==================== alu_op_seq
Figure 1. Wires at chosen ports, followed through buffers (alu_op_seq).
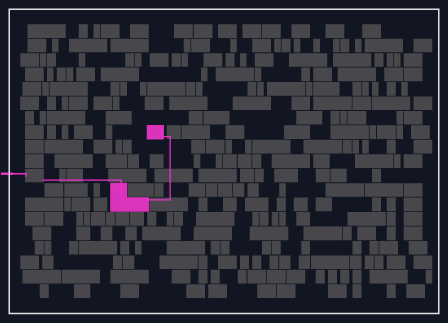
--- config.mk ---
export PLATFORM = sky130hd
export DESIGN_NAME = alu_op_seq
export DESIGN_NICKNAME = d
export VERILOG_FILES = /design/src/rtl/alu_op_seq.sv
export SDC_FILE = /design/constraint.sdc
export NUM_CORES = 1
export LEC_CHECK = 0
export CORE_ASPECT_RATIO = 0.7
export CORE_MARGIN = 1
export CORE_UTILIZATION = 42
export CTS_CLUSTER_SIZE = 10
export DETAILED_ROUTE_END_ITERATION = 7
export PLACE_DENSITY_LB_ADDON = 0.3
export SLEW_MARGIN = 0
export SYNTH_ARGS = -nofsm -noshare
export SYNTH_HDL_FRONTEND = slang
export SYNTH_SLANG_ARGS = --single-unit
--- constraint.sdc ---
create_clock -name clk -period 1.85 [get_ports clk]
set_input_delay 0.185 -clock clk [delete_from_list [all_inputs] [get_ports clk]]
set_output_delay 0.185 -clock clk [all_outputs]
set_load 0.01 [all_outputs]
--- src/rtl/alu_op_seq.sv ---
// Operation sequencer for the team ALU: registers one request onto A/B/ALU_Sel, waits SETTLE_CYCLES, then
// captures the result behind a valid/ready response port. Define ALU_SEQ_SWEEP_EN to build the select-sweep mode.
module alu_op_seq #(
  parameter int unsigned SETTLE_CYCLES = 1
) (
  input  logic       clk,
  input  logic       rst,
  input  logic       req_valid,
  output logic       req_ready,
  input  logic [7:0] req_a,
  input  logic [7:0] req_b,
  input  logic [3:0] req_sel,
  output logic [7:0] A,
  output logic [7:0] B,
  output logic [3:0] ALU_Sel,
  input  logic [7:0] ALU_Out,
  input  logic       CarryOut,
  output logic       rsp_valid,
  input  logic       rsp_ready,
  output logic [7:0] rsp_data,
  output logic       rsp_carry,
  output logic       rsp_zero,
  output logic [7:0] op_count,
  input  logic       sweep_start,
  output logic       sweep_busy
);

  // Handshakes: a transfer happens on a rising edge where valid && ready; valid never waits on ready,
  // and once rsp_valid rises its payload holds until that transfer.
  typedef enum logic [1:0] {IDLE, SETTLE, RESP} state_t;

  localparam logic [3:0] SETTLE_LAST = 4'(SETTLE_CYCLES - 1);

  state_t     state_q, state_d;
  logic [7:0] a_q, a_d, b_q, b_d;
  logic [3:0] sel_q, sel_d;
  logic [3:0] cnt_q, cnt_d;
  logic       rsp_valid_q, rsp_valid_d;
  logic [7:0] rsp_data_q, rsp_data_d;
  logic       rsp_carry_q, rsp_carry_d;
  logic       rsp_zero_q, rsp_zero_d;
  logic [7:0] op_count_q, op_count_d;
  logic       sweep_take;

`ifdef ALU_SEQ_SWEEP_EN
  logic       busy_q, busy_d;
  logic [3:0] idx_q, idx_d;

  assign sweep_take = sweep_start && (state_q == IDLE);
  assign sweep_busy = busy_q;
`else
  logic unused_sweep_start;

  assign unused_sweep_start = sweep_start;
  assign sweep_take         = 1'b0;
  assign sweep_busy         = 1'b0;
`endif

  assign req_ready = (state_q == IDLE) && !rst && !sweep_take;

  always_comb begin
    state_d     = state_q;
    a_d         = a_q;
    b_d         = b_q;
    sel_d       = sel_q;
    cnt_d       = cnt_q;
    rsp_valid_d = rsp_valid_q;
    rsp_data_d  = rsp_data_q;
    rsp_carry_d = rsp_carry_q;
    rsp_zero_d  = rsp_zero_q;
    op_count_d  = op_count_q;
`ifdef ALU_SEQ_SWEEP_EN
    busy_d      = busy_q;
    idx_d       = idx_q;
`endif
    case (state_q)
      IDLE: begin
`ifdef ALU_SEQ_SWEEP_EN
        if (sweep_take) begin
          a_d     = req_a;
          b_d     = req_b;
          sel_d   = 4'd0;
          idx_d   = 4'd0;
          busy_d  = 1'b1;
          cnt_d   = 4'd0;
          state_d = SETTLE;
        end else
`endif
        if (req_valid && req_ready) begin
          a_d     = req_a;
          b_d     = req_b;
          sel_d   = req_sel;
          cnt_d   = 4'd0;
          state_d = SETTLE;
        end
      end
      SETTLE: begin
        cnt_d = cnt_q + 4'd1;
        if (cnt_q == SETTLE_LAST) begin
          rsp_data_d  = ALU_Out;
          rsp_carry_d = CarryOut;
          rsp_zero_d  = (ALU_Out == 8'h00);
          rsp_valid_d = 1'b1;
          state_d     = RESP;
        end
      end
      RESP: begin
        if (rsp_ready) begin
          rsp_valid_d = 1'b0;
          op_count_d  = op_count_q + 8'd1;
          state_d     = IDLE;
`ifdef ALU_SEQ_SWEEP_EN
          // A sweep re-enters SETTLE directly with the next select; operands stay latched.
          if (busy_q) begin
            if (idx_q == 4'hF) begin
              busy_d = 1'b0;
            end else begin
              idx_d   = idx_q + 4'd1;
              sel_d   = idx_q + 4'd1;
              cnt_d   = 4'd0;
              state_d = SETTLE;
            end
          end
`endif
        end
      end
      default: state_d = IDLE;
    endcase
  end

  always_ff @(posedge clk) begin
    if (rst) begin
      state_q     <= IDLE;
      a_q         <= 8'h00;
      b_q         <= 8'h00;
      sel_q       <= 4'h0;
      cnt_q       <= 4'h0;
      rsp_valid_q <= 1'b0;
      rsp_data_q  <= 8'h00;
      rsp_carry_q <= 1'b0;
      rsp_zero_q  <= 1'b0;
      op_count_q  <= 8'h00;
`ifdef ALU_SEQ_SWEEP_EN
      busy_q      <= 1'b0;
      idx_q       <= 4'h0;
`endif
    end else begin
      state_q     <= state_d;
      a_q         <= a_d;
      b_q         <= b_d;
      sel_q       <= sel_d;
      cnt_q       <= cnt_d;
      rsp_valid_q <= rsp_valid_d;
      rsp_data_q  <= rsp_data_d;
      rsp_carry_q <= rsp_carry_d;
      rsp_zero_q  <= rsp_zero_d;
      op_count_q  <= op_count_d;
`ifdef ALU_SEQ_SWEEP_EN
      busy_q      <= busy_d;
      idx_q       <= idx_d;
`endif
    end
  end

  assign A         = a_q;
  assign B         = b_q;
  assign ALU_Sel   = sel_q;
  assign rsp_valid = rsp_valid_q;
  assign rsp_data  = rsp_data_q;
  assign rsp_carry = rsp_carry_q;
  assign rsp_zero  = rsp_zero_q;
  assign op_count  = op_count_q;

endmodule

==> flow_summary.ini <==
; physical design summary
[run_status]
outcome = complete, no violations

[power]
cellPowerDensity_nw_per_um2 = 756
power_frac_comb_pct = 18.4
total_leakage_power_nw = 0.950

[logic_synthesis]
ys_cells = 218
async_flop_share_pct = 0

[detailed_routing]
routed_via_density = 5.13
drt_first_pass_iters = 4

[worst_setup_path]
worst-path-max-fanout = 11
critical_path_depth = 2

[floorplanning]
die.size.y_um = 57.0

[final_layout]
num-fill-cells = 375
multiInputCombCellCount = 153

[clocking]
clock.latency.late_pin_ns = 0.28
ctsHoldBuffers = 0

[final_timing]
finalHoldViolCount = 0
Notes on Figure 1 above:
legend:
  magenta:
    port: rsp_ready
    bits: 1
    direction: input
    end_cells: 3
    buffers: 1
    wire: 45.9 µm


==================== rv32_writeback_unit_flat
Figure 2. Placed standard cells (rv32_writeback_unit_flat).
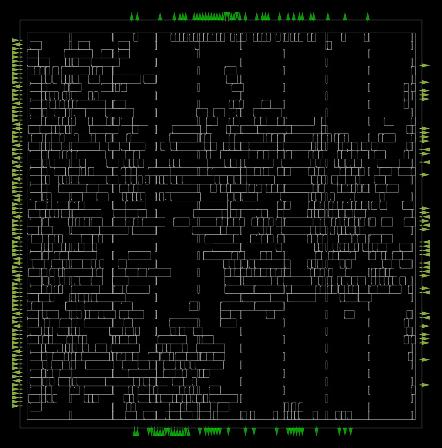
`config.mk`:
```
export PLATFORM = sky130hd
export DESIGN_NAME = rv32_writeback_unit_flat
export DESIGN_NICKNAME = d
export VERILOG_FILES = /design/src/rtl/rv32_pkg.sv /design/src/rtl/rv32_writeback_unit_if.sv /design/src/rtl/rv32_wb_scoreboard.sv /design/src/rtl/rv32_writeback_unit.sv /design/src/flat_wrapper.sv
export SDC_FILE = /design/constraint.sdc
export NUM_CORES = 1
export LEC_CHECK = 0
export ABC_AREA = 1
export CAP_MARGIN = 20
export CORE_AREA = 2 2 128 130
export CTS_BUF_LIST = sky130_fd_sc_hd__clkbuf_8
export DETAILED_ROUTE_END_ITERATION = 12
export DIE_AREA = 0 0 130 132
export PLACE_DENSITY = 0.65
export SLEW_MARGIN = 20
export SYNTH_ARGS = -nofsm -noshare
export SYNTH_HDL_FRONTEND = slang
export SYNTH_SLANG_ARGS = --single-unit
```
`constraint.sdc`:
```
create_clock -name clk_i -period 1.8 [get_ports clk_i]
set_input_delay 0.36 -clock clk_i [delete_from_list [all_inputs] [get_ports clk_i]]
set_output_delay 0.36 -clock clk_i [all_outputs]
set_load 0.005 [all_outputs]
```
`src/rtl/rv32_pkg.sv`:
```
// Shared RV32 constants and types for the writeback unit, register file and decode.
package rv32_pkg;

    localparam int unsigned XLEN   = 32;
    localparam int unsigned NREG   = 32;
    localparam int unsigned REG_AW = $clog2(NREG);

    typedef logic [REG_AW-1:0] reg_addr_t;
    typedef logic [XLEN-1:0]   xlen_t;

    // Which producer won the write port this cycle
    typedef enum logic [1:0] {
        SrcNone,
        SrcAlu,
        SrcLsu
    } wb_src_e;

    // x0 is hardwired to zero: never written, never busy
    function automatic logic is_x0(input reg_addr_t addr);
        return addr == '0;
    endfunction

endpackage

```
`src/rtl/rv32_writeback_unit_if.sv`:
```
// Bundle of all writeback-unit traffic: issue, ALU/LSU result handshakes,
// regfile write port and decode hazard/bypass queries.
// slave: the writeback unit. master: the surrounding pipeline.
interface rv32_writeback_unit_if;
    import rv32_pkg::*;

    logic      iss_valid;
    reg_addr_t iss_rd;

    logic      alu_valid;
    logic      alu_ready;
    reg_addr_t alu_rd;
    xlen_t     alu_data;

    logic      lsu_valid;
    logic      lsu_ready;
    reg_addr_t lsu_rd;
    xlen_t     lsu_data;

    logic      rf_we;
    reg_addr_t rf_rd_addr;
    xlen_t     rf_val_rd;

    reg_addr_t rs1_addr;
    reg_addr_t rs2_addr;
    logic      rs1_busy;
    logic      rs2_busy;
    logic      rs1_fwd_vld;
    xlen_t     rs1_fwd;
    logic      rs2_fwd_vld;
    xlen_t     rs2_fwd;

    modport slave (
        input  iss_valid, iss_rd,
        input  alu_valid, alu_rd, alu_data,
        output alu_ready,
        input  lsu_valid, lsu_rd, lsu_data,
        output lsu_ready,
        output rf_we, rf_rd_addr, rf_val_rd,
        input  rs1_addr, rs2_addr,
        output rs1_busy, rs2_busy, rs1_fwd_vld, rs1_fwd, rs2_fwd_vld, rs2_fwd
    );

    modport master (
        output iss_valid, iss_rd,
        output alu_valid, alu_rd, alu_data,
        input  alu_ready,
        output lsu_valid, lsu_rd, lsu_data,
        input  lsu_ready,
        input  rf_we, rf_rd_addr, rf_val_rd,
        output rs1_addr, rs2_addr,
        input  rs1_busy, rs2_busy, rs1_fwd_vld, rs1_fwd, rs2_fwd_vld, rs2_fwd
    );

endinterface

```
`src/rtl/rv32_wb_scoreboard.sv`:
```
// Per-register busy scoreboard with two combinational read ports.
// An issue on the same edge as a commit to the same register keeps the bit set.
module rv32_wb_scoreboard
    import rv32_pkg::*;
(
    input  logic      clk_i,
    input  logic      rst_n_i,
    input  logic      set_en_i,
    input  reg_addr_t set_addr_i,
    input  logic      clr_en_i,
    input  reg_addr_t clr_addr_i,
    input  reg_addr_t rs1_addr_i,
    input  reg_addr_t rs2_addr_i,
    output logic      rs1_busy_o,
    output logic      rs2_busy_o
);

    logic [NREG-1:0] busy_q, busy_d;

    // Next busy vector: clear on commit first, then set on issue so issue wins
    always_comb begin
        busy_d = busy_q;
        if (clr_en_i) begin
            busy_d[clr_addr_i] = 1'b0;
        end
        if (set_en_i && !is_x0(set_addr_i)) begin
            busy_d[set_addr_i] = 1'b1;
        end
        busy_d[0] = 1'b0;
    end

    // Busy vector register
    always_ff @(posedge clk_i or negedge rst_n_i) begin
        if (!rst_n_i) begin
            busy_q <= '0;
        end else begin
            busy_q <= busy_d;
        end
    end

    assign rs1_busy_o = busy_q[rs1_addr_i];
    assign rs2_busy_o = busy_q[rs2_addr_i];

endmodule

```
`src/rtl/rv32_writeback_unit.sv`:
```
// Writeback unit: LSU-over-ALU arbiter, one registered regfile write per cycle,
// RAW scoreboard and optional writeback bypass.
// Optional feature macro: WB_BYPASS_EN (forward the in-flight regfile write to decode).
module rv32_writeback_unit
    import rv32_pkg::*;
(
    input  logic                  clk_i,
    input  logic                  rst_n_i,
    rv32_writeback_unit_if.slave  wb
);

    wb_src_e   src;
    logic      we_q, we_d;
    reg_addr_t addr_q, addr_d;
    xlen_t     data_q, data_d;
    logic      sb_rs1_busy, sb_rs2_busy;

    // Fixed-priority arbitration; readies are low while reset is asserted
    always_comb begin
        wb.lsu_ready = rst_n_i;
        wb.alu_ready = rst_n_i & ~wb.lsu_valid;
        src = SrcNone;
        if (wb.lsu_valid && wb.lsu_ready) begin
            src = SrcLsu;
        end else if (wb.alu_valid && wb.alu_ready) begin
            src = SrcAlu;
        end
    end

    // Next write-port state; x0 results are consumed without a write
    always_comb begin
        we_d   = 1'b0;
        addr_d = addr_q;
        data_d = data_q;
        unique case (src)
            SrcLsu: begin
                if (!is_x0(wb.lsu_rd)) begin
                    we_d   = 1'b1;
                    addr_d = wb.lsu_rd;
                    data_d = wb.lsu_data;
                end
            end
            SrcAlu: begin
                if (!is_x0(wb.alu_rd)) begin
                    we_d   = 1'b1;
                    addr_d = wb.alu_rd;
                    data_d = wb.alu_data;
                end
            end
            default: ;
        endcase
    end

    // Regfile write-port register
    always_ff @(posedge clk_i or negedge rst_n_i) begin
        if (!rst_n_i) begin
            we_q   <= 1'b0;
            addr_q <= '0;
            data_q <= '0;
        end else begin
            we_q   <= we_d;
            addr_q <= addr_d;
            data_q <= data_d;
        end
    end

    assign wb.rf_we      = we_q;
    assign wb.rf_rd_addr = addr_q;
    assign wb.rf_val_rd  = data_q;

    rv32_wb_scoreboard u_scoreboard (
        .clk_i      (clk_i),
        .rst_n_i    (rst_n_i),
        .set_en_i   (wb.iss_valid),
        .set_addr_i (wb.iss_rd),
        .clr_en_i   (we_q),
        .clr_addr_i (addr_q),
        .rs1_addr_i (wb.rs1_addr),
        .rs2_addr_i (wb.rs2_addr),
        .rs1_busy_o (sb_rs1_busy),
        .rs2_busy_o (sb_rs2_busy)
    );

`ifdef WB_BYPASS_EN
    logic rs1_hit, rs2_hit;

    // Forward the committing value; the source is no longer a hazard this cycle
    always_comb begin
        rs1_hit        = we_q && (addr_q == wb.rs1_addr) && !is_x0(wb.rs1_addr);
        rs2_hit        = we_q && (addr_q == wb.rs2_addr) && !is_x0(wb.rs2_addr);
        wb.rs1_fwd_vld = rs1_hit;
        wb.rs2_fwd_vld = rs2_hit;
        wb.rs1_fwd     = rs1_hit ? data_q : '0;
        wb.rs2_fwd     = rs2_hit ? data_q : '0;
        wb.rs1_busy    = sb_rs1_busy & ~rs1_hit;
        wb.rs2_busy    = sb_rs2_busy & ~rs2_hit;
    end
`else
    // No bypass: busy comes straight from the scoreboard
    always_comb begin
        wb.rs1_fwd_vld = 1'b0;
        wb.rs2_fwd_vld = 1'b0;
        wb.rs1_fwd     = '0;
        wb.rs2_fwd     = '0;
        wb.rs1_busy    = sb_rs1_busy;
        wb.rs2_busy    = sb_rs2_busy;
    end
`endif

endmodule

```
`src/flat_wrapper.sv`:
```
// flat-port wrapper written by rule: the top's interface ports become plain ports
module rv32_writeback_unit_flat import rv32_pkg::*;
  (clk_i, rst_n_i, wb_iss_valid, wb_iss_rd, wb_alu_valid, wb_alu_rd, wb_alu_data, wb_alu_ready, wb_lsu_valid, wb_lsu_rd, wb_lsu_data, wb_lsu_ready, wb_rf_we, wb_rf_rd_addr, wb_rf_val_rd, wb_rs1_addr, wb_rs2_addr, wb_rs1_busy, wb_rs2_busy, wb_rs1_fwd_vld, wb_rs1_fwd, wb_rs2_fwd_vld, wb_rs2_fwd);
  rv32_writeback_unit_if wb_i ();
  input  logic clk_i;
  input  logic rst_n_i;
  input wire logic [$bits(wb_i.iss_valid)-1:0] wb_iss_valid;
  input wire logic [$bits(wb_i.iss_rd)-1:0] wb_iss_rd;
  input wire logic [$bits(wb_i.alu_valid)-1:0] wb_alu_valid;
  input wire logic [$bits(wb_i.alu_rd)-1:0] wb_alu_rd;
  input wire logic [$bits(wb_i.alu_data)-1:0] wb_alu_data;
  output wire logic [$bits(wb_i.alu_ready)-1:0] wb_alu_ready;
  input wire logic [$bits(wb_i.lsu_valid)-1:0] wb_lsu_valid;
  input wire logic [$bits(wb_i.lsu_rd)-1:0] wb_lsu_rd;
  input wire logic [$bits(wb_i.lsu_data)-1:0] wb_lsu_data;
  output wire logic [$bits(wb_i.lsu_ready)-1:0] wb_lsu_ready;
  output wire logic [$bits(wb_i.rf_we)-1:0] wb_rf_we;
  output wire logic [$bits(wb_i.rf_rd_addr)-1:0] wb_rf_rd_addr;
  output wire logic [$bits(wb_i.rf_val_rd)-1:0] wb_rf_val_rd;
  input wire logic [$bits(wb_i.rs1_addr)-1:0] wb_rs1_addr;
  input wire logic [$bits(wb_i.rs2_addr)-1:0] wb_rs2_addr;
  output wire logic [$bits(wb_i.rs1_busy)-1:0] wb_rs1_busy;
  output wire logic [$bits(wb_i.rs2_busy)-1:0] wb_rs2_busy;
  output wire logic [$bits(wb_i.rs1_fwd_vld)-1:0] wb_rs1_fwd_vld;
  output wire logic [$bits(wb_i.rs1_fwd)-1:0] wb_rs1_fwd;
  output wire logic [$bits(wb_i.rs2_fwd_vld)-1:0] wb_rs2_fwd_vld;
  output wire logic [$bits(wb_i.rs2_fwd)-1:0] wb_rs2_fwd;
  assign wb_i.iss_valid = wb_iss_valid;
  assign wb_i.iss_rd = wb_iss_rd;
  assign wb_i.alu_valid = wb_alu_valid;
  assign wb_i.alu_rd = wb_alu_rd;
  assign wb_i.alu_data = wb_alu_data;
  assign wb_alu_ready = wb_i.alu_ready;
  assign wb_i.lsu_valid = wb_lsu_valid;
  assign wb_i.lsu_rd = wb_lsu_rd;
  assign wb_i.lsu_data = wb_lsu_data;
  assign wb_lsu_ready = wb_i.lsu_ready;
  assign wb_rf_we = wb_i.rf_we;
  assign wb_rf_rd_addr = wb_i.rf_rd_addr;
  assign wb_rf_val_rd = wb_i.rf_val_rd;
  assign wb_i.rs1_addr = wb_rs1_addr;
  assign wb_i.rs2_addr = wb_rs2_addr;
  assign wb_rs1_busy = wb_i.rs1_busy;
  assign wb_rs2_busy = wb_i.rs2_busy;
  assign wb_rs1_fwd_vld = wb_i.rs1_fwd_vld;
  assign wb_rs1_fwd = wb_i.rs1_fwd;
  assign wb_rs2_fwd_vld = wb_i.rs2_fwd_vld;
  assign wb_rs2_fwd = wb_i.rs2_fwd;
  rv32_writeback_unit u_core (.clk_i(clk_i), .rst_n_i(rst_n_i), .wb(wb_i));
endmodule
```
==> flow_summary.ini <==
; physical design summary
[place]
placed_cell_area_um2 = 5970
place.gp.congestion = 0.903
placed_cells_incl_taps = 988

[worst_setup_path]
timing.critical_path.from_type = flip-flop
path_class = reg2out
worst_setup_path_startpoint = u_core.u_scoreboard.busy_q[20]
worst-path-max-fanout = 3

[detailed_routing]
wl_met1_um = 5880
postRouteWirelength_um = 13800
drt_first_pass_iters = 7
met2WireLength_um = 6390

[floorplanning]
floorplan.die.width_um = 130
coreArea_um2 = 15700
ios = 202
tapCellCount = 216

[logic_synthesis]
post_synth_inst_count = 640
synth_top_area_share_pct = 38.6
numSynthFlops = 69
yosys_most_used_dff = sky130_fd_sc_hd__dfrtp_1
synth.comb.largest_family = simple AND/OR/NAND/NOR gates
synth-xor-area-share_pct = 0
synth.area.top_cells = sky130_fd_sc_hd__dfrtp_1 (39%), sky130_fd_sc_hd__nand2_1 (19%), sky130_fd_sc_hd__nand3_1 (16%)
ys_cells = 640

[global_route]
global_route.usage.met1_pct = 21.1
groute.usage.overall_pct = 16.2

[final_layout]
antenna_cells = 0
layout.non_clock_buffers = 169
clkCellAreaFrac_pct = 3.35
multiInputGateArea_um2 = 2250

[final_timing]
final_critical_path_required_period_ns = 1.76
final.setup_skew_ns = 0.00776
layout_worst_path_cycle_share_pct = 97.6
worst_hold_margin_ns = 0.100

[run_status]
outcome = complete, no violations

[job]
warnings = 28

[clocking]
ctsHoldBuffers = 1
cts-buffers-inserted = 9
htree_num_levels = 3

[min_path]
hold_path.class = in2async

[power]
clockPowerShare_pct = 24.5
vdd_drop_max_mv = 0.307
power_clock_w = 0.00132
Notes on Figure 2 above:
Flop Count: 69
number of filler instances in the final layout: 1,641
sequential fraction of total cell area: 27.6%


==================== df_wr_ptr_full
Figure 3. M3 wires (df_wr_ptr_full).
The bar under the picture is 20 µm long.
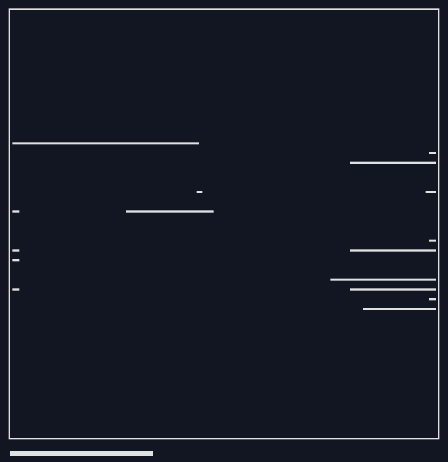
Figure 4. M2 wires (df_wr_ptr_full).
Cells faint in the background.
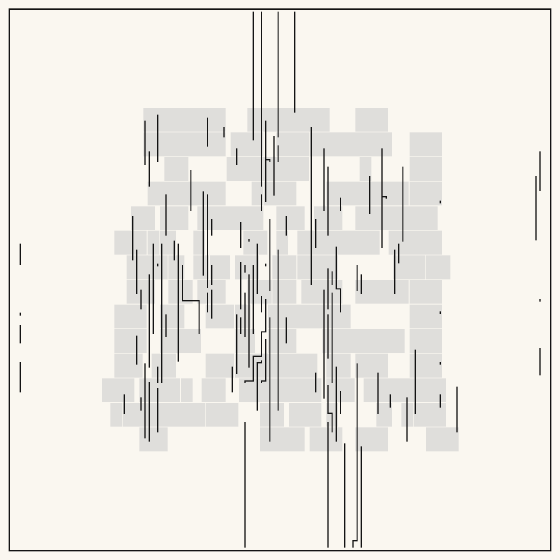
Figure 5. Wires at chosen ports, followed through buffers (df_wr_ptr_full).
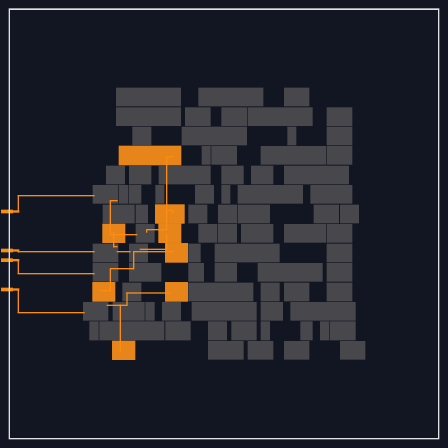
==> config.mk <==
export PLATFORM = sky130hd
export DESIGN_NAME = df_wr_ptr_full
export DESIGN_NICKNAME = d
export VERILOG_FILES = /design/src/rtl/df_wr_ptr_full.sv
export SDC_FILE = /design/constraint.sdc
export NUM_CORES = 1
export LEC_CHECK = 0
export CORE_MARGIN = 10
export CORE_UTILIZATION = 43
export CTS_CLUSTER_DIAMETER = 40
export CTS_CLUSTER_SIZE = 20
export DETAILED_ROUTE_END_ITERATION = 12
export PLACE_DENSITY_LB_ADDON = 0.12
export SLEW_MARGIN = 5
export SYNTH_ARGS = -nofsm -noshare
export SYNTH_HDL_FRONTEND = slang
export SYNTH_SLANG_ARGS = --single-unit
==> constraint.sdc <==
create_clock -name clk -period 2.7 [get_ports clk]
set_clock_uncertainty 0.2 [all_clocks]
set_input_delay 0.405 -clock clk [delete_from_list [all_inputs] [get_ports clk]]
set_output_delay 0.405 -clock clk [all_outputs]
set_load 0.01 [all_outputs]
==> src/rtl/df_wr_ptr_full.sv <==
// Write-domain pointer and full-flag controller for the dual-clock FIFO.
// Owns the binary write pointer, publishes its registered Gray form to the
// read domain, and derives full / almost_full / level / overflow from the
// Gray read pointer that has already been synchronized into clk.
module df_wr_ptr_full #(
    parameter int unsigned ADDR_WIDTH   = 3,
    parameter int unsigned AFULL_THRESH = 6
) (
    input  logic                  clk,
    input  logic                  rst_n,
    input  logic                  winc,
    input  logic                  clr_ovf,
    input  logic [ADDR_WIDTH:0]   wq2_rptr,
    output logic [ADDR_WIDTH-1:0] waddr,
    output logic                  wclken,
    output logic [ADDR_WIDTH:0]   wptr,
    output logic                  full,
    output logic                  almost_full,
    output logic [ADDR_WIDTH:0]   wlevel,
    output logic                  overflow
);

    localparam int unsigned P = ADDR_WIDTH + 1;
    localparam logic [P-1:0] AF_LVL = AFULL_THRESH[P-1:0];

    logic [P-1:0] wbin;
    logic [P-1:0] wbin_next;
    logic [P-1:0] wgray_next;
    logic [P-1:0] rbin;
    logic [P-1:0] level_next;
    logic         accept;

    assign accept = winc & ~full;
    assign wclken = accept;
    assign waddr  = wbin[ADDR_WIDTH-1:0];

    // Next write pointer (binary and Gray) and occupancy after this edge.
    always_comb begin
        wbin_next  = wbin + {{(P-1){1'b0}}, accept};
        wgray_next = (wbin_next >> 1) ^ wbin_next;
        level_next = wbin_next - rbin;
    end

    // Gray-to-binary of the synchronized read pointer (XOR prefix from MSB).
    always_comb begin
        rbin        = '0;
        rbin[P-1]   = wq2_rptr[P-1];
        for (int unsigned i = 1; i < P; i++) begin
            rbin[P-1-i] = rbin[P-i] ^ wq2_rptr[P-1-i];
        end
    end

    // Pointer and status registers; full compares the next Gray write pointer
    // against the read pointer with its two MSBs inverted (one lap ahead).
    always_ff @(posedge clk or negedge rst_n) begin
        if (!rst_n) begin
            wbin        <= '0;
            wptr        <= '0;
            full        <= 1'b0;
            almost_full <= 1'b0;
            wlevel      <= '0;
        end else begin
            wbin        <= wbin_next;
            wptr        <= wgray_next;
            full        <= (wgray_next == {~wq2_rptr[P-1:P-2], wq2_rptr[P-3:0]});
            almost_full <= (level_next >= AF_LVL);
            wlevel      <= level_next;
        end
    end

    // Sticky overflow: a write attempt while full sets it and beats a clear.
    always_ff @(posedge clk or negedge rst_n) begin
        if (!rst_n) begin
            overflow <= 1'b0;
        end else if (winc && full) begin
            overflow <= 1'b1;
        end else if (clr_ovf) begin
            overflow <= 1'b0;
        end
    end

endmodule
==> flow_summary.ini <==
; physical design summary
[run_status]
outcome = complete, no violations

[logic_synthesis]
synth-xor-area-share_pct = 21.2
yosys.area_share.aoi_pct = 4.42
synth.top_cells.by_count = sky130_fd_sc_hd__dfrtp_1 (14), sky130_fd_sc_hd__inv_1 (7), sky130_fd_sc_hd__ha_1 (5), sky130_fd_sc_hd__xnor2_1 (5), sky130_fd_sc_hd__xor2_1 (5)
numSynthFlops = 14

[worst_setup_path]
timing.rr.end = almost_full
critPathTopFamily = adder cells
critical_path.n_buffers_inverters = 1
worstReg2RegStart = full
worst-path-max-fanout = 3

[min_path]
hold_path.class = in2async

[power]
design_power_total_w = 0.00143
power_frac_comb_pct = 62.7
cell_internal_pwr_w = 0.000915

[final_timing]
finalHoldViolCount = 0
finalSetupTns_ns = 0
timing.final.setup_violations = 0
grt_setup_unrepaired = false

[final_layout]
top_area_cell_class = flip-flops and latches
layout.core_utilization_pct = 68.1
num-fill-cells = 143
clkCellAreaFrac_pct = 3.54

[detailed_routing]
routed_via_density = 4.59
met2WireLength_um = 597
antenna_violating_nets_post_route = 0

[clocking]
ctsHoldBuffers = 0
post_cts_setup_buffer_count = 0
clock_pin_slew_reported_for_the_worst_setup_and_hold_paths_after_clock_tree_synthesis_ns = 0.08

[floorplanning]
core.rowCount = 14
ios = 23
floorplan.die.width_um = 59.8

[global_route]
grt_use_met3_pct = 3.39
initial_antenna_violation_count = 0
Notes on Figure 3 above:
longest straight run: 25.8 µm
wire length on this layer: 104 µm

Notes on Figure 4 above:
share of all routed wire: 46%
wire length on this layer: 597 µm
longest straight run: 19.6 µm
nets with wire on the layer: 84

Notes on Figure 5 above:
legend:
  orange:
    port: wq2_rptr
    bits: 4
    direction: input
    end_cells: 9
    buffers: 6
    wire: 119 µm


==================== axi_sram_slave
**src/rtl/axi_sram_slave.sv**
```systemverilog
// AXI3 slave that serves one read or write burst at a time from a synchronous SRAM
// whose read data appears the cycle after the enable.
module axi_sram_slave #(
  parameter int ID_WIDTH = 4
) (
  input  logic                clk,
  input  logic                reset,
  input  logic [ID_WIDTH-1:0] arid,
  input  logic [31:0]         araddr,
  input  logic [3:0]          arlen,
  input  logic [2:0]          arsize,
  input  logic [1:0]          arburst,
  input  logic                arvalid,
  output logic                arready,
  input  logic [ID_WIDTH-1:0] awid,
  input  logic [31:0]         awaddr,
  input  logic [3:0]          awlen,
  input  logic [2:0]          awsize,
  input  logic [1:0]          awburst,
  input  logic                awvalid,
  output logic                awready,
  output logic [ID_WIDTH-1:0] rid,
  output logic [31:0]         rdata,
  output logic [1:0]          rresp,
  output logic                rlast,
  output logic                rvalid,
  input  logic                rready,
  input  logic [ID_WIDTH-1:0] wid,
  input  logic [31:0]         wdata,
  input  logic [3:0]          wstrb,
  input  logic                wlast,
  input  logic                wvalid,
  output logic                wready,
  output logic [ID_WIDTH-1:0] bid,
  output logic [1:0]          bresp,
  output logic                bvalid,
  input  logic                bready,
  output logic                sram_en,
  output logic [3:0]          sram_wen,
  output logic [31:0]         sram_addr,
  output logic [31:0]         sram_wdata,
  input  logic [31:0]         sram_rdata,
  output logic [2:0]          dbg_state
);

  typedef enum logic [2:0] {
    IDLE  = 3'd0,
    RREQ  = 3'd1,
    RCAP  = 3'd2,
    RRESP = 3'd3,
    WDATA = 3'd4,
    WRESP = 3'd5
  } state_t;

  state_t              state_q, state_d;
  logic [ID_WIDTH-1:0] id_q, id_d;
  logic [31:0]         addr_q, addr_d;
  logic [31:0]         rbuf_q, rbuf_d;
  logic [3:0]          len_q, len_d;
  logic [3:0]          beat_q, beat_d;
  logic [2:0]          size_q, size_d;
  logic [1:0]          burst_q, burst_d;
  logic                err_q, err_d;
  logic                last_write_q, last_write_d;
  logic [31:0]         next_addr;
  logic                grant_r, grant_w, last_beat, w_fire;
  logic                unused_wid;

  assign unused_wid = ^wid;

  // A transfer happens on a rising edge where valid and ready are both high; once a
  // valid is raised its payload is held and the valid is kept until the matching ready.
  assign grant_r = ~awvalid | last_write_q;
  assign grant_w = ~arvalid | ~last_write_q;
  assign arready = (state_q == IDLE) & arvalid & grant_r & ~reset;
  assign awready = (state_q == IDLE) & awvalid & grant_w & ~reset;

  assign last_beat = (beat_q == len_q);
  assign w_fire    = (state_q == WDATA) & wvalid;
  assign next_addr = (burst_q == 2'b00) ? addr_q : addr_q + (32'd1 << size_q);

  assign rvalid = (state_q == RRESP);
  assign rdata  = rbuf_q;
  assign rid    = id_q;
  assign rresp  = err_q ? 2'b10 : 2'b00;
  assign rlast  = (state_q == RRESP) & last_beat;
  assign wready = (state_q == WDATA);
  assign bvalid = (state_q == WRESP);
  assign bid    = id_q;
  assign bresp  = err_q ? 2'b10 : 2'b00;

  assign sram_en    = (state_q == RREQ) | w_fire;
  assign sram_wen   = w_fire ? wstrb : 4'b0000;
  assign sram_addr  = {addr_q[31:2], 2'b00};
  assign sram_wdata = wdata;
  assign dbg_state  = state_q;

  always_comb begin
    state_d      = state_q;
    id_d         = id_q;
    addr_d       = addr_q;
    rbuf_d       = rbuf_q;
    len_d        = len_q;
    beat_d       = beat_q;
    size_d       = size_q;
    burst_d      = burst_q;
    err_d        = err_q;
    last_write_d = last_write_q;
    case (state_q)
      IDLE: begin
        if (arready) begin
          id_d         = arid;
          addr_d       = araddr;
          len_d        = arlen;
          size_d       = arsize;
          burst_d      = arburst;
          beat_d       = 4'd0;
          err_d        = (arburst == 2'b10);
          last_write_d = 1'b0;
          state_d      = RREQ;
        end else if (awready) begin
          id_d         = awid;
          addr_d       = awaddr;
          len_d        = awlen;
          size_d       = awsize;
          burst_d      = awburst;
          beat_d       = 4'd0;
          err_d        = (awburst == 2'b10);
          last_write_d = 1'b1;
          state_d      = WDATA;
        end
      end
      RREQ: state_d = RCAP;
      RCAP: begin
        rbuf_d  = sram_rdata;
        state_d = RRESP;
      end
      RRESP: begin
        if (rready) begin
          if (last_beat) begin
            state_d = IDLE;
          end else begin
            beat_d  = beat_q + 4'd1;
            addr_d  = next_addr;
            state_d = RREQ;
          end
        end
      end
      WDATA: begin
        if (wvalid) begin
          // The burst length comes from awlen; wlast only flags a protocol error.
          if (last_beat) begin
            err_d   = err_q | ~wlast;
            state_d = WRESP;
          end else begin
            err_d  = err_q | wlast;
            beat_d = beat_q + 4'd1;
            addr_d = next_addr;
          end
        end
      end
      WRESP: begin
        if (bready) state_d = IDLE;
      end
      default: state_d = IDLE;
    endcase
  end

  always_ff @(posedge clk or posedge reset) begin
    if (reset) begin
      state_q      <= IDLE;
      id_q         <= '0;
      addr_q       <= 32'd0;
      rbuf_q       <= 32'd0;
      len_q        <= 4'd0;
      beat_q       <= 4'd0;
      size_q       <= 3'd0;
      burst_q      <= 2'b00;
      err_q        <= 1'b0;
      last_write_q <= 1'b1;
    end else begin
      state_q      <= state_d;
      id_q         <= id_d;
      addr_q       <= addr_d;
      rbuf_q       <= rbuf_d;
      len_q        <= len_d;
      beat_q       <= beat_d;
      size_q       <= size_d;
      burst_q      <= burst_d;
      err_q        <= err_d;
      last_write_q <= last_write_d;
    end
  end

endmodule

```
**config.mk**
```make
export PLATFORM = sky130hd
export DESIGN_NAME = axi_sram_slave
export DESIGN_NICKNAME = d
export VERILOG_FILES = /design/src/rtl/axi_sram_slave.sv
export SDC_FILE = /design/constraint.sdc
export NUM_CORES = 1
export LEC_CHECK = 0
export CAP_MARGIN = 25
export CORE_MARGIN = 1
export CORE_UTILIZATION = 37
export DETAILED_ROUTE_END_ITERATION = 16
export PLACE_DENSITY = 0.76
export SYNTH_ARGS = -nofsm -noshare
export SYNTH_HDL_FRONTEND = slang
export SYNTH_SLANG_ARGS = --single-unit
```
**constraint.sdc**
```tcl
create_clock -name clk -period 2.6 [get_ports clk]
set_input_delay 0.52 -clock clk [delete_from_list [all_inputs] [get_ports clk]]
set_output_delay 0.52 -clock clk [all_outputs]
set_load 0.05 [all_outputs]
```
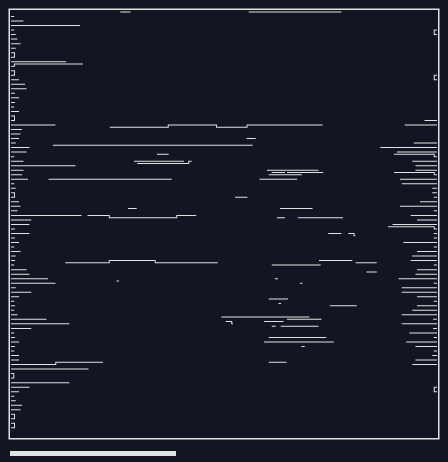
Figure 6: axi_sram_slave, M3 wires.
The bar under the picture is 50 µm long.
nets with wire on the layer: 164
share of all routed wire: 7.7%
wire length on this layer: 1,290 µm
longest straight run: 59.8 µm

==> flow_summary.ini <==
; physical design summary
[worst_setup_path]
timing.rr.end = addr_q[30]
worst-path-max-fanout = 9
critical_path_depth = 8
setup.worst_path.end = addr_q[30]
path_class = reg2reg

[final_layout]
layout.non_clock_buffers = 261
sequential_cell_total = 86
layout_top_cell = sky130_fd_sc_hd__clkdlybuf4s50_1
layout.buffer.nonclock.area_share_pct = 31.1

[detailed_routing]
met2WireLength_um = 8300
antenna_violating_nets_post_route = 0
route.met3.wl_um = 1290
routed_via_density = 5.39

[power]
clockPowerShare_pct = 10.3
cell_internal_pwr_w = 0.00607
power_clock_w = 0.00126
sw_frac_of_total_pct = 50.2

[final_timing]
finalSetupTns_ns = 0
timing.final.setup_violations = 0
final_critical_path_required_period_ns = 2.53
post-route-worst-setup-slack_ns = 0.0729

[global_route]
initial_antenna_violation_count = 0
grt_first_pass_wirelength_um = 26700
fraction_of_met2_tracks_used_by_global_routing_pct = 34.7
groute.usage.overall_pct = 20.5

[run_status]
outcome = complete, no violations

[logic_synthesis]
synth-xor-area-share_pct = 1.47
async_flop_share_pct = 100
post_synth_mux_area_share_pct = 13.0

[place]
portBuffers = 219
dp_hpwl_um = 12800
placed_cells_incl_taps = 999

[clocking]
number_of_sinks_on_the_clock_net = 86

[floorplanning]
die.size.y_um = 129
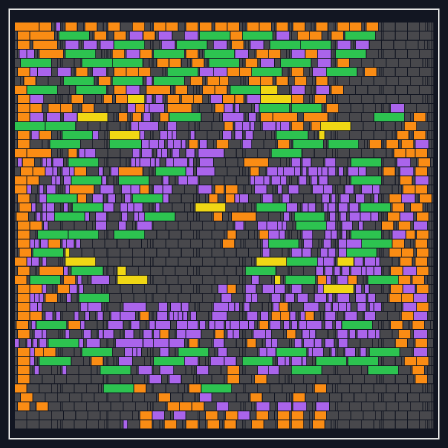
Figure 7: axi_sram_slave, cell classes on the final placement.
Fill, decap, tap and diode cells in gray.
legend:
  purple:
    class: remaining logic cells
    cells: 442
    share_of_their_area: 38%
  green:
    class: registers
    cells: 86
    share_of_their_area: 26%
  orange:
    class: remaining buffers and delay cells
    cells: 261
    share_of_their_area: 32%
  yellow:
    class: clock drivers and dummy loads
    cells: 16
    share_of_their_area: 3.5%


==================== uart_rx_port_flat
Figure 8. M2 wires (uart_rx_port_flat).
Cells faint in the background.
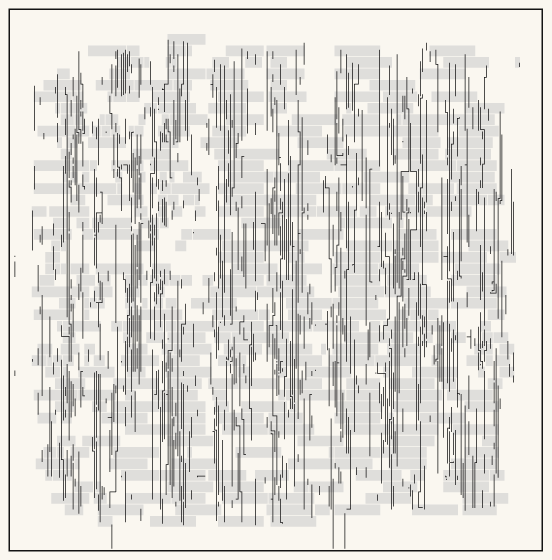
Figure 9. Wires at chosen ports, followed through buffers (uart_rx_port_flat).
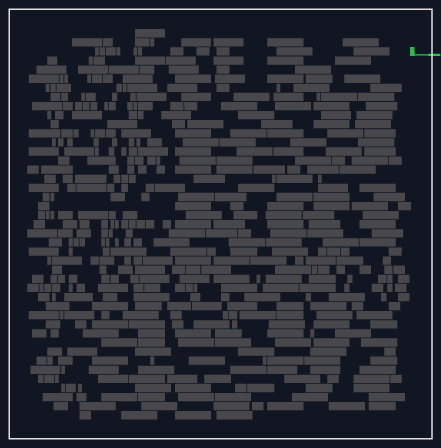
[config.mk]
export PLATFORM = sky130hd
export DESIGN_NAME = uart_rx_port_flat
export DESIGN_NICKNAME = d
export VERILOG_FILES = /design/src/rtl/uart_pkg.sv /design/src/rtl/uart_rx_port_if.sv /design/src/rtl/rx_byte_fifo.sv /design/src/rtl/uart_rx_port.sv /design/src/flat_wrapper.sv
export SDC_FILE = /design/constraint.sdc
export NUM_CORES = 1
export LEC_CHECK = 0
export CAP_MARGIN = 20
export CORE_AREA = 5 5 121 123
export CTS_CLUSTER_SIZE = 8
export DETAILED_ROUTE_END_ITERATION = 7
export DIE_AREA = 0 0 126 128
export PLACE_DENSITY_LB_ADDON = 0.05
export SKIP_CTS_REPAIR_TIMING = 1
export SLEW_MARGIN = 10
export SYNTH_ARGS = -nofsm -noshare
export SYNTH_HDL_FRONTEND = slang
export SYNTH_SLANG_ARGS = --single-unit
export TNS_END_PERCENT = 50
[constraint.sdc]
create_clock -name clk -period 3.8 [get_ports clk]
set_input_delay 0.76 -clock clk [delete_from_list [all_inputs] [get_ports clk]]
set_output_delay 0.76 -clock clk [all_outputs]
set_load 0.02 [all_outputs]
[src/rtl/uart_pkg.sv]
// Shared types and constants for the UART receive port: FSM states,
// oversampling ratio and the tick divider computation.
package uart_pkg;

   localparam int OVERSAMPLE = 16;

   typedef enum logic [2:0] {
      IDLE,
      START,
      DATA,
      PARITY,
      STOP
   } rx_state_t;

   // Clocks per oversample tick, truncated; never below 1.
   function automatic int calc_div(input int clk_freq, input int baud);
      int d;
      d = clk_freq / (baud * OVERSAMPLE);
      return (d < 1) ? 1 : d;
   endfunction

endpackage

[src/rtl/uart_rx_port_if.sv]
// Processor-facing bundle of the UART receive port: serial line in,
// pop / error-clear strobes in, FIFO head, status and sticky error flags out.
interface uart_rx_port_if;

   logic       rx_232;
   logic       rd_en_pls;
   logic       err_clr;
   logic [7:0] rx_data;
   logic       rx_empty;
   logic       rx_full;
   logic       frame_err;
   logic       overrun_err;
   logic       parity_err;

   modport master (
      output rx_232, rd_en_pls, err_clr,
      input  rx_data, rx_empty, rx_full, frame_err, overrun_err, parity_err
   );

   modport slave (
      input  rx_232, rd_en_pls, err_clr,
      output rx_data, rx_empty, rx_full, frame_err, overrun_err, parity_err
   );

endinterface

[src/rtl/rx_byte_fifo.sv]
// First-word-fall-through byte FIFO; a write while full succeeds only when a
// read is accepted in the same cycle. Reads while empty are ignored.
module rx_byte_fifo #(
   parameter int DEPTH = 16,
   parameter int WIDTH = 8
) (
   input  logic             clk,
   input  logic             reset,
   input  logic             wr_en,
   input  logic             rd_en,
   input  logic [WIDTH-1:0] wr_data,
   output logic [WIDTH-1:0] rd_data,
   output logic             empty,
   output logic             full
);

   localparam int AW = $clog2(DEPTH);

   logic [WIDTH-1:0] mem [DEPTH];
   logic [AW-1:0]    wr_ptr;
   logic [AW-1:0]    rd_ptr;
   logic [AW:0]      count;
   logic             do_wr;
   logic             do_rd;

   assign empty   = (count == '0);
   assign full    = (count == (AW+1)'(DEPTH));
   assign do_rd   = rd_en && !empty;
   assign do_wr   = wr_en && (!full || do_rd);
   assign rd_data = empty ? '0 : mem[rd_ptr];

   // NOTE: the storage array has no reset; the empty flag masks stale contents.
   always_ff @(posedge clk) begin
      if (do_wr) mem[wr_ptr] <= wr_data;
   end

   // NOTE: sequential state uses <= so every flop samples pre-edge values.
   always_ff @(posedge clk or posedge reset) begin
      if (reset) begin
         wr_ptr <= '0;
         rd_ptr <= '0;
         count  <= '0;
      end else begin
         if (do_wr) wr_ptr <= wr_ptr + AW'(1);
         if (do_rd) rd_ptr <= rd_ptr + AW'(1);
         count <= count + (AW+1)'(do_wr) - (AW+1)'(do_rd);
      end
   end

endmodule

[src/rtl/uart_rx_port.sv]
// UART receiver with 16x oversampling, FWFT receive FIFO and sticky errors.
// Define UART_RX_PARITY_EN to add an even-parity bit between data and stop.
module uart_rx_port
   import uart_pkg::*;
#(
   parameter int CLK_FREQ   = 50000000,
   parameter int BAUD       = 115200,
   parameter int FIFO_DEPTH = 16
) (
   input  logic clk,
   input  logic reset,
   uart_rx_port_if.slave port
);

   localparam int DIV   = calc_div(CLK_FREQ, BAUD);
   localparam int DIV_W = (DIV > 1) ? $clog2(DIV) : 1;

   rx_state_t        state;
   logic [1:0]       sync_q;
   logic             rx_s;
   logic             rx_prev;
   logic [DIV_W-1:0] div_cnt;
   logic             tick;
   logic [3:0]       tick_cnt;
   logic [2:0]       bit_cnt;
   logic [7:0]       shift;
   logic             mid_bit;
   logic             par_ok;
   logic             push;
   logic             fifo_full;
   logic             frame_err_q;
   logic             overrun_err_q;

   assign rx_s    = sync_q[1];
   assign tick    = (div_cnt == DIV_W'(DIV - 1));
   assign mid_bit = tick && (tick_cnt == 4'(OVERSAMPLE - 1));
   assign push    = (state == STOP) && mid_bit && rx_s && par_ok;

   always_ff @(posedge clk or posedge reset) begin
      if (reset) begin
         sync_q  <= 2'b11;
         rx_prev <= 1'b1;
      end else begin
         sync_q  <= {sync_q[0], port.rx_232};
         rx_prev <= rx_s;
      end
   end

   // Divider restarts on the start edge so ticks are phase-aligned to the frame.
   always_ff @(posedge clk or posedge reset) begin
      if (reset)                        div_cnt <= '0;
      else if (state == IDLE || tick)   div_cnt <= '0;
      else                              div_cnt <= div_cnt + DIV_W'(1);
   end

   always_ff @(posedge clk or posedge reset) begin
      if (reset) begin
         state         <= IDLE;
         tick_cnt      <= '0;
         bit_cnt       <= '0;
         shift         <= '0;
         frame_err_q   <= 1'b0;
         overrun_err_q <= 1'b0;
`ifdef UART_RX_PARITY_EN
         par_ok        <= 1'b1;
         port.parity_err <= 1'b0;
`endif
      end else begin
         // Clear first; a set later in this block wins over a coinciding clear.
         if (port.err_clr) begin
            frame_err_q   <= 1'b0;
            overrun_err_q <= 1'b0;
`ifdef UART_RX_PARITY_EN
            port.parity_err <= 1'b0;
`endif
         end
         if (push && fifo_full && !port.rd_en_pls) overrun_err_q <= 1'b1;

         if (state != IDLE && state != START && tick) tick_cnt <= tick_cnt + 4'd1;

         case (state)
            IDLE: begin
               tick_cnt <= '0;
               bit_cnt  <= '0;
`ifdef UART_RX_PARITY_EN
               par_ok   <= 1'b1;
`endif
               if (rx_prev && !rx_s) state <= START;
            end
            START: begin
               if (tick) begin
                  if (tick_cnt == 4'(OVERSAMPLE / 2 - 1)) begin
                     tick_cnt <= '0;
                     state    <= rx_s ? IDLE : DATA;
                  end else begin
                     tick_cnt <= tick_cnt + 4'd1;
                  end
               end
            end
            DATA: begin
               if (mid_bit) begin
                  shift   <= {rx_s, shift[7:1]};
                  bit_cnt <= bit_cnt + 3'd1;
`ifdef UART_RX_PARITY_EN
                  if (bit_cnt == 3'd7) state <= PARITY;
`else
                  if (bit_cnt == 3'd7) state <= STOP;
`endif
               end
            end
            PARITY: begin
`ifdef UART_RX_PARITY_EN
               if (mid_bit) begin
                  par_ok <= ~^{shift, rx_s};
                  if (^{shift, rx_s}) port.parity_err <= 1'b1;
                  state <= STOP;
               end
`else
               state <= IDLE;
`endif
            end
            STOP: begin
               if (mid_bit) begin
                  if (!rx_s) frame_err_q <= 1'b1;
                  state <= IDLE;
               end
            end
            default: state <= IDLE;
         endcase
      end
   end

`ifndef UART_RX_PARITY_EN
   assign par_ok          = 1'b1;
   assign port.parity_err = 1'b0;
`endif

   assign port.frame_err   = frame_err_q;
   assign port.overrun_err = overrun_err_q;
   assign port.rx_full     = fifo_full;

   rx_byte_fifo #(
      .DEPTH (FIFO_DEPTH),
      .WIDTH (8)
   ) u_fifo (
      .clk     (clk),
      .reset   (reset),
      .wr_en   (push),
      .rd_en   (port.rd_en_pls),
      .wr_data (shift),
      .rd_data (port.rx_data),
      .empty   (port.rx_empty),
      .full    (fifo_full)
   );

endmodule

[src/flat_wrapper.sv]
// flat-port wrapper written by rule: the top's interface ports become plain ports
module uart_rx_port_flat import uart_pkg::*;
#(
   parameter int CLK_FREQ   = 50000000,
   parameter int BAUD       = 115200,
   parameter int FIFO_DEPTH = 16
)
  (clk, reset, port_rx_232, port_rd_en_pls, port_err_clr, port_rx_data, port_rx_empty, port_rx_full, port_frame_err, port_overrun_err, port_parity_err);
  uart_rx_port_if port_i ();
  input  logic clk;
  input  logic reset;
  input wire logic [$bits(port_i.rx_232)-1:0] port_rx_232;
  input wire logic [$bits(port_i.rd_en_pls)-1:0] port_rd_en_pls;
  input wire logic [$bits(port_i.err_clr)-1:0] port_err_clr;
  output wire logic [$bits(port_i.rx_data)-1:0] port_rx_data;
  output wire logic [$bits(port_i.rx_empty)-1:0] port_rx_empty;
  output wire logic [$bits(port_i.rx_full)-1:0] port_rx_full;
  output wire logic [$bits(port_i.frame_err)-1:0] port_frame_err;
  output wire logic [$bits(port_i.overrun_err)-1:0] port_overrun_err;
  output wire logic [$bits(port_i.parity_err)-1:0] port_parity_err;
  assign port_i.rx_232 = port_rx_232;
  assign port_i.rd_en_pls = port_rd_en_pls;
  assign port_i.err_clr = port_err_clr;
  assign port_rx_data = port_i.rx_data;
  assign port_rx_empty = port_i.rx_empty;
  assign port_rx_full = port_i.rx_full;
  assign port_frame_err = port_i.frame_err;
  assign port_overrun_err = port_i.overrun_err;
  assign port_parity_err = port_i.parity_err;
  uart_rx_port #(.CLK_FREQ(CLK_FREQ), .BAUD(BAUD), .FIFO_DEPTH(FIFO_DEPTH)) u_core (.clk(clk), .reset(reset), .port(port_i));
endmodule
==> flow_summary.ini <==
; physical design summary
[clocking]
cts_tree = built

[logic_synthesis]
synthSimpleGateAreaFrac_pct = 6.79
yosys.stat.seqShare_pct = 68.1
synth_area_um2 = 7150

[global_route]
global_route.usage.met1_pct = 23.1

[worst_setup_path]
worst_setup_path_startpoint = u_core.u_fifo.rd_ptr[1]
setup.worst_path.end = port_rx_data[0]
r2r_cells = 13

[detailed_routing]
antenna_violating_nets_post_route = 0
wl_met1_um = 5790
drt_first_pass_iters = 4

[final_layout]
nNonClkInverters = 11
num-fill-cells = 1057
reg_top3 = u_core.u_fifo.mem x128, u_core.shift x8
layout-area-overhead-vs-synth_pct = 14.1
multiInputGateArea_um2 = 2120

[run_status]
outcome = complete, no violations

[place]
dpl_worst_slack_ns = 0.683

[power]
pwr.group.sequential_w = 0.00219

[floorplanning]
initial_core_util_pct = 52.8

[final_timing]
worst_hold_margin_ns = 0.357
worst-slew-pin-transition_ns = 0.675
About Figure 8:
main direction: vertical
wire length on this layer: 6,590 µm
longest straight run: 54.1 µm
share of all routed wire: 51%

About Figure 9:
legend:
  green:
    port: port_parity_err
    bits: 1
    direction: output
    end_cells: 1
    buffers: 0
    wire: 5.70 µm


==================== timed_word_tx
Figure 10. Placed standard cells (timed_word_tx).
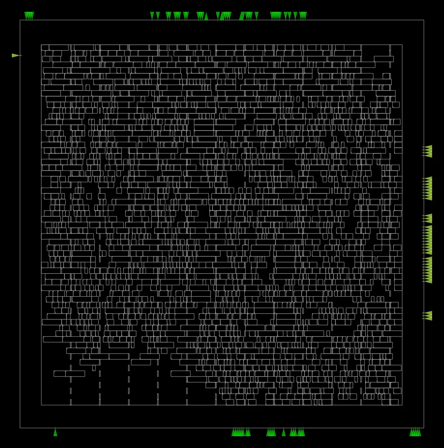
$ cat config.mk
export PLATFORM = sky130hd
export DESIGN_NAME = timed_word_tx
export DESIGN_NICKNAME = d
export VERILOG_FILES = /design/src/rtl/timed_word_tx_pkg.sv /design/src/rtl/timed_word_tx_period_pulse_gen.sv /design/src/rtl/timed_word_tx.sv
export SDC_FILE = /design/constraint.sdc
export NUM_CORES = 1
export LEC_CHECK = 0
export CAP_MARGIN = 20
export CORE_AREA = 10 10 182 184
export CTS_CLUSTER_DIAMETER = 50
export DETAILED_ROUTE_END_ITERATION = 12
export DIE_AREA = 0 0 192 194
export GPL_TIMING_DRIVEN = 0
export PLACE_DENSITY = 0.75
export SLEW_MARGIN = 30
export SYNTH_ARGS = -nofsm -noshare
export SYNTH_HDL_FRONTEND = slang
export SYNTH_SLANG_ARGS = --single-unit
$ cat constraint.sdc
create_clock -name clk -period 7.9 [get_ports clk]
set_input_delay 1.58 -clock clk [delete_from_list [all_inputs] [get_ports clk]]
set_output_delay 1.58 -clock clk [all_outputs]
set_load 0.02 [all_outputs]
$ cat src/rtl/timed_word_tx_pkg.sv
// Shared constants, serializer state type and sizing helpers for the
// timed word transmitter.
package timed_word_tx_pkg;

    localparam longint unsigned SECOND_NS = 64'd1_000_000_000;

    typedef enum logic {
        IDLE,
        SEND
    } tx_state_e;

    function automatic longint unsigned ns_per_clk(input longint unsigned freq);
        return SECOND_NS / freq;
    endfunction

    function automatic int unsigned num_bytes(input int unsigned width);
        return (width + 32'd7) / 32'd8;
    endfunction

endpackage

$ cat src/rtl/timed_word_tx_period_pulse_gen.sv
// Programmable-period strobe: accumulates clock nanoseconds and fires once
// the accumulated time reaches the period, carrying the remainder forward.
module period_pulse_gen #(
    parameter int unsigned PERIOD_BITS = 64,
    parameter int unsigned NS_PER_CLK  = 20
) (
    input  logic                   clk,
    input  logic                   rst_n,
    input  logic                   enable,
    input  logic [PERIOD_BITS-1:0] period_ns,
    output logic                   pulse
);

    localparam logic [PERIOD_BITS:0] STEP = (PERIOD_BITS + 1)'(NS_PER_CLK);

    logic [PERIOD_BITS:0] acc_q;
    logic [PERIOD_BITS:0] acc_d;
    logic [PERIOD_BITS:0] sum;
    logic [PERIOD_BITS:0] period_ext;
    logic                 active;
    logic                 hit;

    always_comb begin
        period_ext = {1'b0, period_ns};
        sum        = acc_q + STEP;
        active     = enable && (period_ns != '0);
        hit        = active && (sum >= period_ext);
        acc_d      = '0;
        if (hit) begin
            acc_d = sum - period_ext;
        end else if (active) begin
            acc_d = sum;
        end
    end

    always_ff @(posedge clk or negedge rst_n) begin
        if (!rst_n) begin
            acc_q <= '0;
        end else begin
            acc_q <= acc_d;
        end
    end

    // Periods shorter than one clock would otherwise strobe while held in reset.
    assign pulse = hit && rst_n;

endmodule

$ cat src/rtl/timed_word_tx.sv
// Snapshots a wide word on each frame strobe and streams it LSB byte first
// as back-to-back 8N1 UART bytes; also issues a trailing clear strobe.
module timed_word_tx
    import timed_word_tx_pkg::*;
#(
    parameter int unsigned CLK_FREQUENCY = 50_000_000,
    parameter int unsigned BAUD_RATE     = 230_400,
    parameter int unsigned WIDTH         = 32,
    parameter int unsigned PERIOD_BITS   = 64
) (
    input  logic                   clk,
    input  logic                   rst_n,
    input  logic [WIDTH-1:0]       data_in,
    input  logic [PERIOD_BITS-1:0] frame_period_ns,
    input  logic                   frame_enable,
    input  logic                   tx_enable,
    output logic                   tx,
    output logic                   frame_pulse,
    output logic                   clear_pulse
);

    localparam int unsigned NS_PER_CLK = 32'(ns_per_clk(64'(CLK_FREQUENCY)));
    localparam int unsigned NBYTES     = num_bytes(WIDTH);
    localparam int unsigned SHIFT_W    = 8 * NBYTES;
    localparam int unsigned BIDX_W     = (NBYTES > 1) ? $clog2(NBYTES) : 1;

    localparam logic [PERIOD_BITS-1:0] BAUD_PERIOD_NS = PERIOD_BITS'(SECOND_NS / 64'(BAUD_RATE));
    localparam logic [BIDX_W-1:0]      LAST_BYTE      = BIDX_W'(NBYTES - 1);
    localparam logic [3:0]             STOP_BIT       = 4'd9;

    logic               baud_tick;
    logic               frame_tick;
    logic [WIDTH-1:0]   word_q;
    logic               clear_q;

    tx_state_e          state_q;
    tx_state_e          state_d;
    logic [SHIFT_W-1:0] shift_q;
    logic [SHIFT_W-1:0] shift_d;
    logic [BIDX_W-1:0]  byte_idx_q;
    logic [BIDX_W-1:0]  byte_idx_d;
    logic [3:0]         bit_idx_q;
    logic [3:0]         bit_idx_d;
    logic               tx_q;
    logic               tx_d;

    period_pulse_gen #(
        .PERIOD_BITS (PERIOD_BITS),
        .NS_PER_CLK  (NS_PER_CLK)
    ) u_baud_gen (
        .clk       (clk),
        .rst_n     (rst_n),
        .enable    (1'b1),
        .period_ns (BAUD_PERIOD_NS),
        .pulse     (baud_tick)
    );

    period_pulse_gen #(
        .PERIOD_BITS (PERIOD_BITS),
        .NS_PER_CLK  (NS_PER_CLK)
    ) u_frame_gen (
        .clk       (clk),
        .rst_n     (rst_n),
        .enable    (frame_enable),
        .period_ns (frame_period_ns),
        .pulse     (frame_tick)
    );

    always_ff @(posedge clk or negedge rst_n) begin
        if (!rst_n) begin
            word_q  <= '0;
            clear_q <= 1'b0;
        end else begin
            clear_q <= frame_tick;
            if (frame_tick) begin
                word_q <= data_in;
            end
        end
    end

    // The load tick already emits the start bit, so words follow each other
    // with no idle bit; bit_idx 0 is the start bit of the following bytes.
    always_comb begin
        state_d    = state_q;
        shift_d    = shift_q;
        byte_idx_d = byte_idx_q;
        bit_idx_d  = bit_idx_q;
        tx_d       = tx_q;
        if (baud_tick) begin
            case (state_q)
                IDLE: begin
                    tx_d = 1'b1;
                    if (tx_enable) begin
                        shift_d    = SHIFT_W'(word_q);
                        byte_idx_d = '0;
                        bit_idx_d  = 4'd1;
                        tx_d       = 1'b0;
                        state_d    = SEND;
                    end
                end
                SEND: begin
                    if (bit_idx_q == 4'd0) begin
                        tx_d      = 1'b0;
                        bit_idx_d = 4'd1;
                    end else if (bit_idx_q < STOP_BIT) begin
                        tx_d      = shift_q[0];
                        shift_d   = shift_q >> 1;
                        bit_idx_d = bit_idx_q + 4'd1;
                    end else begin
                        tx_d      = 1'b1;
                        bit_idx_d = 4'd0;
                        if ((byte_idx_q == LAST_BYTE) || !tx_enable) begin
                            state_d = IDLE;
                        end else begin
                            byte_idx_d = byte_idx_q + BIDX_W'(1);
                        end
                    end
                end
                default: begin
                    state_d = IDLE;
                    tx_d    = 1'b1;
                end
            endcase
        end
    end

    always_ff @(posedge clk or negedge rst_n) begin
        if (!rst_n) begin
            state_q    <= IDLE;
            shift_q    <= '0;
            byte_idx_q <= '0;
            bit_idx_q  <= '0;
            tx_q       <= 1'b1;
        end else begin
            state_q    <= state_d;
            shift_q    <= shift_d;
            byte_idx_q <= byte_idx_d;
            bit_idx_q  <= bit_idx_d;
            tx_q       <= tx_d;
        end
    end

    assign tx          = tx_q;
    assign frame_pulse = frame_tick;
    assign clear_pulse = clear_q;

endmodule

==> flow_summary.ini <==
; physical design summary
[run_status]
outcome = complete, no violations

[clocking]
postCtsResizedCells = 11
post_cts_setup_buffer_count = 3

[logic_synthesis]
synthAdderAreaFrac_pct = 5.49
async_flop_share_pct = 100
yosys.area_share.aoi_pct = 15.2
syn-mean-instance-area_um2 = 8.40

[worst_setup_path]
worstReg2RegStart = u_frame_gen.acc_q[2]
critical_path_depth = 20
timing.critical_path.from_type = flip-flop
r2r_setup_slack_ns = 1.84

[global_route]
grt.busiest_layer = met2
first_global_vias = 14900
grt_start_max_net_pins = 77

[detailed_routing]
wl_per_cell_um = 19.1
detailroute.via_count = 15000

[final_layout]
reg_top3 = u_frame_gen.acc_q x65, u_baud_gen.acc_q x63
sequential_cell_total = 201
top_area_cell_class = combinational gates

[final_timing]
grt_setup_unrepaired = false

[min_path]
hp-start = word_q[10]

[power]
clockPowerShare_pct = 48.8
pwr.group.sequential_w = 0.00105

[floorplanning]
initial_core_util_pct = 55.5
ios = 103

[place]
placed_cell_area_um2 = 17900
About Figure 10:
Cell Count, Final, Fillers Out: 2,485
Std-Cell Core Area: 29,400 µm²


==================== tl_pop_referee
==> config.mk <==
export PLATFORM = sky130hd
export DESIGN_NAME = tl_pop_referee
export DESIGN_NICKNAME = d
export VERILOG_FILES = /design/src/rtl/tl_pop_referee.sv
export SDC_FILE = /design/constraint.sdc
export NUM_CORES = 1
export LEC_CHECK = 0
export ABC_CLOCK_PERIOD_IN_PS = 2400
export CAP_MARGIN = 40
export CELL_PAD_IN_SITES_DETAIL_PLACEMENT = 0
export CELL_PAD_IN_SITES_GLOBAL_PLACEMENT = 1
export CORE_UTILIZATION = 32
export CTS_CLUSTER_DIAMETER = 40
export DETAILED_ROUTE_END_ITERATION = 6
export PLACE_DENSITY_LB_ADDON = 0.1
export SLEW_MARGIN = 10
export SYNTH_ARGS = -nofsm -noshare
export SYNTH_HDL_FRONTEND = slang
export SYNTH_SLANG_ARGS = --single-unit
export TNS_END_PERCENT = 100
==> constraint.sdc <==
create_clock -name clk -period 2.4 [get_ports clk]
set_clock_uncertainty 0.15 [all_clocks]
set_input_delay 0.48 -clock clk [delete_from_list [all_inputs] [get_ports clk]]
set_output_delay 0.48 -clock clk [all_outputs]
set_load 0.02 [all_outputs]
==> src/rtl/tl_pop_referee.sv <==
// Purpose : pop-side referee; round-robin pops one word from four source FIFOs and
//           pushes it to the destination FIFO chosen by the word's two MSBs.
// Latency : request edge E0 -> src_pop E0..E1 -> data sampled E2 -> dst_push E2..E3.
// Backpr. : addressed dst_almost_full parks the word in HOLD until released; never drops.
// Ports   : clk/reset (sync, active-low); enable gates new pops; src_empty/src_pop/src_data
//           face the source controllers; dst_almost_full/dst_push/dst_data face the
//           destination controllers; busy = FSM not idle; words_routed = pushes since reset.
module tl_pop_referee #(
    parameter int DATA_WIDTH = 12,
    parameter int CNT_WIDTH  = 16
) (
    input  logic                  clk,
    input  logic                  reset,
    input  logic                  enable,
    input  logic [3:0]            src_empty,
    output logic [3:0]            src_pop,
    input  logic [DATA_WIDTH-1:0] src_data,
    input  logic [3:0]            dst_almost_full,
    output logic [3:0]            dst_push,
    output logic [DATA_WIDTH-1:0] dst_data,
    output logic                  busy,
    output logic [CNT_WIDTH-1:0]  words_routed
);

    typedef enum logic [1:0] {IDLE, POP, WAIT, HOLD} state_t;

    state_t                state_q, state_d;
    logic [3:0]            src_pop_q, src_pop_d;
    logic [3:0]            dst_push_q, dst_push_d;
    logic [DATA_WIDTH-1:0] dst_data_q, dst_data_d;
    logic                  busy_q, busy_d;
    logic [CNT_WIDTH-1:0]  words_routed_q, words_routed_d;
    logic [1:0]            last_grant_q, last_grant_d;
    logic [DATA_WIDTH-1:0] hold_data_q, hold_data_d;
    logic [1:0]            dest_q, dest_d;

    logic [1:0]            grant;
    logic                  grant_vld;
    logic [1:0]            wait_dest;
    logic [1:0]            idx;

    // Round-robin search starting one past the last winner; offset 4 wraps back to
    // the last winner itself so a lone busy source is still served.
    always_comb begin
        grant     = 2'd0;
        grant_vld = 1'b0;
        idx       = 2'd0;
        for (int k = 1; k <= 4; k++) begin
            idx = last_grant_q + 2'(k);
            if (!grant_vld && !src_empty[idx]) begin
                grant     = idx;
                grant_vld = 1'b1;
            end
        end
    end

    assign wait_dest = src_data[DATA_WIDTH-1 -: 2];

    always_comb begin
        state_d        = state_q;
        src_pop_d      = 4'd0;
        dst_push_d     = 4'd0;
        dst_data_d     = dst_data_q;
        words_routed_d = words_routed_q;
        last_grant_d   = last_grant_q;
        hold_data_d    = hold_data_q;
        dest_d         = dest_q;

        case (state_q)
            IDLE: begin
                if (enable && grant_vld) begin
                    src_pop_d    = 4'b0001 << grant;
                    last_grant_d = grant;
                    state_d      = POP;
                end
            end
            POP: begin
                state_d = WAIT;
            end
            WAIT: begin
                // Word is only valid this cycle, so capture it whether or not it can go now.
                hold_data_d = src_data;
                dest_d      = wait_dest;
                if (!dst_almost_full[wait_dest]) begin
                    dst_push_d     = 4'b0001 << wait_dest;
                    dst_data_d     = src_data;
                    words_routed_d = words_routed_q + {{(CNT_WIDTH-1){1'b0}}, 1'b1};
                    state_d        = IDLE;
                end else begin
                    state_d = HOLD;
                end
            end
            HOLD: begin
                if (!dst_almost_full[dest_q]) begin
                    dst_push_d     = 4'b0001 << dest_q;
                    dst_data_d     = hold_data_q;
                    words_routed_d = words_routed_q + {{(CNT_WIDTH-1){1'b0}}, 1'b1};
                    state_d        = IDLE;
                end
            end
            default: state_d = IDLE;
        endcase

        busy_d = (state_d != IDLE);
    end

    always_ff @(posedge clk) begin
        if (!reset) begin
            state_q        <= IDLE;
            src_pop_q      <= 4'd0;
            dst_push_q     <= 4'd0;
            dst_data_q     <= '0;
            busy_q         <= 1'b0;
            words_routed_q <= '0;
            last_grant_q   <= 2'd3;
            hold_data_q    <= '0;
            dest_q         <= 2'd0;
        end else begin
            state_q        <= state_d;
            src_pop_q      <= src_pop_d;
            dst_push_q     <= dst_push_d;
            dst_data_q     <= dst_data_d;
            busy_q         <= busy_d;
            words_routed_q <= words_routed_d;
            last_grant_q   <= last_grant_d;
            hold_data_q    <= hold_data_d;
            dest_q         <= dest_d;
        end
    end

    assign src_pop      = src_pop_q;
    assign dst_push     = dst_push_q;
    assign dst_data     = dst_data_q;
    assign busy         = busy_q;
    assign words_routed = words_routed_q;

endmodule

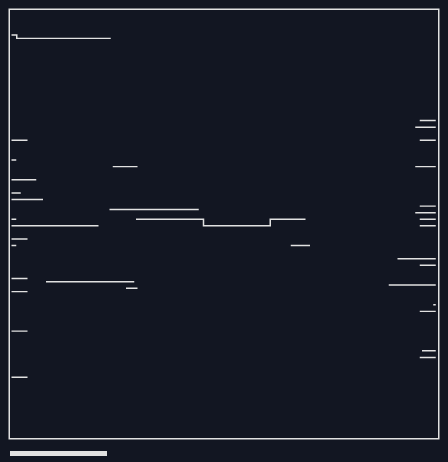
Figure 11: tl_pop_referee, M3 wires.
The bar under the picture is 20 µm long.
share of all routed wire: 3.6%
longest straight run: 19.3 µm
nets with wire on the layer: 32
main direction: horizontal

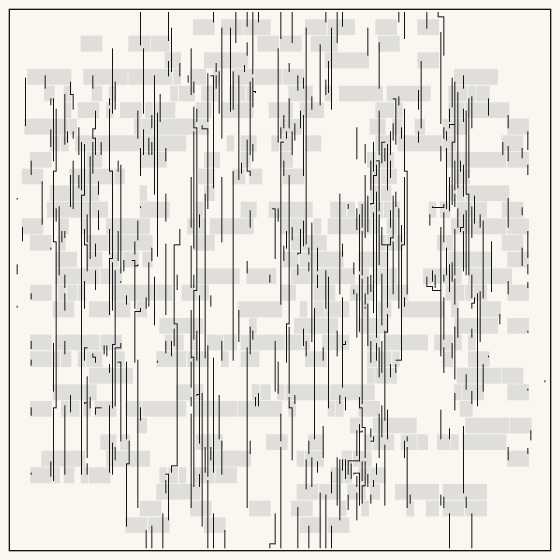
Figure 12: tl_pop_referee, M2 wires.
Cells faint in the background.
main direction: vertical
share of all routed wire: 47%
wire length on this layer: 2,750 µm

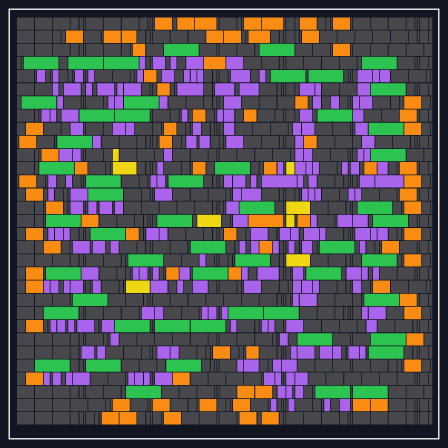
Figure 13: tl_pop_referee, cell classes on the final placement.
Fill, decap, tap and diode cells in gray.
legend:
  green:
    class: registers
    cells: 53
    share_of_their_area: 33%
  purple:
    class: remaining logic cells
    cells: 209
    share_of_their_area: 40%
  orange:
    class: remaining buffers and delay cells
    cells: 80
    share_of_their_area: 24%
  yellow:
    class: clock drivers and dummy loads
    cells: 8
    share_of_their_area: 2.6%

==> flow_summary.ini <==
; physical design summary
[logic_synthesis]
post_synth_mux_area_share_pct = 9.15
synthAdderAreaFrac_pct = 0.523
synth-warning-count = 0
yosys.stat.seqShare_pct = 44.3
synth.area.top_cells = sky130_fd_sc_hd__dfxtp_1 (44%), sky130_fd_sc_hd__mux2i_1 (7.1%), sky130_fd_sc_hd__nand2_1 (6.4%)
synthSimpleGateAreaFrac_pct = 24.4
synth.comb.largest_family = simple AND/OR/NAND/NOR gates
enable_flop_cells = 0
async_flop_share_pct = 0

[run_status]
outcome = complete, no violations

[final_layout]
multiInputCombCellCount = 200
seq_cell_area_um2 = 1060
multiInputGateArea_um2 = 1220

[place]
place.gp.congestion = 0.800
dpl_worst_slack_ns = -0.457

[floorplanning]
floorplan.die.width_um = 88.5
die.size.y_um = 88.5

[power]
sw_frac_of_total_pct = 27.5
clockPowerShare_pct = 28.4

[detailed_routing]
postRouteWirelength_um = 5860
met2WireLength_um = 2750

[worst_setup_path]
critical_path_depth = 7
worst_path_max_stage_delay_ns = 0.52

[job]
warnings = 26

==================== pwm_duty_ramp
<file path="src/rtl/pwm_duty_ramp.sv">
// Soft-start duty generator: walks the PWM on-time toward a loaded target in
// bounded steps at a programmable update interval, with busy/done status.
module pwm_duty_ramp #(
    parameter int WIDTH = 8,
    parameter int DIV_W = 16
) (
    input  logic             clk,
    input  logic             rst,
    input  logic             enable,
    input  logic             load,
    input  logic [WIDTH-1:0] target,
    input  logic [WIDTH-1:0] step,
    input  logic [DIV_W-1:0] tick_div,
    output logic [WIDTH-1:0] cycle_on,
    output logic             busy,
    output logic             done
);

    localparam logic IDLE = 1'b0;
    localparam logic RAMP = 1'b1;

    logic             state_reg, state_next;
    logic [WIDTH-1:0] on_reg, on_next;
    logic             busy_reg, busy_next;
    logic             done_reg, done_next;
    logic [DIV_W-1:0] div_cnt_reg, div_cnt_next;
    logic [WIDTH-1:0] tgt_reg, tgt_next;
    logic [WIDTH-1:0] step_reg, step_next;
    logic [DIV_W-1:0] div_reg, div_next;

    logic [WIDTH-1:0] step_eff;
    logic [WIDTH:0]   up_sum;
    logic [WIDTH:0]   down_floor;
    logic [WIDTH-1:0] stepped;

    // A zero step would stall the ramp forever, so it is promoted to 1.
    assign step_eff = (step == '0) ? WIDTH'(1) : step;

    // One extra bit keeps the sums from wrapping near full scale or zero.
    assign up_sum     = {1'b0, on_reg} + {1'b0, step_reg};
    assign down_floor = {1'b0, tgt_reg} + {1'b0, step_reg};

    always_comb begin
        stepped = on_reg;
        if (tgt_reg > on_reg) begin
            stepped = (up_sum >= {1'b0, tgt_reg}) ? tgt_reg : up_sum[WIDTH-1:0];
        end else begin
            stepped = ({1'b0, on_reg} <= down_floor) ? tgt_reg : (on_reg - step_reg);
        end
    end

    always_comb begin
        state_next   = state_reg;
        on_next      = on_reg;
        busy_next    = busy_reg;
        done_next    = 1'b0;
        div_cnt_next = div_cnt_reg;
        tgt_next     = tgt_reg;
        step_next    = step_reg;
        div_next     = div_reg;

        if (!enable) begin
            state_next   = IDLE;
            on_next      = '0;
            busy_next    = 1'b0;
            div_cnt_next = '0;
        end else if (load) begin
            // A load always wins, even over an update that would finish the ramp.
            tgt_next     = target;
            step_next    = step_eff;
            div_next     = tick_div;
            div_cnt_next = '0;
            if (target == on_reg) begin
                state_next = IDLE;
                busy_next  = 1'b0;
                done_next  = 1'b1;
            end else begin
                state_next = RAMP;
                busy_next  = 1'b1;
            end
        end else if (state_reg == RAMP) begin
            if (div_cnt_reg == div_reg) begin
                div_cnt_next = '0;
                on_next      = stepped;
                if (stepped == tgt_reg) begin
                    state_next = IDLE;
                    busy_next  = 1'b0;
                    done_next  = 1'b1;
                end
            end else begin
                div_cnt_next = div_cnt_reg + DIV_W'(1);
            end
        end
    end

    always_ff @(posedge clk) begin
        if (rst) begin
            state_reg   <= IDLE;
            on_reg      <= '0;
            busy_reg    <= 1'b0;
            done_reg    <= 1'b0;
            div_cnt_reg <= '0;
            tgt_reg     <= '0;
            step_reg    <= '0;
            div_reg     <= '0;
        end else begin
            state_reg   <= state_next;
            on_reg      <= on_next;
            busy_reg    <= busy_next;
            done_reg    <= done_next;
            div_cnt_reg <= div_cnt_next;
            tgt_reg     <= tgt_next;
            step_reg    <= step_next;
            div_reg     <= div_next;
        end
    end

    assign cycle_on = on_reg;
    assign busy     = busy_reg;
    assign done     = done_reg;

endmodule
</file>
<file path="config.mk">
export PLATFORM = sky130hd
export DESIGN_NAME = pwm_duty_ramp
export DESIGN_NICKNAME = d
export VERILOG_FILES = /design/src/rtl/pwm_duty_ramp.sv
export SDC_FILE = /design/constraint.sdc
export NUM_CORES = 1
export LEC_CHECK = 0
export ABC_AREA = 1
export CAP_MARGIN = 10
export CORE_MARGIN = 5
export CORE_UTILIZATION = 50
export CTS_CLUSTER_DIAMETER = 150
export DETAILED_ROUTE_END_ITERATION = 8
export GPL_TIMING_DRIVEN = 0
export PLACE_DENSITY = 0.7
export REMOVE_ABC_BUFFERS = 1
export SYNTH_ARGS = -nofsm -noshare
export SYNTH_HDL_FRONTEND = slang
export SYNTH_SLANG_ARGS = --single-unit
</file>
<file path="constraint.sdc">
create_clock -name clk -period 8.2 [get_ports clk]
set_input_delay 1.64 -clock clk [delete_from_list [all_inputs] [get_ports clk]]
set_output_delay 1.64 -clock clk [all_outputs]
set_load 0.05 [all_outputs]
</file>
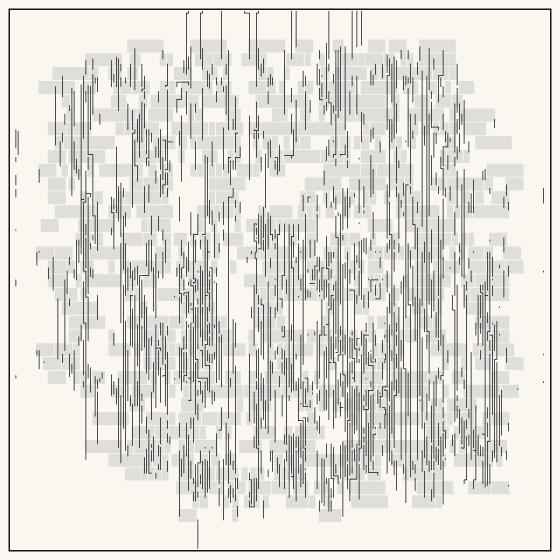
Figure 14: pwm_duty_ramp, M2 wires.
Cells faint in the background.
longest straight run: 50.3 µm
nets with wire on the layer: 635
wire length on this layer: 5,500 µm
main direction: vertical
share of all routed wire: 44%

==> flow_summary.ini <==
; physical design summary
[detailed_routing]
topRoutingLayerUsed = met4
routed_via_density = 5.45
route.met3.wl_um = 904
met2WireLength_um = 5500
wl_per_cell_um = 14.8

[final_timing]
max_freq_mhz = 215
grt_setup_unrepaired = false
layout_worst_path_cycle_share_pct = 56.6
worst_hold_margin_ns = 0.479

[final_layout]
seq-cell-share_pct = 21.8
multiInputGateArea_um2 = 3030
sequential_cell_total = 59
post-route-cell-area_um2 = 5420

[logic_synthesis]
synth_area_um2 = 4640
yosys.stat.seqShare_pct = 25.4
synth-xor-area-share_pct = 6.04
synthDistinctLibCells = 40
synth.top_cells.by_count = sky130_fd_sc_hd__nand2_1 (163), sky130_fd_sc_hd__inv_1 (87), sky130_fd_sc_hd__nand3_1 (71)
yosys_most_used_dff = sky130_fd_sc_hd__dfxtp_1

[floorplanning]
floorplan.die.width_um = 106
dieArea_um2 = 11300
die.size.y_um = 106
coreArea_um2 = 9150

[place]
placed_cells_incl_taps = 821
place.gp.congestion = 0.927

[worst_setup_path]
worstReg2RegStart = tgt_reg[2]
cp_common_cell = sky130_fd_sc_hd__nor2_1
timing.critical_path.slowest_stage_cell = sky130_fd_sc_hd__nor2_1
worst_setup_path_startpoint = tgt_reg[2]

[global_route]
global_route.usage.met1_pct = 28.9

[power]
design_power_total_w = 0.000876
cell_internal_pwr_w = 0.000568
clockPowerShare_pct = 35.0

[run_status]
outcome = complete, no violations

==================== sync_fifo_ctrl
Figure 15. M3 wires (sync_fifo_ctrl).
The bar under the picture is 50 µm long.
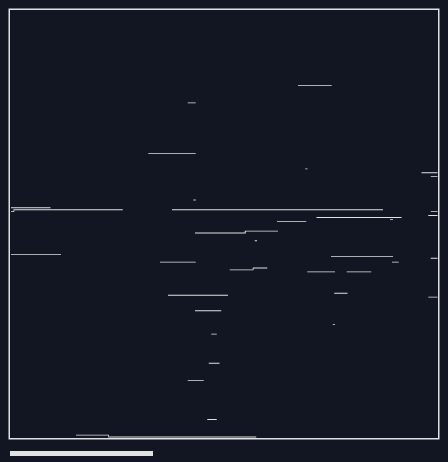
`config.mk`:
```
export PLATFORM = sky130hd
export DESIGN_NAME = sync_fifo_ctrl
export DESIGN_NICKNAME = d
export VERILOG_FILES = /design/src/rtl/sync_fifo_ctrl.sv
export SDC_FILE = /design/constraint.sdc
export NUM_CORES = 1
export LEC_CHECK = 0
export CORE_MARGIN = 2
export CORE_UTILIZATION = 30
export CTS_CLUSTER_SIZE = 28
export DETAILED_ROUTE_END_ITERATION = 12
export SYNTH_ARGS = -nofsm -noshare
export SYNTH_HDL_FRONTEND = slang
export SYNTH_SLANG_ARGS = --single-unit
```
`constraint.sdc`:
```
create_clock -name clk -period 2.3 [get_ports clk]
set_input_delay 0.69 -clock clk [delete_from_list [all_inputs] [get_ports clk]]
set_output_delay 0.69 -clock clk [all_outputs]
set_load 0.02 [all_outputs]
```
`src/rtl/sync_fifo_ctrl.sv`:
```
// Single-clock FIFO controller: register-array storage, wrap-bit pointers, registered status.
// Compile with FIFO_FWFT_EN defined for first-word-fall-through read data.

module sync_fifo_ctrl_entry #(
  parameter int WIDTH = 8
) (
  input  logic             clk,
  input  logic             we,
  input  logic [WIDTH-1:0] d,
  output logic [WIDTH-1:0] q
);
  // Storage is intentionally unreset; pointers define which entries are live.
  always_ff @(posedge clk)
    if (we) q <= d;
endmodule

module sync_fifo_ctrl #(
  parameter int WIDTH     = 8,
  parameter int DEPTH     = 16,
  parameter int AF_THRESH = DEPTH-2,
  parameter int AE_THRESH = 2
) (
  input  logic                     clk,
  input  logic                     rst,
  input  logic                     flush,
  input  logic                     wr_en,
  input  logic [WIDTH-1:0]         wdata,
  input  logic                     rd_en,
  output logic [WIDTH-1:0]         rdata,
  output logic                     full,
  output logic                     empty,
  output logic                     almost_full,
  output logic                     almost_empty,
  output logic                     overflow,
  output logic                     underflow,
  output logic [$clog2(DEPTH):0]   count
);
  localparam int AW = $clog2(DEPTH);
  localparam int CW = AW + 1;
  localparam logic [CW-1:0] AF_T = CW'(AF_THRESH);
  localparam logic [CW-1:0] AE_T = CW'(AE_THRESH);

  logic [AW:0]                  wr_ptr, rd_ptr, wr_ptr_nxt, rd_ptr_nxt;
  logic [CW-1:0]                count_nxt;
  logic                         full_nxt, empty_nxt, af_nxt, ae_nxt;
  logic                         wr_acc, rd_acc, wr_go, rd_go;
  logic [DEPTH-1:0]             mem_we;
  logic [DEPTH-1:0][WIDTH-1:0]  mem_q;

  assign rd_acc = rd_en & ~empty;
  assign wr_acc = wr_en & (~full | rd_acc);
  // flush wins: nothing is accepted or flagged in a flush cycle
  assign wr_go  = wr_acc & ~flush;
  assign rd_go  = rd_acc & ~flush;

  for (genvar g = 0; g < DEPTH; g++) begin : g_ent
    assign mem_we[g] = wr_go && (wr_ptr[AW-1:0] == AW'(g));
    sync_fifo_ctrl_entry #(.WIDTH(WIDTH)) u_ent (
      .clk (clk),
      .we  (mem_we[g]),
      .d   (wdata),
      .q   (mem_q[g])
    );
  end

  always_comb begin
    wr_ptr_nxt = flush ? '0 : wr_ptr + CW'(wr_go);
    rd_ptr_nxt = flush ? '0 : rd_ptr + CW'(rd_go);
    count_nxt  = count;
    if (flush)               count_nxt = '0;
    else if (wr_go && !rd_go) count_nxt = count + CW'(1);
    else if (rd_go && !wr_go) count_nxt = count - CW'(1);
    full_nxt  = (wr_ptr_nxt[AW-1:0] == rd_ptr_nxt[AW-1:0]) && (wr_ptr_nxt[AW] != rd_ptr_nxt[AW]);
    empty_nxt = (wr_ptr_nxt == rd_ptr_nxt);
    af_nxt    = (count_nxt >= AF_T);
    ae_nxt    = (count_nxt <= AE_T);
  end

  always_ff @(posedge clk or negedge rst) begin
    if (!rst) begin
      wr_ptr       <= '0;
      rd_ptr       <= '0;
      count        <= '0;
      full         <= 1'b0;
      empty        <= 1'b1;
      almost_full  <= 1'b0;
      almost_empty <= 1'b1;
      overflow     <= 1'b0;
      underflow    <= 1'b0;
    end else begin
      wr_ptr       <= wr_ptr_nxt;
      rd_ptr       <= rd_ptr_nxt;
      count        <= count_nxt;
      full         <= full_nxt;
      empty        <= empty_nxt;
      almost_full  <= af_nxt;
      almost_empty <= ae_nxt;
      overflow     <= ~flush & wr_en & ~wr_acc;
      underflow    <= ~flush & rd_en & ~rd_acc;
    end
  end

`ifdef FIFO_FWFT_EN
  logic [WIDTH-1:0] head_nxt;
  // A write landing on the next head slot is the only entry, so bypass it.
  assign head_nxt = (wr_go && (wr_ptr[AW-1:0] == rd_ptr_nxt[AW-1:0])) ? wdata
                                                                      : mem_q[rd_ptr_nxt[AW-1:0]];
  always_ff @(posedge clk or negedge rst) begin
    if (!rst)            rdata <= '0;
    else if (!empty_nxt) rdata <= head_nxt;
  end
`else
  always_ff @(posedge clk or negedge rst) begin
    if (!rst)       rdata <= '0;
    else if (rd_go) rdata <= mem_q[rd_ptr[AW-1:0]];
  end
`endif

endmodule
```
==> flow_summary.ini <==
; physical design summary
[logic_synthesis]
syn-mean-instance-area_um2 = 18.2
yosys.area_share.aoi_pct = 2.16
synth.top_cells.by_count = sky130_fd_sc_hd__edfxtp_1 (128), sky130_fd_sc_hd__mux4_2 (30), sky130_fd_sc_hd__dfrtp_1 (27)
post_synth_mux_area_share_pct = 14.9
synth.area.top_cells = sky130_fd_sc_hd__edfxtp_1 (60%), sky130_fd_sc_hd__dfrtp_1 (11%), sky130_fd_sc_hd__mux4_2 (11%)
numSynthFlops = 157
yosys_most_used_dff = sky130_fd_sc_hd__edfxtp_1
synthSimpleGateAreaFrac_pct = 7.04

[clocking]
postCtsResizedCells = 4
cts-root-to-sink-buffers = 2
htree_num_levels = 4
clock_pin_slew_reported_for_the_worst_setup_and_hold_paths_after_clock_tree_synthesis_ns = 0.06

[job]
drv.max_cap_violation_count = 0

[final_timing]
final_critical_path_required_period_ns = 2.24
post-route-worst-setup-slack_ns = 0.0572
worst-slew-pin-transition_ns = 0.636
timing.slew.headroom_pct = 57.5

[worst_setup_path]
cp-end-kind = output pin
critical_path_arrival_ns = 1.55
path_cells = clkdlybuf4s50_1
timing.rr.end = empty
worst_path_max_stage_delay_ns = 0.66
r2r_cells = 9

[final_layout]
sequential_cell_total = 157
multiInputGateArea_um2 = 1800
registers.top_by_ff_count = g_ent.u_ent.q
reg_top3 = g_ent.u_ent.q x128, rdata x8
comb-cell-share_pct = 22.8
seq_cell_area_um2 = 4570
antenna_cells = 0

[min_path]
worst_hold_path.num_cells = 2

[run_status]
outcome = complete, no violations

[global_route]
grt_first_pass_wirelength_um = 20900

[power]
comb_cell_power_w = 0.000603
power.share.sequential_pct = 51.2
vdd_drop_max_mv = 0.490
power_frac_comb_pct = 9.5
power_clock_w = 0.00248

[detailed_routing]
wl_met1_um = 5910
met2WireLength_um = 6600
route.met3.wl_um = 439
Notes on Figure 15 above:
wire length on this layer: 440 µm
nets with wire on the layer: 18
share of all routed wire: 3.3%
longest straight run: 73.6 µm


==================== down_counter_timer_flat
Figure 16. Placed standard cells (down_counter_timer_flat).
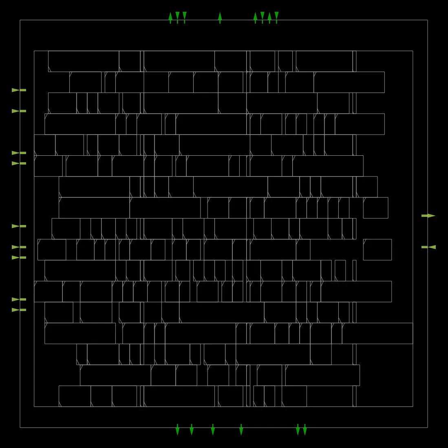
$ cat src/rtl/down_counter_timer_if.sv
`timescale 1ns/1ps
// Control/status bundle for the loadable down-counter timer.
// The master drives the start/stop/mode controls; the timer (slave) returns count and status.
interface down_counter_timer_if #(
   parameter int COUNTER_WIDTH = 8
);
   logic                     en;
   logic                     start;
   logic                     stop;
   logic                     periodic;
   logic [COUNTER_WIDTH-1:0] load_val;
   logic [COUNTER_WIDTH-1:0] cntr_o;
   logic                     tc_o;
   logic                     busy_o;
   logic                     done_o;

   modport master (
      output en, start, stop, periodic, load_val,
      input  cntr_o, tc_o, busy_o, done_o
   );

   modport slave (
      input  en, start, stop, periodic, load_val,
      output cntr_o, tc_o, busy_o, done_o
   );
endinterface

$ cat src/rtl/down_counter_timer.sv
`timescale 1ns/1ps
// Loadable down-counter timer with one-shot and auto-reload modes.
// Emits a single-cycle terminal-count pulse on the enabled edge that finds the count at zero.
module down_counter_timer #(
   parameter int COUNTER_WIDTH = 8
) (
   input  logic                clk,
   input  logic                rst,
   down_counter_timer_if.slave bus
);
   typedef enum logic [1:0] {
      IDLE = 2'd0,
      RUN  = 2'd1,
      DONE = 2'd2
   } state_t;

   state_t                   state_reg;
   logic [COUNTER_WIDTH-1:0] cntr_reg;
   logic [COUNTER_WIDTH-1:0] reload_reg;
   logic                     mode_reg;
   logic                     tc_reg;
   logic                     busy_reg;
   logic                     done_reg;

   // busy/done are written alongside every state change so they always reflect the new state.
   always_ff @(posedge clk or posedge rst) begin
      if (rst) begin
         state_reg  <= IDLE;
         cntr_reg   <= '0;
         reload_reg <= '0;
         mode_reg   <= 1'b0;
         tc_reg     <= 1'b0;
         busy_reg   <= 1'b0;
         done_reg   <= 1'b0;
      end else begin
         tc_reg <= 1'b0;
         if (bus.stop) begin
            // Abort keeps the count where it stopped.
            state_reg <= IDLE;
            busy_reg  <= 1'b0;
            done_reg  <= 1'b0;
         end else if (bus.start) begin
            cntr_reg   <= bus.load_val;
            reload_reg <= bus.load_val;
            mode_reg   <= bus.periodic;
            state_reg  <= RUN;
            busy_reg   <= 1'b1;
            done_reg   <= 1'b0;
         end else if (state_reg == RUN && bus.en) begin
            if (cntr_reg != '0) begin
               cntr_reg <= cntr_reg - COUNTER_WIDTH'(1);
            end else begin
               tc_reg <= 1'b1;
               if (mode_reg) begin
                  cntr_reg <= reload_reg;
               end else begin
                  state_reg <= DONE;
                  busy_reg  <= 1'b0;
                  done_reg  <= 1'b1;
               end
            end
         end
      end
   end

   assign bus.cntr_o = cntr_reg;
   assign bus.tc_o   = tc_reg;
   assign bus.busy_o = busy_reg;
   assign bus.done_o = done_reg;
endmodule

$ cat src/flat_wrapper.sv
// flat-port wrapper written by rule: the top's interface ports become plain ports
module down_counter_timer_flat 
#(
   parameter int COUNTER_WIDTH = 8
)
  (clk, rst, bus_en, bus_start, bus_stop, bus_periodic, bus_load_val, bus_cntr_o, bus_tc_o, bus_busy_o, bus_done_o);
  down_counter_timer_if #(.COUNTER_WIDTH(COUNTER_WIDTH)) bus_i ();
  input  logic clk;
  input  logic rst;
  input wire logic [$bits(bus_i.en)-1:0] bus_en;
  input wire logic [$bits(bus_i.start)-1:0] bus_start;
  input wire logic [$bits(bus_i.stop)-1:0] bus_stop;
  input wire logic [$bits(bus_i.periodic)-1:0] bus_periodic;
  input wire logic [$bits(bus_i.load_val)-1:0] bus_load_val;
  output wire logic [$bits(bus_i.cntr_o)-1:0] bus_cntr_o;
  output wire logic [$bits(bus_i.tc_o)-1:0] bus_tc_o;
  output wire logic [$bits(bus_i.busy_o)-1:0] bus_busy_o;
  output wire logic [$bits(bus_i.done_o)-1:0] bus_done_o;
  assign bus_i.en = bus_en;
  assign bus_i.start = bus_start;
  assign bus_i.stop = bus_stop;
  assign bus_i.periodic = bus_periodic;
  assign bus_i.load_val = bus_load_val;
  assign bus_cntr_o = bus_i.cntr_o;
  assign bus_tc_o = bus_i.tc_o;
  assign bus_busy_o = bus_i.busy_o;
  assign bus_done_o = bus_i.done_o;
  down_counter_timer #(.COUNTER_WIDTH(COUNTER_WIDTH)) u_core (.clk(clk), .rst(rst), .bus(bus_i));
endmodule
$ cat config.mk
export PLATFORM = sky130hd
export DESIGN_NAME = down_counter_timer_flat
export DESIGN_NICKNAME = d
export VERILOG_FILES = /design/src/rtl/down_counter_timer_if.sv /design/src/rtl/down_counter_timer.sv /design/src/flat_wrapper.sv
export SDC_FILE = /design/constraint.sdc
export NUM_CORES = 1
export LEC_CHECK = 0
export ABC_AREA = 1
export CORE_MARGIN = 1.5
export CORE_UTILIZATION = 50
export DETAILED_ROUTE_END_ITERATION = 10
export GPL_TIMING_DRIVEN = 0
export PLACE_DENSITY = 0.88
export SYNTH_ARGS = -nofsm -noshare
export SYNTH_HDL_FRONTEND = slang
export SYNTH_SLANG_ARGS = --single-unit
$ cat constraint.sdc
create_clock -name clk -period 1.5 [get_ports clk]
set_input_delay 0.3 -clock clk [delete_from_list [all_inputs] [get_ports clk]]
set_output_delay 0.3 -clock clk [all_outputs]
set_load 0.01 [all_outputs]
==> flow_summary.ini <==
; physical design summary
[detailed_routing]
routed_via_density = 5.85
met2WireLength_um = 1950
drt_first_pass_iters = 6

[floorplanning]
die.size.y_um = 53.0

[clocking]
ctsHoldBuffers = 0
clock.latency.late_pin_ns = 0.33
cts_tree = built

[final_timing]
timing.final.setup_violations = 7
finalHoldViolCount = 0
post-route-worst-setup-slack_ns = -0.0686

[power]
clockPowerShare_pct = 22.1

[logic_synthesis]
top_area_cell = sky130_fd_sc_hd__dfrtp_1
synth_top_area_share_pct = 40.1
synth.area.top_cells = sky130_fd_sc_hd__dfrtp_1 (40%), sky130_fd_sc_hd__nand2_1 (14%), sky130_fd_sc_hd__nand3_1 (5.6%)

[global_route]
grt_use_met3_pct = 4.52
grt_start_max_net_pins = 21
grt_first_pass_wirelength_um = 5240

[run_status]
failed_checks = setup timing
outcome = finished with violations

[final_layout]
nNonClkInverters = 21
Notes on Figure 16 above:
number of filler instances in the final layout: 131
Flop Count: 20
Std-Cell Core Area: 2280 µm²
n_taps: 28
sequential fraction of total cell area: 28.6%


==================== conv_encoder_punct
Figure 17. Placed standard cells (conv_encoder_punct).
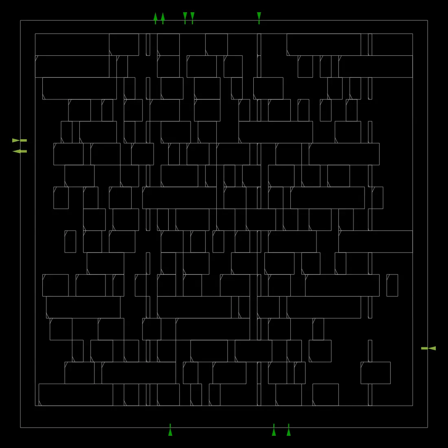
Figure 18. M2 wires (conv_encoder_punct).
Cells faint in the background.
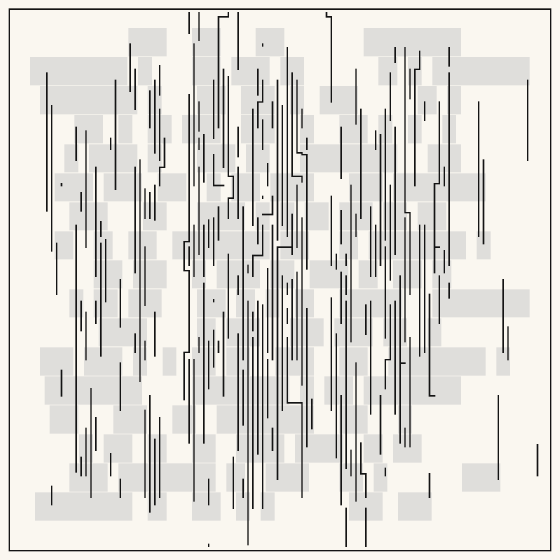
Figure 19. Cell classes on the final placement (conv_encoder_punct).
Fill, decap, tap and diode cells in gray.
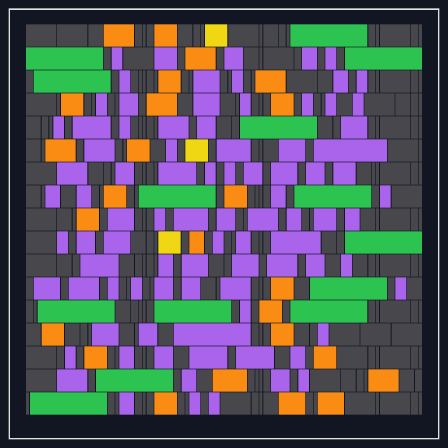
**src/rtl/conv_encoder_punct_pkg.sv**
```systemverilog
// rtl/conv_encoder_punct_pkg.sv - shared rate encodings and K=7 generator constants
package conv_encoder_punct_pkg;

  typedef enum logic [1:0] {
    RATE_1_2 = 2'b00,
    RATE_2_3 = 2'b01,
    RATE_3_4 = 2'b10
  } rate_e;

  // Bit 6 is the tap on the current input, bit 0 the tap on the oldest state bit.
  localparam logic [6:0] G0 = 7'o133;
  localparam logic [6:0] G1 = 7'o171;

  // Reserved code 11 is folded onto rate 1/2.
  function automatic rate_e decode_rate(input logic [1:0] sel);
    case (sel)
      2'b01:   return RATE_2_3;
      2'b10:   return RATE_3_4;
      default: return RATE_1_2;
    endcase
  endfunction

endpackage

```
**src/rtl/conv_encoder_punct_conv_core.sv**
```systemverilog
// rtl/conv_encoder_punct_conv_core.sv - K=7 shift register and A/B parity trees with clear-on-start
module conv_encoder_punct_conv_core
  import conv_encoder_punct_pkg::*;
(
  input  logic i_clk,
  input  logic i_rst_n,
  input  logic i_en,
  input  logic i_clear,
  input  logic i_bit,
  output logic o_a,
  output logic o_b
);

  logic [5:0] r_sr;
  logic [5:0] w_sr_eff;
  logic [6:0] w_win;

  // A start bit sees an all-zero history regardless of what the previous frame left behind.
  assign w_sr_eff = i_clear ? 6'd0 : r_sr;
  assign w_win    = {i_bit, w_sr_eff[0], w_sr_eff[1], w_sr_eff[2],
                     w_sr_eff[3], w_sr_eff[4], w_sr_eff[5]};

  assign o_a = ^(w_win & G0);
  assign o_b = ^(w_win & G1);

  always_ff @(posedge i_clk or negedge i_rst_n) begin
    if (!i_rst_n) begin
      r_sr <= 6'd0;
    end else if (i_en) begin
      r_sr <= {w_sr_eff[4:0], i_bit};
    end
  end

endmodule

```
**src/rtl/conv_encoder_punct.sv**
```systemverilog
// rtl/conv_encoder_punct.sv - 802.11a rate 1/2, 2/3, 3/4 punctured convolutional encoder
module conv_encoder_punct
  import conv_encoder_punct_pkg::*;
#(
  parameter int RATE_W = 2
) (
  input  logic              clk,
  input  logic              reset,
  input  logic [RATE_W-1:0] rate,
  input  logic              in_start,
  input  logic              data_in,
  input  logic              in_valid,
  output logic              in_ready,
  output logic              data_out,
  output logic              out_valid,
  input  logic              out_ready
);

  logic [1:0] r_cnt;
  logic [1:0] r_buf;
  logic [1:0] r_phase;
  rate_e      r_rate;

  logic       w_in_xfer;
  logic       w_pop;
  logic       w_a;
  logic       w_b;
  rate_e      w_rate;
  logic [1:0] w_phase;
  logic [1:0] w_phase_nxt;
  logic [1:0] w_push_n;
  logic       w_p0;
  logic       w_p1;
  logic [1:0] w_cnt_mid;
  logic [1:0] w_buf_mid;
  logic [1:0] w_cnt_nxt;
  logic [1:0] w_buf_nxt;

  // Only admit a bit when its (up to two) kept outputs are guaranteed to fit.
  assign in_ready  = (r_cnt == 2'd0) || ((r_cnt == 2'd1) && out_ready);
  assign out_valid = (r_cnt != 2'd0);
  assign data_out  = r_buf[0];
  assign w_in_xfer = in_valid && in_ready;
  assign w_pop     = out_valid && out_ready;

  conv_encoder_punct_conv_core u_core (
    .i_clk   (clk),
    .i_rst_n (reset),
    .i_en    (w_in_xfer),
    .i_clear (in_start),
    .i_bit   (data_in),
    .o_a     (w_a),
    .o_b     (w_b)
  );

  always_comb begin
    w_rate      = in_start ? decode_rate(rate[1:0]) : r_rate;
    w_phase     = in_start ? 2'd0 : r_phase;
    w_phase_nxt = 2'd0;
    w_push_n    = 2'd2;
    w_p0        = w_a;
    w_p1        = w_b;
    case (w_rate)
      RATE_2_3: begin
        if (w_phase == 2'd1) begin
          w_push_n = 2'd1;
        end else begin
          w_phase_nxt = 2'd1;
        end
      end
      RATE_3_4: begin
        case (w_phase)
          2'd0: w_phase_nxt = 2'd1;
          2'd1: begin
            w_push_n    = 2'd1;
            w_phase_nxt = 2'd2;
          end
          default: begin
            w_push_n = 2'd1;
            w_p0     = w_b;
          end
        endcase
      end
      default: ;
    endcase
  end

  // Pop first, then append kept bits behind whatever survives.
  always_comb begin
    w_cnt_mid = r_cnt - {1'b0, w_pop};
    w_buf_mid = w_pop ? {1'b0, r_buf[1]} : r_buf;
    w_cnt_nxt = w_cnt_mid;
    w_buf_nxt = w_buf_mid;
    if (w_in_xfer) begin
      w_cnt_nxt = w_cnt_mid + w_push_n;
      if (w_cnt_mid == 2'd0) begin
        w_buf_nxt = {w_p1, w_p0};
      end else begin
        w_buf_nxt[1] = w_p0;
      end
    end
  end

  always_ff @(posedge clk or negedge reset) begin
    if (!reset) begin
      r_cnt   <= 2'd0;
      r_buf   <= 2'd0;
      r_phase <= 2'd0;
      r_rate  <= RATE_1_2;
    end else begin
      r_cnt <= w_cnt_nxt;
      r_buf <= w_buf_nxt;
      if (w_in_xfer) begin
        r_phase <= w_phase_nxt;
        r_rate  <= w_rate;
      end
    end
  end

endmodule

```
**config.mk**
```make
export PLATFORM = sky130hd
export DESIGN_NAME = conv_encoder_punct
export DESIGN_NICKNAME = d
export VERILOG_FILES = /design/src/rtl/conv_encoder_punct_pkg.sv /design/src/rtl/conv_encoder_punct_conv_core.sv /design/src/rtl/conv_encoder_punct.sv
export SDC_FILE = /design/constraint.sdc
export NUM_CORES = 1
export LEC_CHECK = 0
export CAP_MARGIN = 25
export CELL_PAD_IN_SITES_DETAIL_PLACEMENT = 1
export CELL_PAD_IN_SITES_GLOBAL_PLACEMENT = 1
export CORE_MARGIN = 1.5
export CORE_UTILIZATION = 40
export DETAILED_ROUTE_END_ITERATION = 6
export PLACE_DENSITY = 0.75
export SLEW_MARGIN = 0
export SYNTH_ARGS = -nofsm -noshare
export SYNTH_HDL_FRONTEND = slang
export SYNTH_SLANG_ARGS = --single-unit
export TNS_END_PERCENT = 50
```
**constraint.sdc**
```tcl
create_clock -name clk -period 2.45 [get_ports clk]
set_input_delay 0.735 -clock clk [delete_from_list [all_inputs] [get_ports clk]]
set_output_delay 0.735 -clock clk [all_outputs]
set_load 0.03 [all_outputs]
```
==> flow_summary.ini <==
; physical design summary
[place]
placed_cell_area_um2 = 1130
dp_hpwl_um = 1840

[clocking]
clock.latency.late_pin_ns = 0.29

[floorplanning]
dieArea_um2 = 2560
tapCellCount = 28

[final_layout]
num-fill-cells = 266
multiInputCombCellCount = 79
registers.top_by_ff_count = u_core.r_sr

[worst_setup_path]
setup.worst_path.end = in_ready

[logic_synthesis]
yosys_most_used_dff = sky130_fd_sc_hd__dfrtp_1
async_flop_share_pct = 100
synth-xor-area-share_pct = 8.41
top_area_cell = sky130_fd_sc_hd__dfrtp_1

[global_route]
total_congestion_overflow = 0

[power]
cellPowerDensity_nw_per_um2 = 1080
power.share.sequential_pct = 29.1

[detailed_routing]
topRoutingLayerUsed = met4
routed_via_density = 5.55
dr.first_iter.drc_count = 6

[run_status]
outcome = complete, no violations

[final_timing]
max_freq_mhz = 414
finalHoldViolCount = 0
About Figure 17:
number of rows in the core area: 17
Std-Cell Core Area: 2170 µm²

About Figure 18:
longest straight run: 23.1 µm
nets with wire on the layer: 133

About Figure 19:
legend:
  yellow:
    class: clock-net drivers
    cells: 3
    share_of_their_area: 1.9%
  green:
    class: registers
    cells: 14
    share_of_their_area: 29%
  orange:
    class: remaining buffers and delay cells
    cells: 25
    share_of_their_area: 17%
  purple:
    class: remaining logic cells
    cells: 88
    share_of_their_area: 51%


==================== uart_tx_arbiter
## config.mk

```make
export PLATFORM = sky130hd
export DESIGN_NAME = uart_tx_arbiter
export DESIGN_NICKNAME = d
export VERILOG_FILES = /design/src/rtl/uart_tx_arbiter.sv
export SDC_FILE = /design/constraint.sdc
export NUM_CORES = 1
export LEC_CHECK = 0
export CAP_MARGIN = 20
export CORE_UTILIZATION = 53
export CTS_CLUSTER_SIZE = 8
export DETAILED_ROUTE_END_ITERATION = 8
export PLACE_DENSITY = 0.87
export SLEW_MARGIN = 15
export SYNTH_ARGS = -nofsm -noshare
export SYNTH_HDL_FRONTEND = slang
export SYNTH_SLANG_ARGS = --single-unit
```

## constraint.sdc

```tcl
create_clock -name clk -period 2.48 [get_ports clk]
set_input_delay 0.744 -clock clk [delete_from_list [all_inputs] [get_ports clk]]
set_output_delay 0.744 -clock clk [all_outputs]
set_load 0.01 [all_outputs]
```

## src/rtl/uart_tx_arbiter.sv

```systemverilog
// rtl/uart_tx_arbiter.sv - packet-aware round-robin arbiter in front of a byte-wide UART transmitter
module uart_tx_arbiter #(
  parameter int NUM_REQ     = 2,
  parameter int MAX_PKT     = 64,
  parameter int GAP_TIMEOUT = 50_000,
  localparam int IW         = (NUM_REQ > 1) ? $clog2(NUM_REQ) : 1
) (
  input  logic                 clk,
  input  logic                 rst_n,
  input  logic [NUM_REQ-1:0]   req_valid,
  input  logic [NUM_REQ*8-1:0] req_data,
  input  logic [NUM_REQ-1:0]   req_last,
  output logic [NUM_REQ-1:0]   req_ready,
  output logic [7:0]           tx_data,
  output logic                 tx_start,
  input  logic                 tx_busy,
  output logic                 grant_active,
  output logic [IW-1:0]        grant_id,
  output logic                 pkt_done,
  output logic                 pkt_abort
);

  localparam int CW  = $clog2(MAX_PKT + 1);
  localparam int GW  = $clog2(GAP_TIMEOUT + 1);
  localparam int IW1 = IW + 1;

  typedef enum logic [1:0] {IDLE, SEND, WAIT_BUSY, WAIT_DONE} state_t;

  state_t               state, state_nxt;
  logic [IW-1:0]        rr_ptr;
  logic [IW-1:0]        pick_id;
  logic [IW-1:0]        next_ptr;
  logic [IW-1:0]        off;
  logic [IW:0]          sum;
  logic [CW-1:0]        byte_cnt;
  logic [GW-1:0]        gap_cnt;
  logic                 last_q;
  logic [NUM_REQ-1:0]   gsel;
  logic [NUM_REQ-1:0]   rot;
  logic [2*NUM_REQ-1:0] dbl;
  logic                 g_valid;
  logic                 g_last;
  logic [7:0]           g_data;
  logic                 accept;
  logic                 gap_expire;
  logic                 pkt_end;
  logic                 release_ok;

  // Rotate the request vector so the search always starts at rr_ptr.
  always_comb begin
    dbl = {req_valid, req_valid};
    rot = NUM_REQ'(dbl >> rr_ptr);
    off = '0;
    for (int j = NUM_REQ - 1; j >= 0; j--) begin
      if (rot[j]) off = IW'(j);
    end
    sum = {1'b0, rr_ptr} + {1'b0, off};
    if (sum >= IW1'(NUM_REQ)) sum = sum - IW1'(NUM_REQ);
    pick_id = sum[IW-1:0];
  end

  always_comb begin
    gsel    = NUM_REQ'(1) << grant_id;
    g_valid = |(req_valid & gsel);
    g_last  = |(req_last & gsel);
    g_data  = '0;
    for (int i = 0; i < NUM_REQ; i++) begin
      if (grant_id == IW'(i)) g_data = req_data[8*i +: 8];
    end
    next_ptr = (grant_id == IW'(NUM_REQ - 1)) ? '0 : grant_id + IW'(1);
  end

  always_ff @(posedge clk) begin
    if (!rst_n) state <= IDLE;
    else        state <= state_nxt;
  end

  always_comb begin
    state_nxt = state;
    case (state)
      IDLE:      if (|req_valid) state_nxt = SEND;
      SEND:      if (accept) state_nxt = WAIT_BUSY;
                 else if (gap_expire) state_nxt = IDLE;
      // Busy is only meaningful once the serializer has seen the start pulse.
      WAIT_BUSY: if (tx_busy && !tx_start) state_nxt = WAIT_DONE;
      WAIT_DONE: if (!tx_busy) state_nxt = pkt_end ? IDLE : SEND;
      default:   state_nxt = IDLE;
    endcase
  end

  always_comb begin
    req_ready  = (state == SEND && !tx_busy) ? gsel : '0;
    accept     = (state == SEND) && !tx_busy && g_valid;
    gap_expire = (state == SEND) && !g_valid && (gap_cnt == GW'(GAP_TIMEOUT - 1));
    pkt_end    = last_q || (byte_cnt == CW'(MAX_PKT));
    release_ok = (state == WAIT_DONE) && !tx_busy && pkt_end;
  end

  always_ff @(posedge clk) begin
    if (!rst_n) begin
      tx_data      <= '0;
      tx_start     <= 1'b0;
      grant_active <= 1'b0;
      grant_id     <= '0;
      pkt_done     <= 1'b0;
      pkt_abort    <= 1'b0;
      rr_ptr       <= '0;
      byte_cnt     <= '0;
      gap_cnt      <= '0;
      last_q       <= 1'b0;
    end else begin
      tx_start  <= 1'b0;
      pkt_done  <= 1'b0;
      pkt_abort <= 1'b0;
      case (state)
        IDLE: begin
          if (|req_valid) begin
            grant_id     <= pick_id;
            grant_active <= 1'b1;
            byte_cnt     <= '0;
            gap_cnt      <= '0;
            last_q       <= 1'b0;
          end
        end
        SEND: begin
          if (accept) begin
            tx_data  <= g_data;
            tx_start <= 1'b1;
            last_q   <= g_last;
            gap_cnt  <= '0;
            if (byte_cnt != CW'(MAX_PKT)) byte_cnt <= byte_cnt + CW'(1);
          end else if (gap_expire) begin
            pkt_abort    <= 1'b1;
            grant_active <= 1'b0;
            rr_ptr       <= next_ptr;
          end else if (!g_valid) begin
            gap_cnt <= gap_cnt + GW'(1);
          end
        end
        WAIT_DONE: begin
          // A last byte landing exactly on MAX_PKT still yields a single pkt_done.
          if (release_ok) begin
            pkt_done     <= 1'b1;
            grant_active <= 1'b0;
            rr_ptr       <= next_ptr;
          end
        end
        default: ;
      endcase
    end
  end

endmodule
```

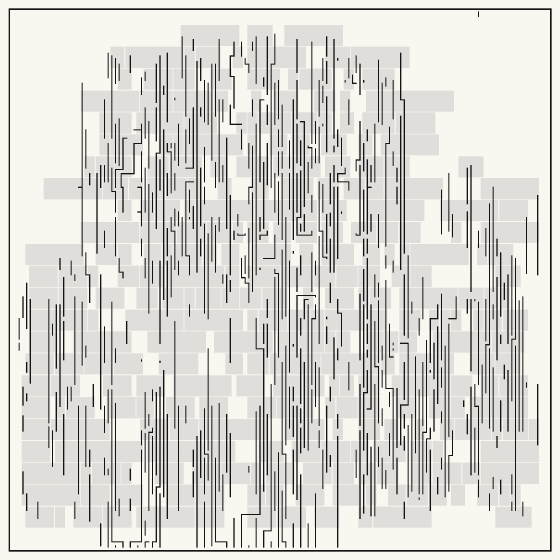
Figure 20: uart_tx_arbiter, M2 wires.
Cells faint in the background.
nets with wire on the layer: 290
longest straight run: 26.2 µm
main direction: vertical
wire length on this layer: 2,740 µm
share of all routed wire: 51%

==> flow_summary.ini <==
; physical design summary
[run_status]
outcome = complete, no violations

[logic_synthesis]
yosys.area_share.aoi_pct = 19.8
top_area_cell = sky130_fd_sc_hd__dfxtp_1
synth_dominant_cell_count = sky130_fd_sc_hd__dfxtp_1
enable_flop_cells = 0
syn-mean-instance-area_um2 = 8.84

[final_layout]
layout.non_clock_buffers = 68
multiInputCombCellCount = 191
nNonClkInverters = 4
comb-cell-share_pct = 45.8
layout_top_cell = sky130_fd_sc_hd__dfxtp_1
layout-drive-gt1-share_pct = 15.1

[global_route]
grt_use_met3_pct = 5.14
fraction_of_met2_tracks_used_by_global_routing_pct = 44.0

[detailed_routing]
routed_via_density = 6.08
drt_drc_violations_left = 0
wl_met1_um = 2290
postRouteWirelength_um = 5420

[worst_setup_path]
critical_path_depth = 6
worst_setup_path_startpoint = tx_busy
worst_path_max_stage_delay_ns = 0.44

[floorplanning]
floorplan.die.width_um = 67.1
ios = 38
core.rowCount = 23

[power]
pwr.group.sequential_w = 0.000677
comb_cell_power_w = 0.000285
clockPowerShare_pct = 35.5

[clocking]
number_of_sinks_on_the_clock_net = 40
cts_tree = built
ctsHoldBuffers = 0
post_cts_setup_buffer_count = 0

[final_timing]
grt_setup_unrepaired = false
final.setup_skew_ns = 0.00590

[place]
placed_cells_incl_taps = 353
dp_hpwl_um = 3970

==================== dma_copy
Figure 21. Placed standard cells (dma_copy).
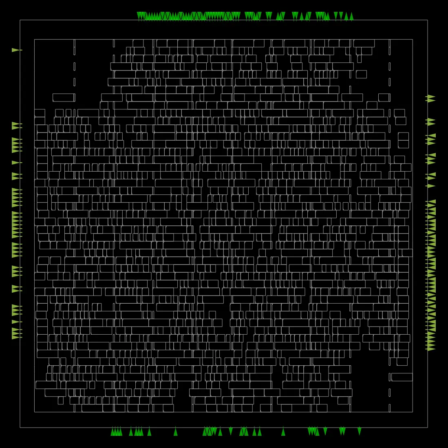
==> config.mk <==
export PLATFORM = sky130hd
export DESIGN_NAME = dma_copy
export DESIGN_NICKNAME = d
export VERILOG_FILES = /design/src/rtl/dma_copy.sv
export SDC_FILE = /design/constraint.sdc
export NUM_CORES = 1
export LEC_CHECK = 0
export CORE_MARGIN = 5
export CORE_UTILIZATION = 50
export DETAILED_ROUTE_END_ITERATION = 6
export HOLD_SLACK_MARGIN = 0.05
export PLACE_DENSITY_LB_ADDON = 0.3
export SETUP_SLACK_MARGIN = 0.02
export SLEW_MARGIN = 20
export SYNTH_ARGS = -nofsm -noshare
export SYNTH_HDL_FRONTEND = slang
export SYNTH_SLANG_ARGS = --single-unit
==> constraint.sdc <==
create_clock -name clk -period 3 [get_ports clk]
set_input_delay 0.6 -clock clk [delete_from_list [all_inputs] [get_ports clk]]
set_output_delay 0.6 -clock clk [all_outputs]
set_load 0.05 [all_outputs]
==> src/rtl/dma_copy.sv <==
// dma_copy: word-copy bus initiator. On a start pulse it reads a block of
// 32-bit words from a source range and writes them to a destination range,
// one read then one write per word, with an optional per-request timeout.
module dma_copy #(
   parameter int TIMEOUT = 64,
   parameter int COUNT_W = 16
) (
   input  logic               clk,
   input  logic               reset,
   input  logic               start,
   input  logic [31:0]        src_addr,
   input  logic [31:0]        dst_addr,
   input  logic [COUNT_W-1:0] word_count,
   output logic               busy,
   output logic               done,
   output logic               error,
   output logic               read,
   output logic               write,
   output logic [31:0]        address,
   output logic [31:0]        write_data,
   input  logic [31:0]        read_data,
   input  logic               response
);

   // Wait counter only needs to reach TIMEOUT-1; keep it at least one bit wide.
   localparam int WAIT_W = (TIMEOUT > 1) ? $clog2(TIMEOUT) : 1;
   localparam logic [WAIT_W-1:0] WAIT_LAST = (TIMEOUT > 0) ? WAIT_W'(TIMEOUT - 1) : '0;

   typedef enum logic [1:0] {
      IDLE,
      READ,
      WRITE,
      FINISH
   } state_t;

   state_t             state_reg;
   logic [31:0]        src_reg;
   logic [31:0]        dst_reg;
   logic [COUNT_W-1:0] remaining_reg;
   logic [WAIT_W-1:0]  wait_reg;
   logic               timed_out;

   // Abort when the current request has gone unanswered for TIMEOUT cycles,
   // counting this one. A zero TIMEOUT disables the check entirely.
   assign timed_out = (TIMEOUT > 0) && !response && (wait_reg == WAIT_LAST);

   // Transfer sequencer; all bus and status outputs are registered here.
   // write_data doubles as the data register holding the word just read.
   always_ff @(posedge clk) begin
      if (reset) begin
         state_reg     <= IDLE;
         busy          <= 1'b0;
         done          <= 1'b0;
         error         <= 1'b0;
         read          <= 1'b0;
         write         <= 1'b0;
         address       <= '0;
         write_data    <= '0;
         src_reg       <= '0;
         dst_reg       <= '0;
         remaining_reg <= '0;
         wait_reg      <= '0;
      end else begin
         done <= 1'b0;
         case (state_reg)
            IDLE: begin
               if (start) begin
                  src_reg       <= src_addr;
                  dst_reg       <= dst_addr;
                  remaining_reg <= word_count;
                  error         <= 1'b0;
                  if (word_count == '0) begin
                     // Empty transfer: report completion without touching the bus.
                     state_reg <= FINISH;
                     done      <= 1'b1;
                  end else begin
                     state_reg <= READ;
                     busy      <= 1'b1;
                     read      <= 1'b1;
                     address   <= src_addr;
                     wait_reg  <= '0;
                  end
               end
            end
            READ: begin
               if (response) begin
                  write_data <= read_data;
                  src_reg    <= src_reg + 32'd4;
                  read       <= 1'b0;
                  write      <= 1'b1;
                  address    <= dst_reg;
                  wait_reg   <= '0;
                  state_reg  <= WRITE;
               end else if (timed_out) begin
                  state_reg <= FINISH;
                  done      <= 1'b1;
                  error     <= 1'b1;
                  busy      <= 1'b0;
                  read      <= 1'b0;
               end else begin
                  wait_reg <= wait_reg + 1'b1;
               end
            end
            WRITE: begin
               if (response) begin
                  dst_reg       <= dst_reg + 32'd4;
                  remaining_reg <= remaining_reg - 1'b1;
                  write         <= 1'b0;
                  if (remaining_reg == COUNT_W'(1)) begin
                     state_reg <= FINISH;
                     done      <= 1'b1;
                     busy      <= 1'b0;
                  end else begin
                     // src_reg was already advanced when the read completed.
                     state_reg <= READ;
                     read      <= 1'b1;
                     address   <= src_reg;
                     wait_reg  <= '0;
                  end
               end else if (timed_out) begin
                  state_reg <= FINISH;
                  done      <= 1'b1;
                  error     <= 1'b1;
                  busy      <= 1'b0;
                  write     <= 1'b0;
               end else begin
                  wait_reg <= wait_reg + 1'b1;
               end
            end
            FINISH: begin
               state_reg <= IDLE;
            end
            default: begin
               state_reg <= IDLE;
            end
         endcase
      end
   end

endmodule

==> flow_summary.ini <==
; physical design summary
[final_layout]
antenna_cells = 0
layout-area-overhead-vs-synth_pct = 28.8
comb-cell-share_pct = 45.6
top_area_cell_class = combinational gates
nNonClkInverters = 20
layout.non_clock_buffers = 212
seq-cell-share_pct = 27.7

[worst_setup_path]
r2r_cells = 8
worstReg2RegStart = state_reg[1]
worst_setup_path_startpoint = state_reg[1]
worst_path_max_stage_delay_ns = 0.56
cp-end-kind = flip-flop
critical_path.n_buffers_inverters = 2

[power]
sw_frac_of_total_pct = 41.8
cellPowerDensity_nw_per_um2 = 796

[global_route]
first_global_vias = 8845
initial_antenna_violation_count = 0
grt.busiest_layer = met2

[job]
drv.max_cap_violation_count = 0

[floorplanning]
dieArea_um2 = 20400
coreArea_um2 = 17300

[logic_synthesis]
syn_nets = 1330
top_area_cell = sky130_fd_sc_hd__dfxtp_1
syn-mean-instance-area_um2 = 7.32
synth-area-yosys_um2 = 8820
post_synth_inst_count = 1204
yosys.stat.seqShare_pct = 35.6

[clocking]
root_buffer = sky130_fd_sc_hd__clkbuf_16
clock_pin_slew_reported_for_the_worst_setup_and_hold_paths_after_clock_tree_synthesis_ns = 0.06
cts-buffers-inserted = 17
number_of_sinks_on_the_clock_net = 157
cts_tree = built

[detailed_routing]
topRoutingLayerUsed = met4
drt_first_pass_iters = 6
dr.first_iter.drc_count = 1371
met2WireLength_um = 13400

[final_timing]
timing.final.setup_violations = 0

[place]
dp_hpwl_um = 19900
portBuffers = 184

[min_path]
hp-start = write_data[21]

[run_status]
outcome = complete, no violations
Notes on Figure 21 above:
number of rows in the core area: 48
n_taps: 225
number of filler instances in the final layout: 1,529
Cell Count, Final, Fillers Out: 1,561



==> notes/layouts.md <==
Pictures saved along the way, in no particular order.

Placed standard cells.
(a)
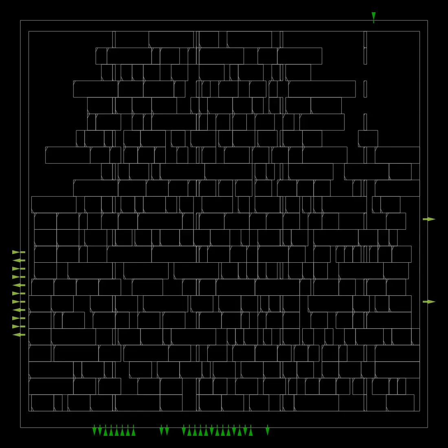
(b)
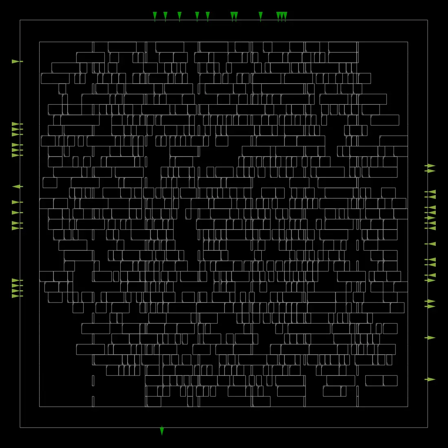
(c)
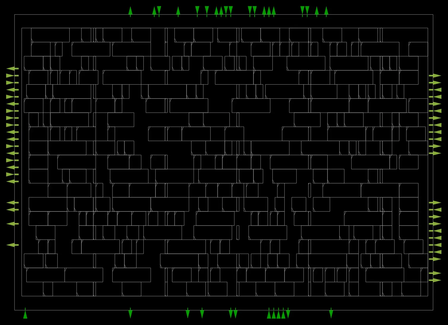
(d)
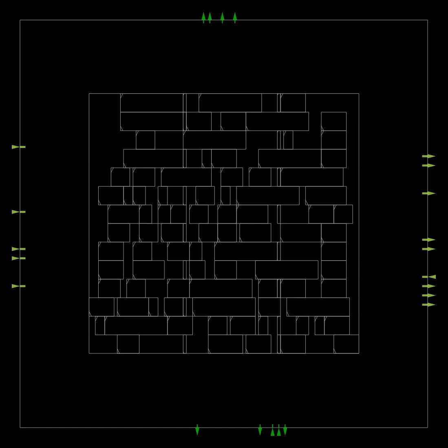
(e)
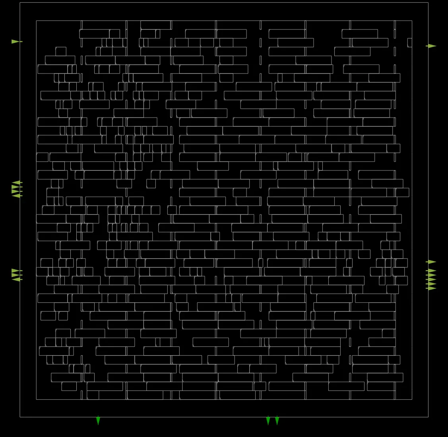
(f)
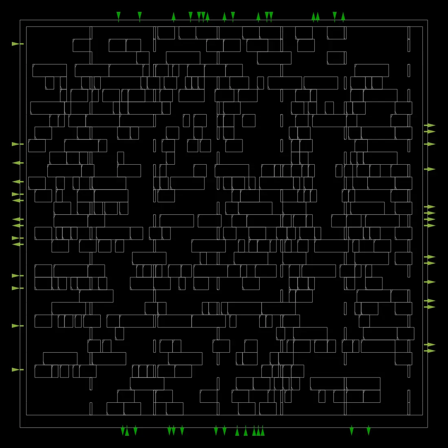
- fewest cells: (d)
- most cells: (b)
| picture | from |
|---|---|
| (d) | df_wr_ptr_full |
| (c) | alu_op_seq |
| (e) | uart_rx_port_flat |
| (a) | uart_tx_arbiter |
| (f) | tl_pop_referee |
| (b) | pwm_duty_ramp |


==> layout pictures side by side <==
M2 wires.
Cells faint in the background.
panel A
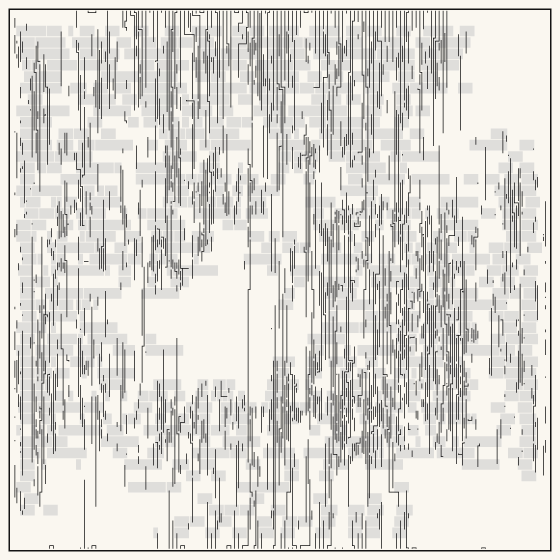
panel B
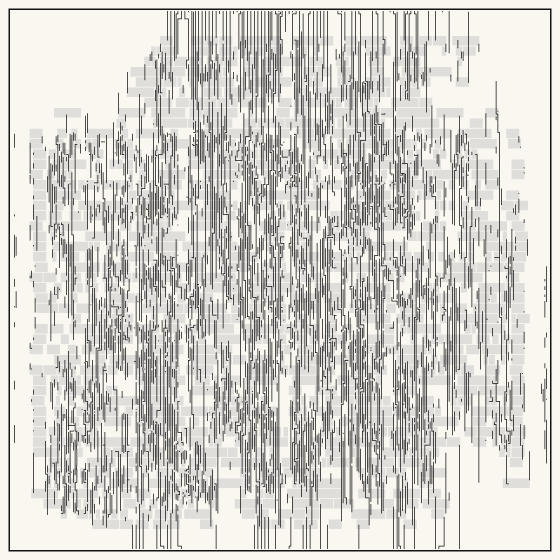
panel C
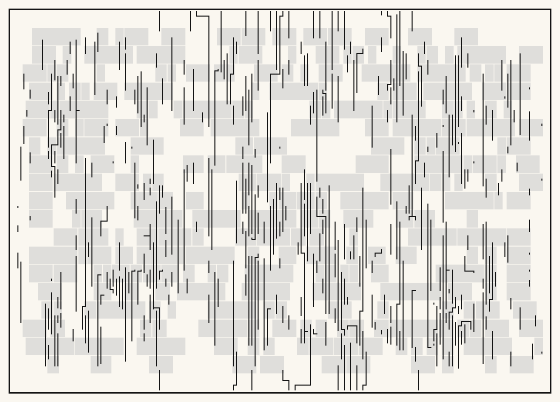
panel D
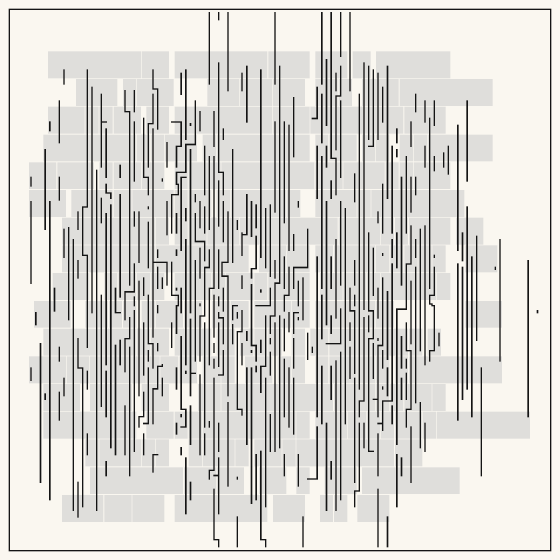
panel E
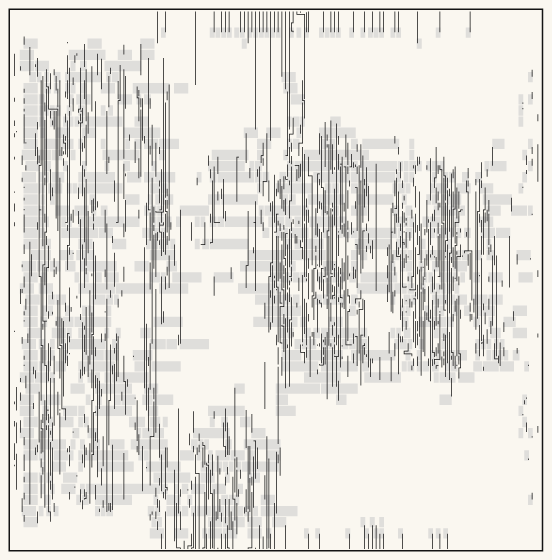
panel F
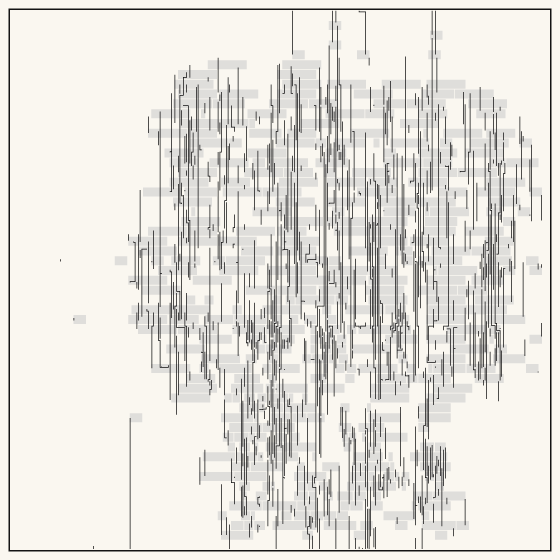
| from | picture |
|---|---|
| sync_fifo_ctrl | panel F |
| rv32_writeback_unit_flat | panel E |
| dma_copy | panel B |
| alu_op_seq | panel C |
| axi_sram_slave | panel A |
| down_counter_timer_flat | panel D |

Key to panel A:
main direction: vertical
longest straight run: 57.3 µm
share of all routed wire: 50%
wire length on this layer: 8,300 µm

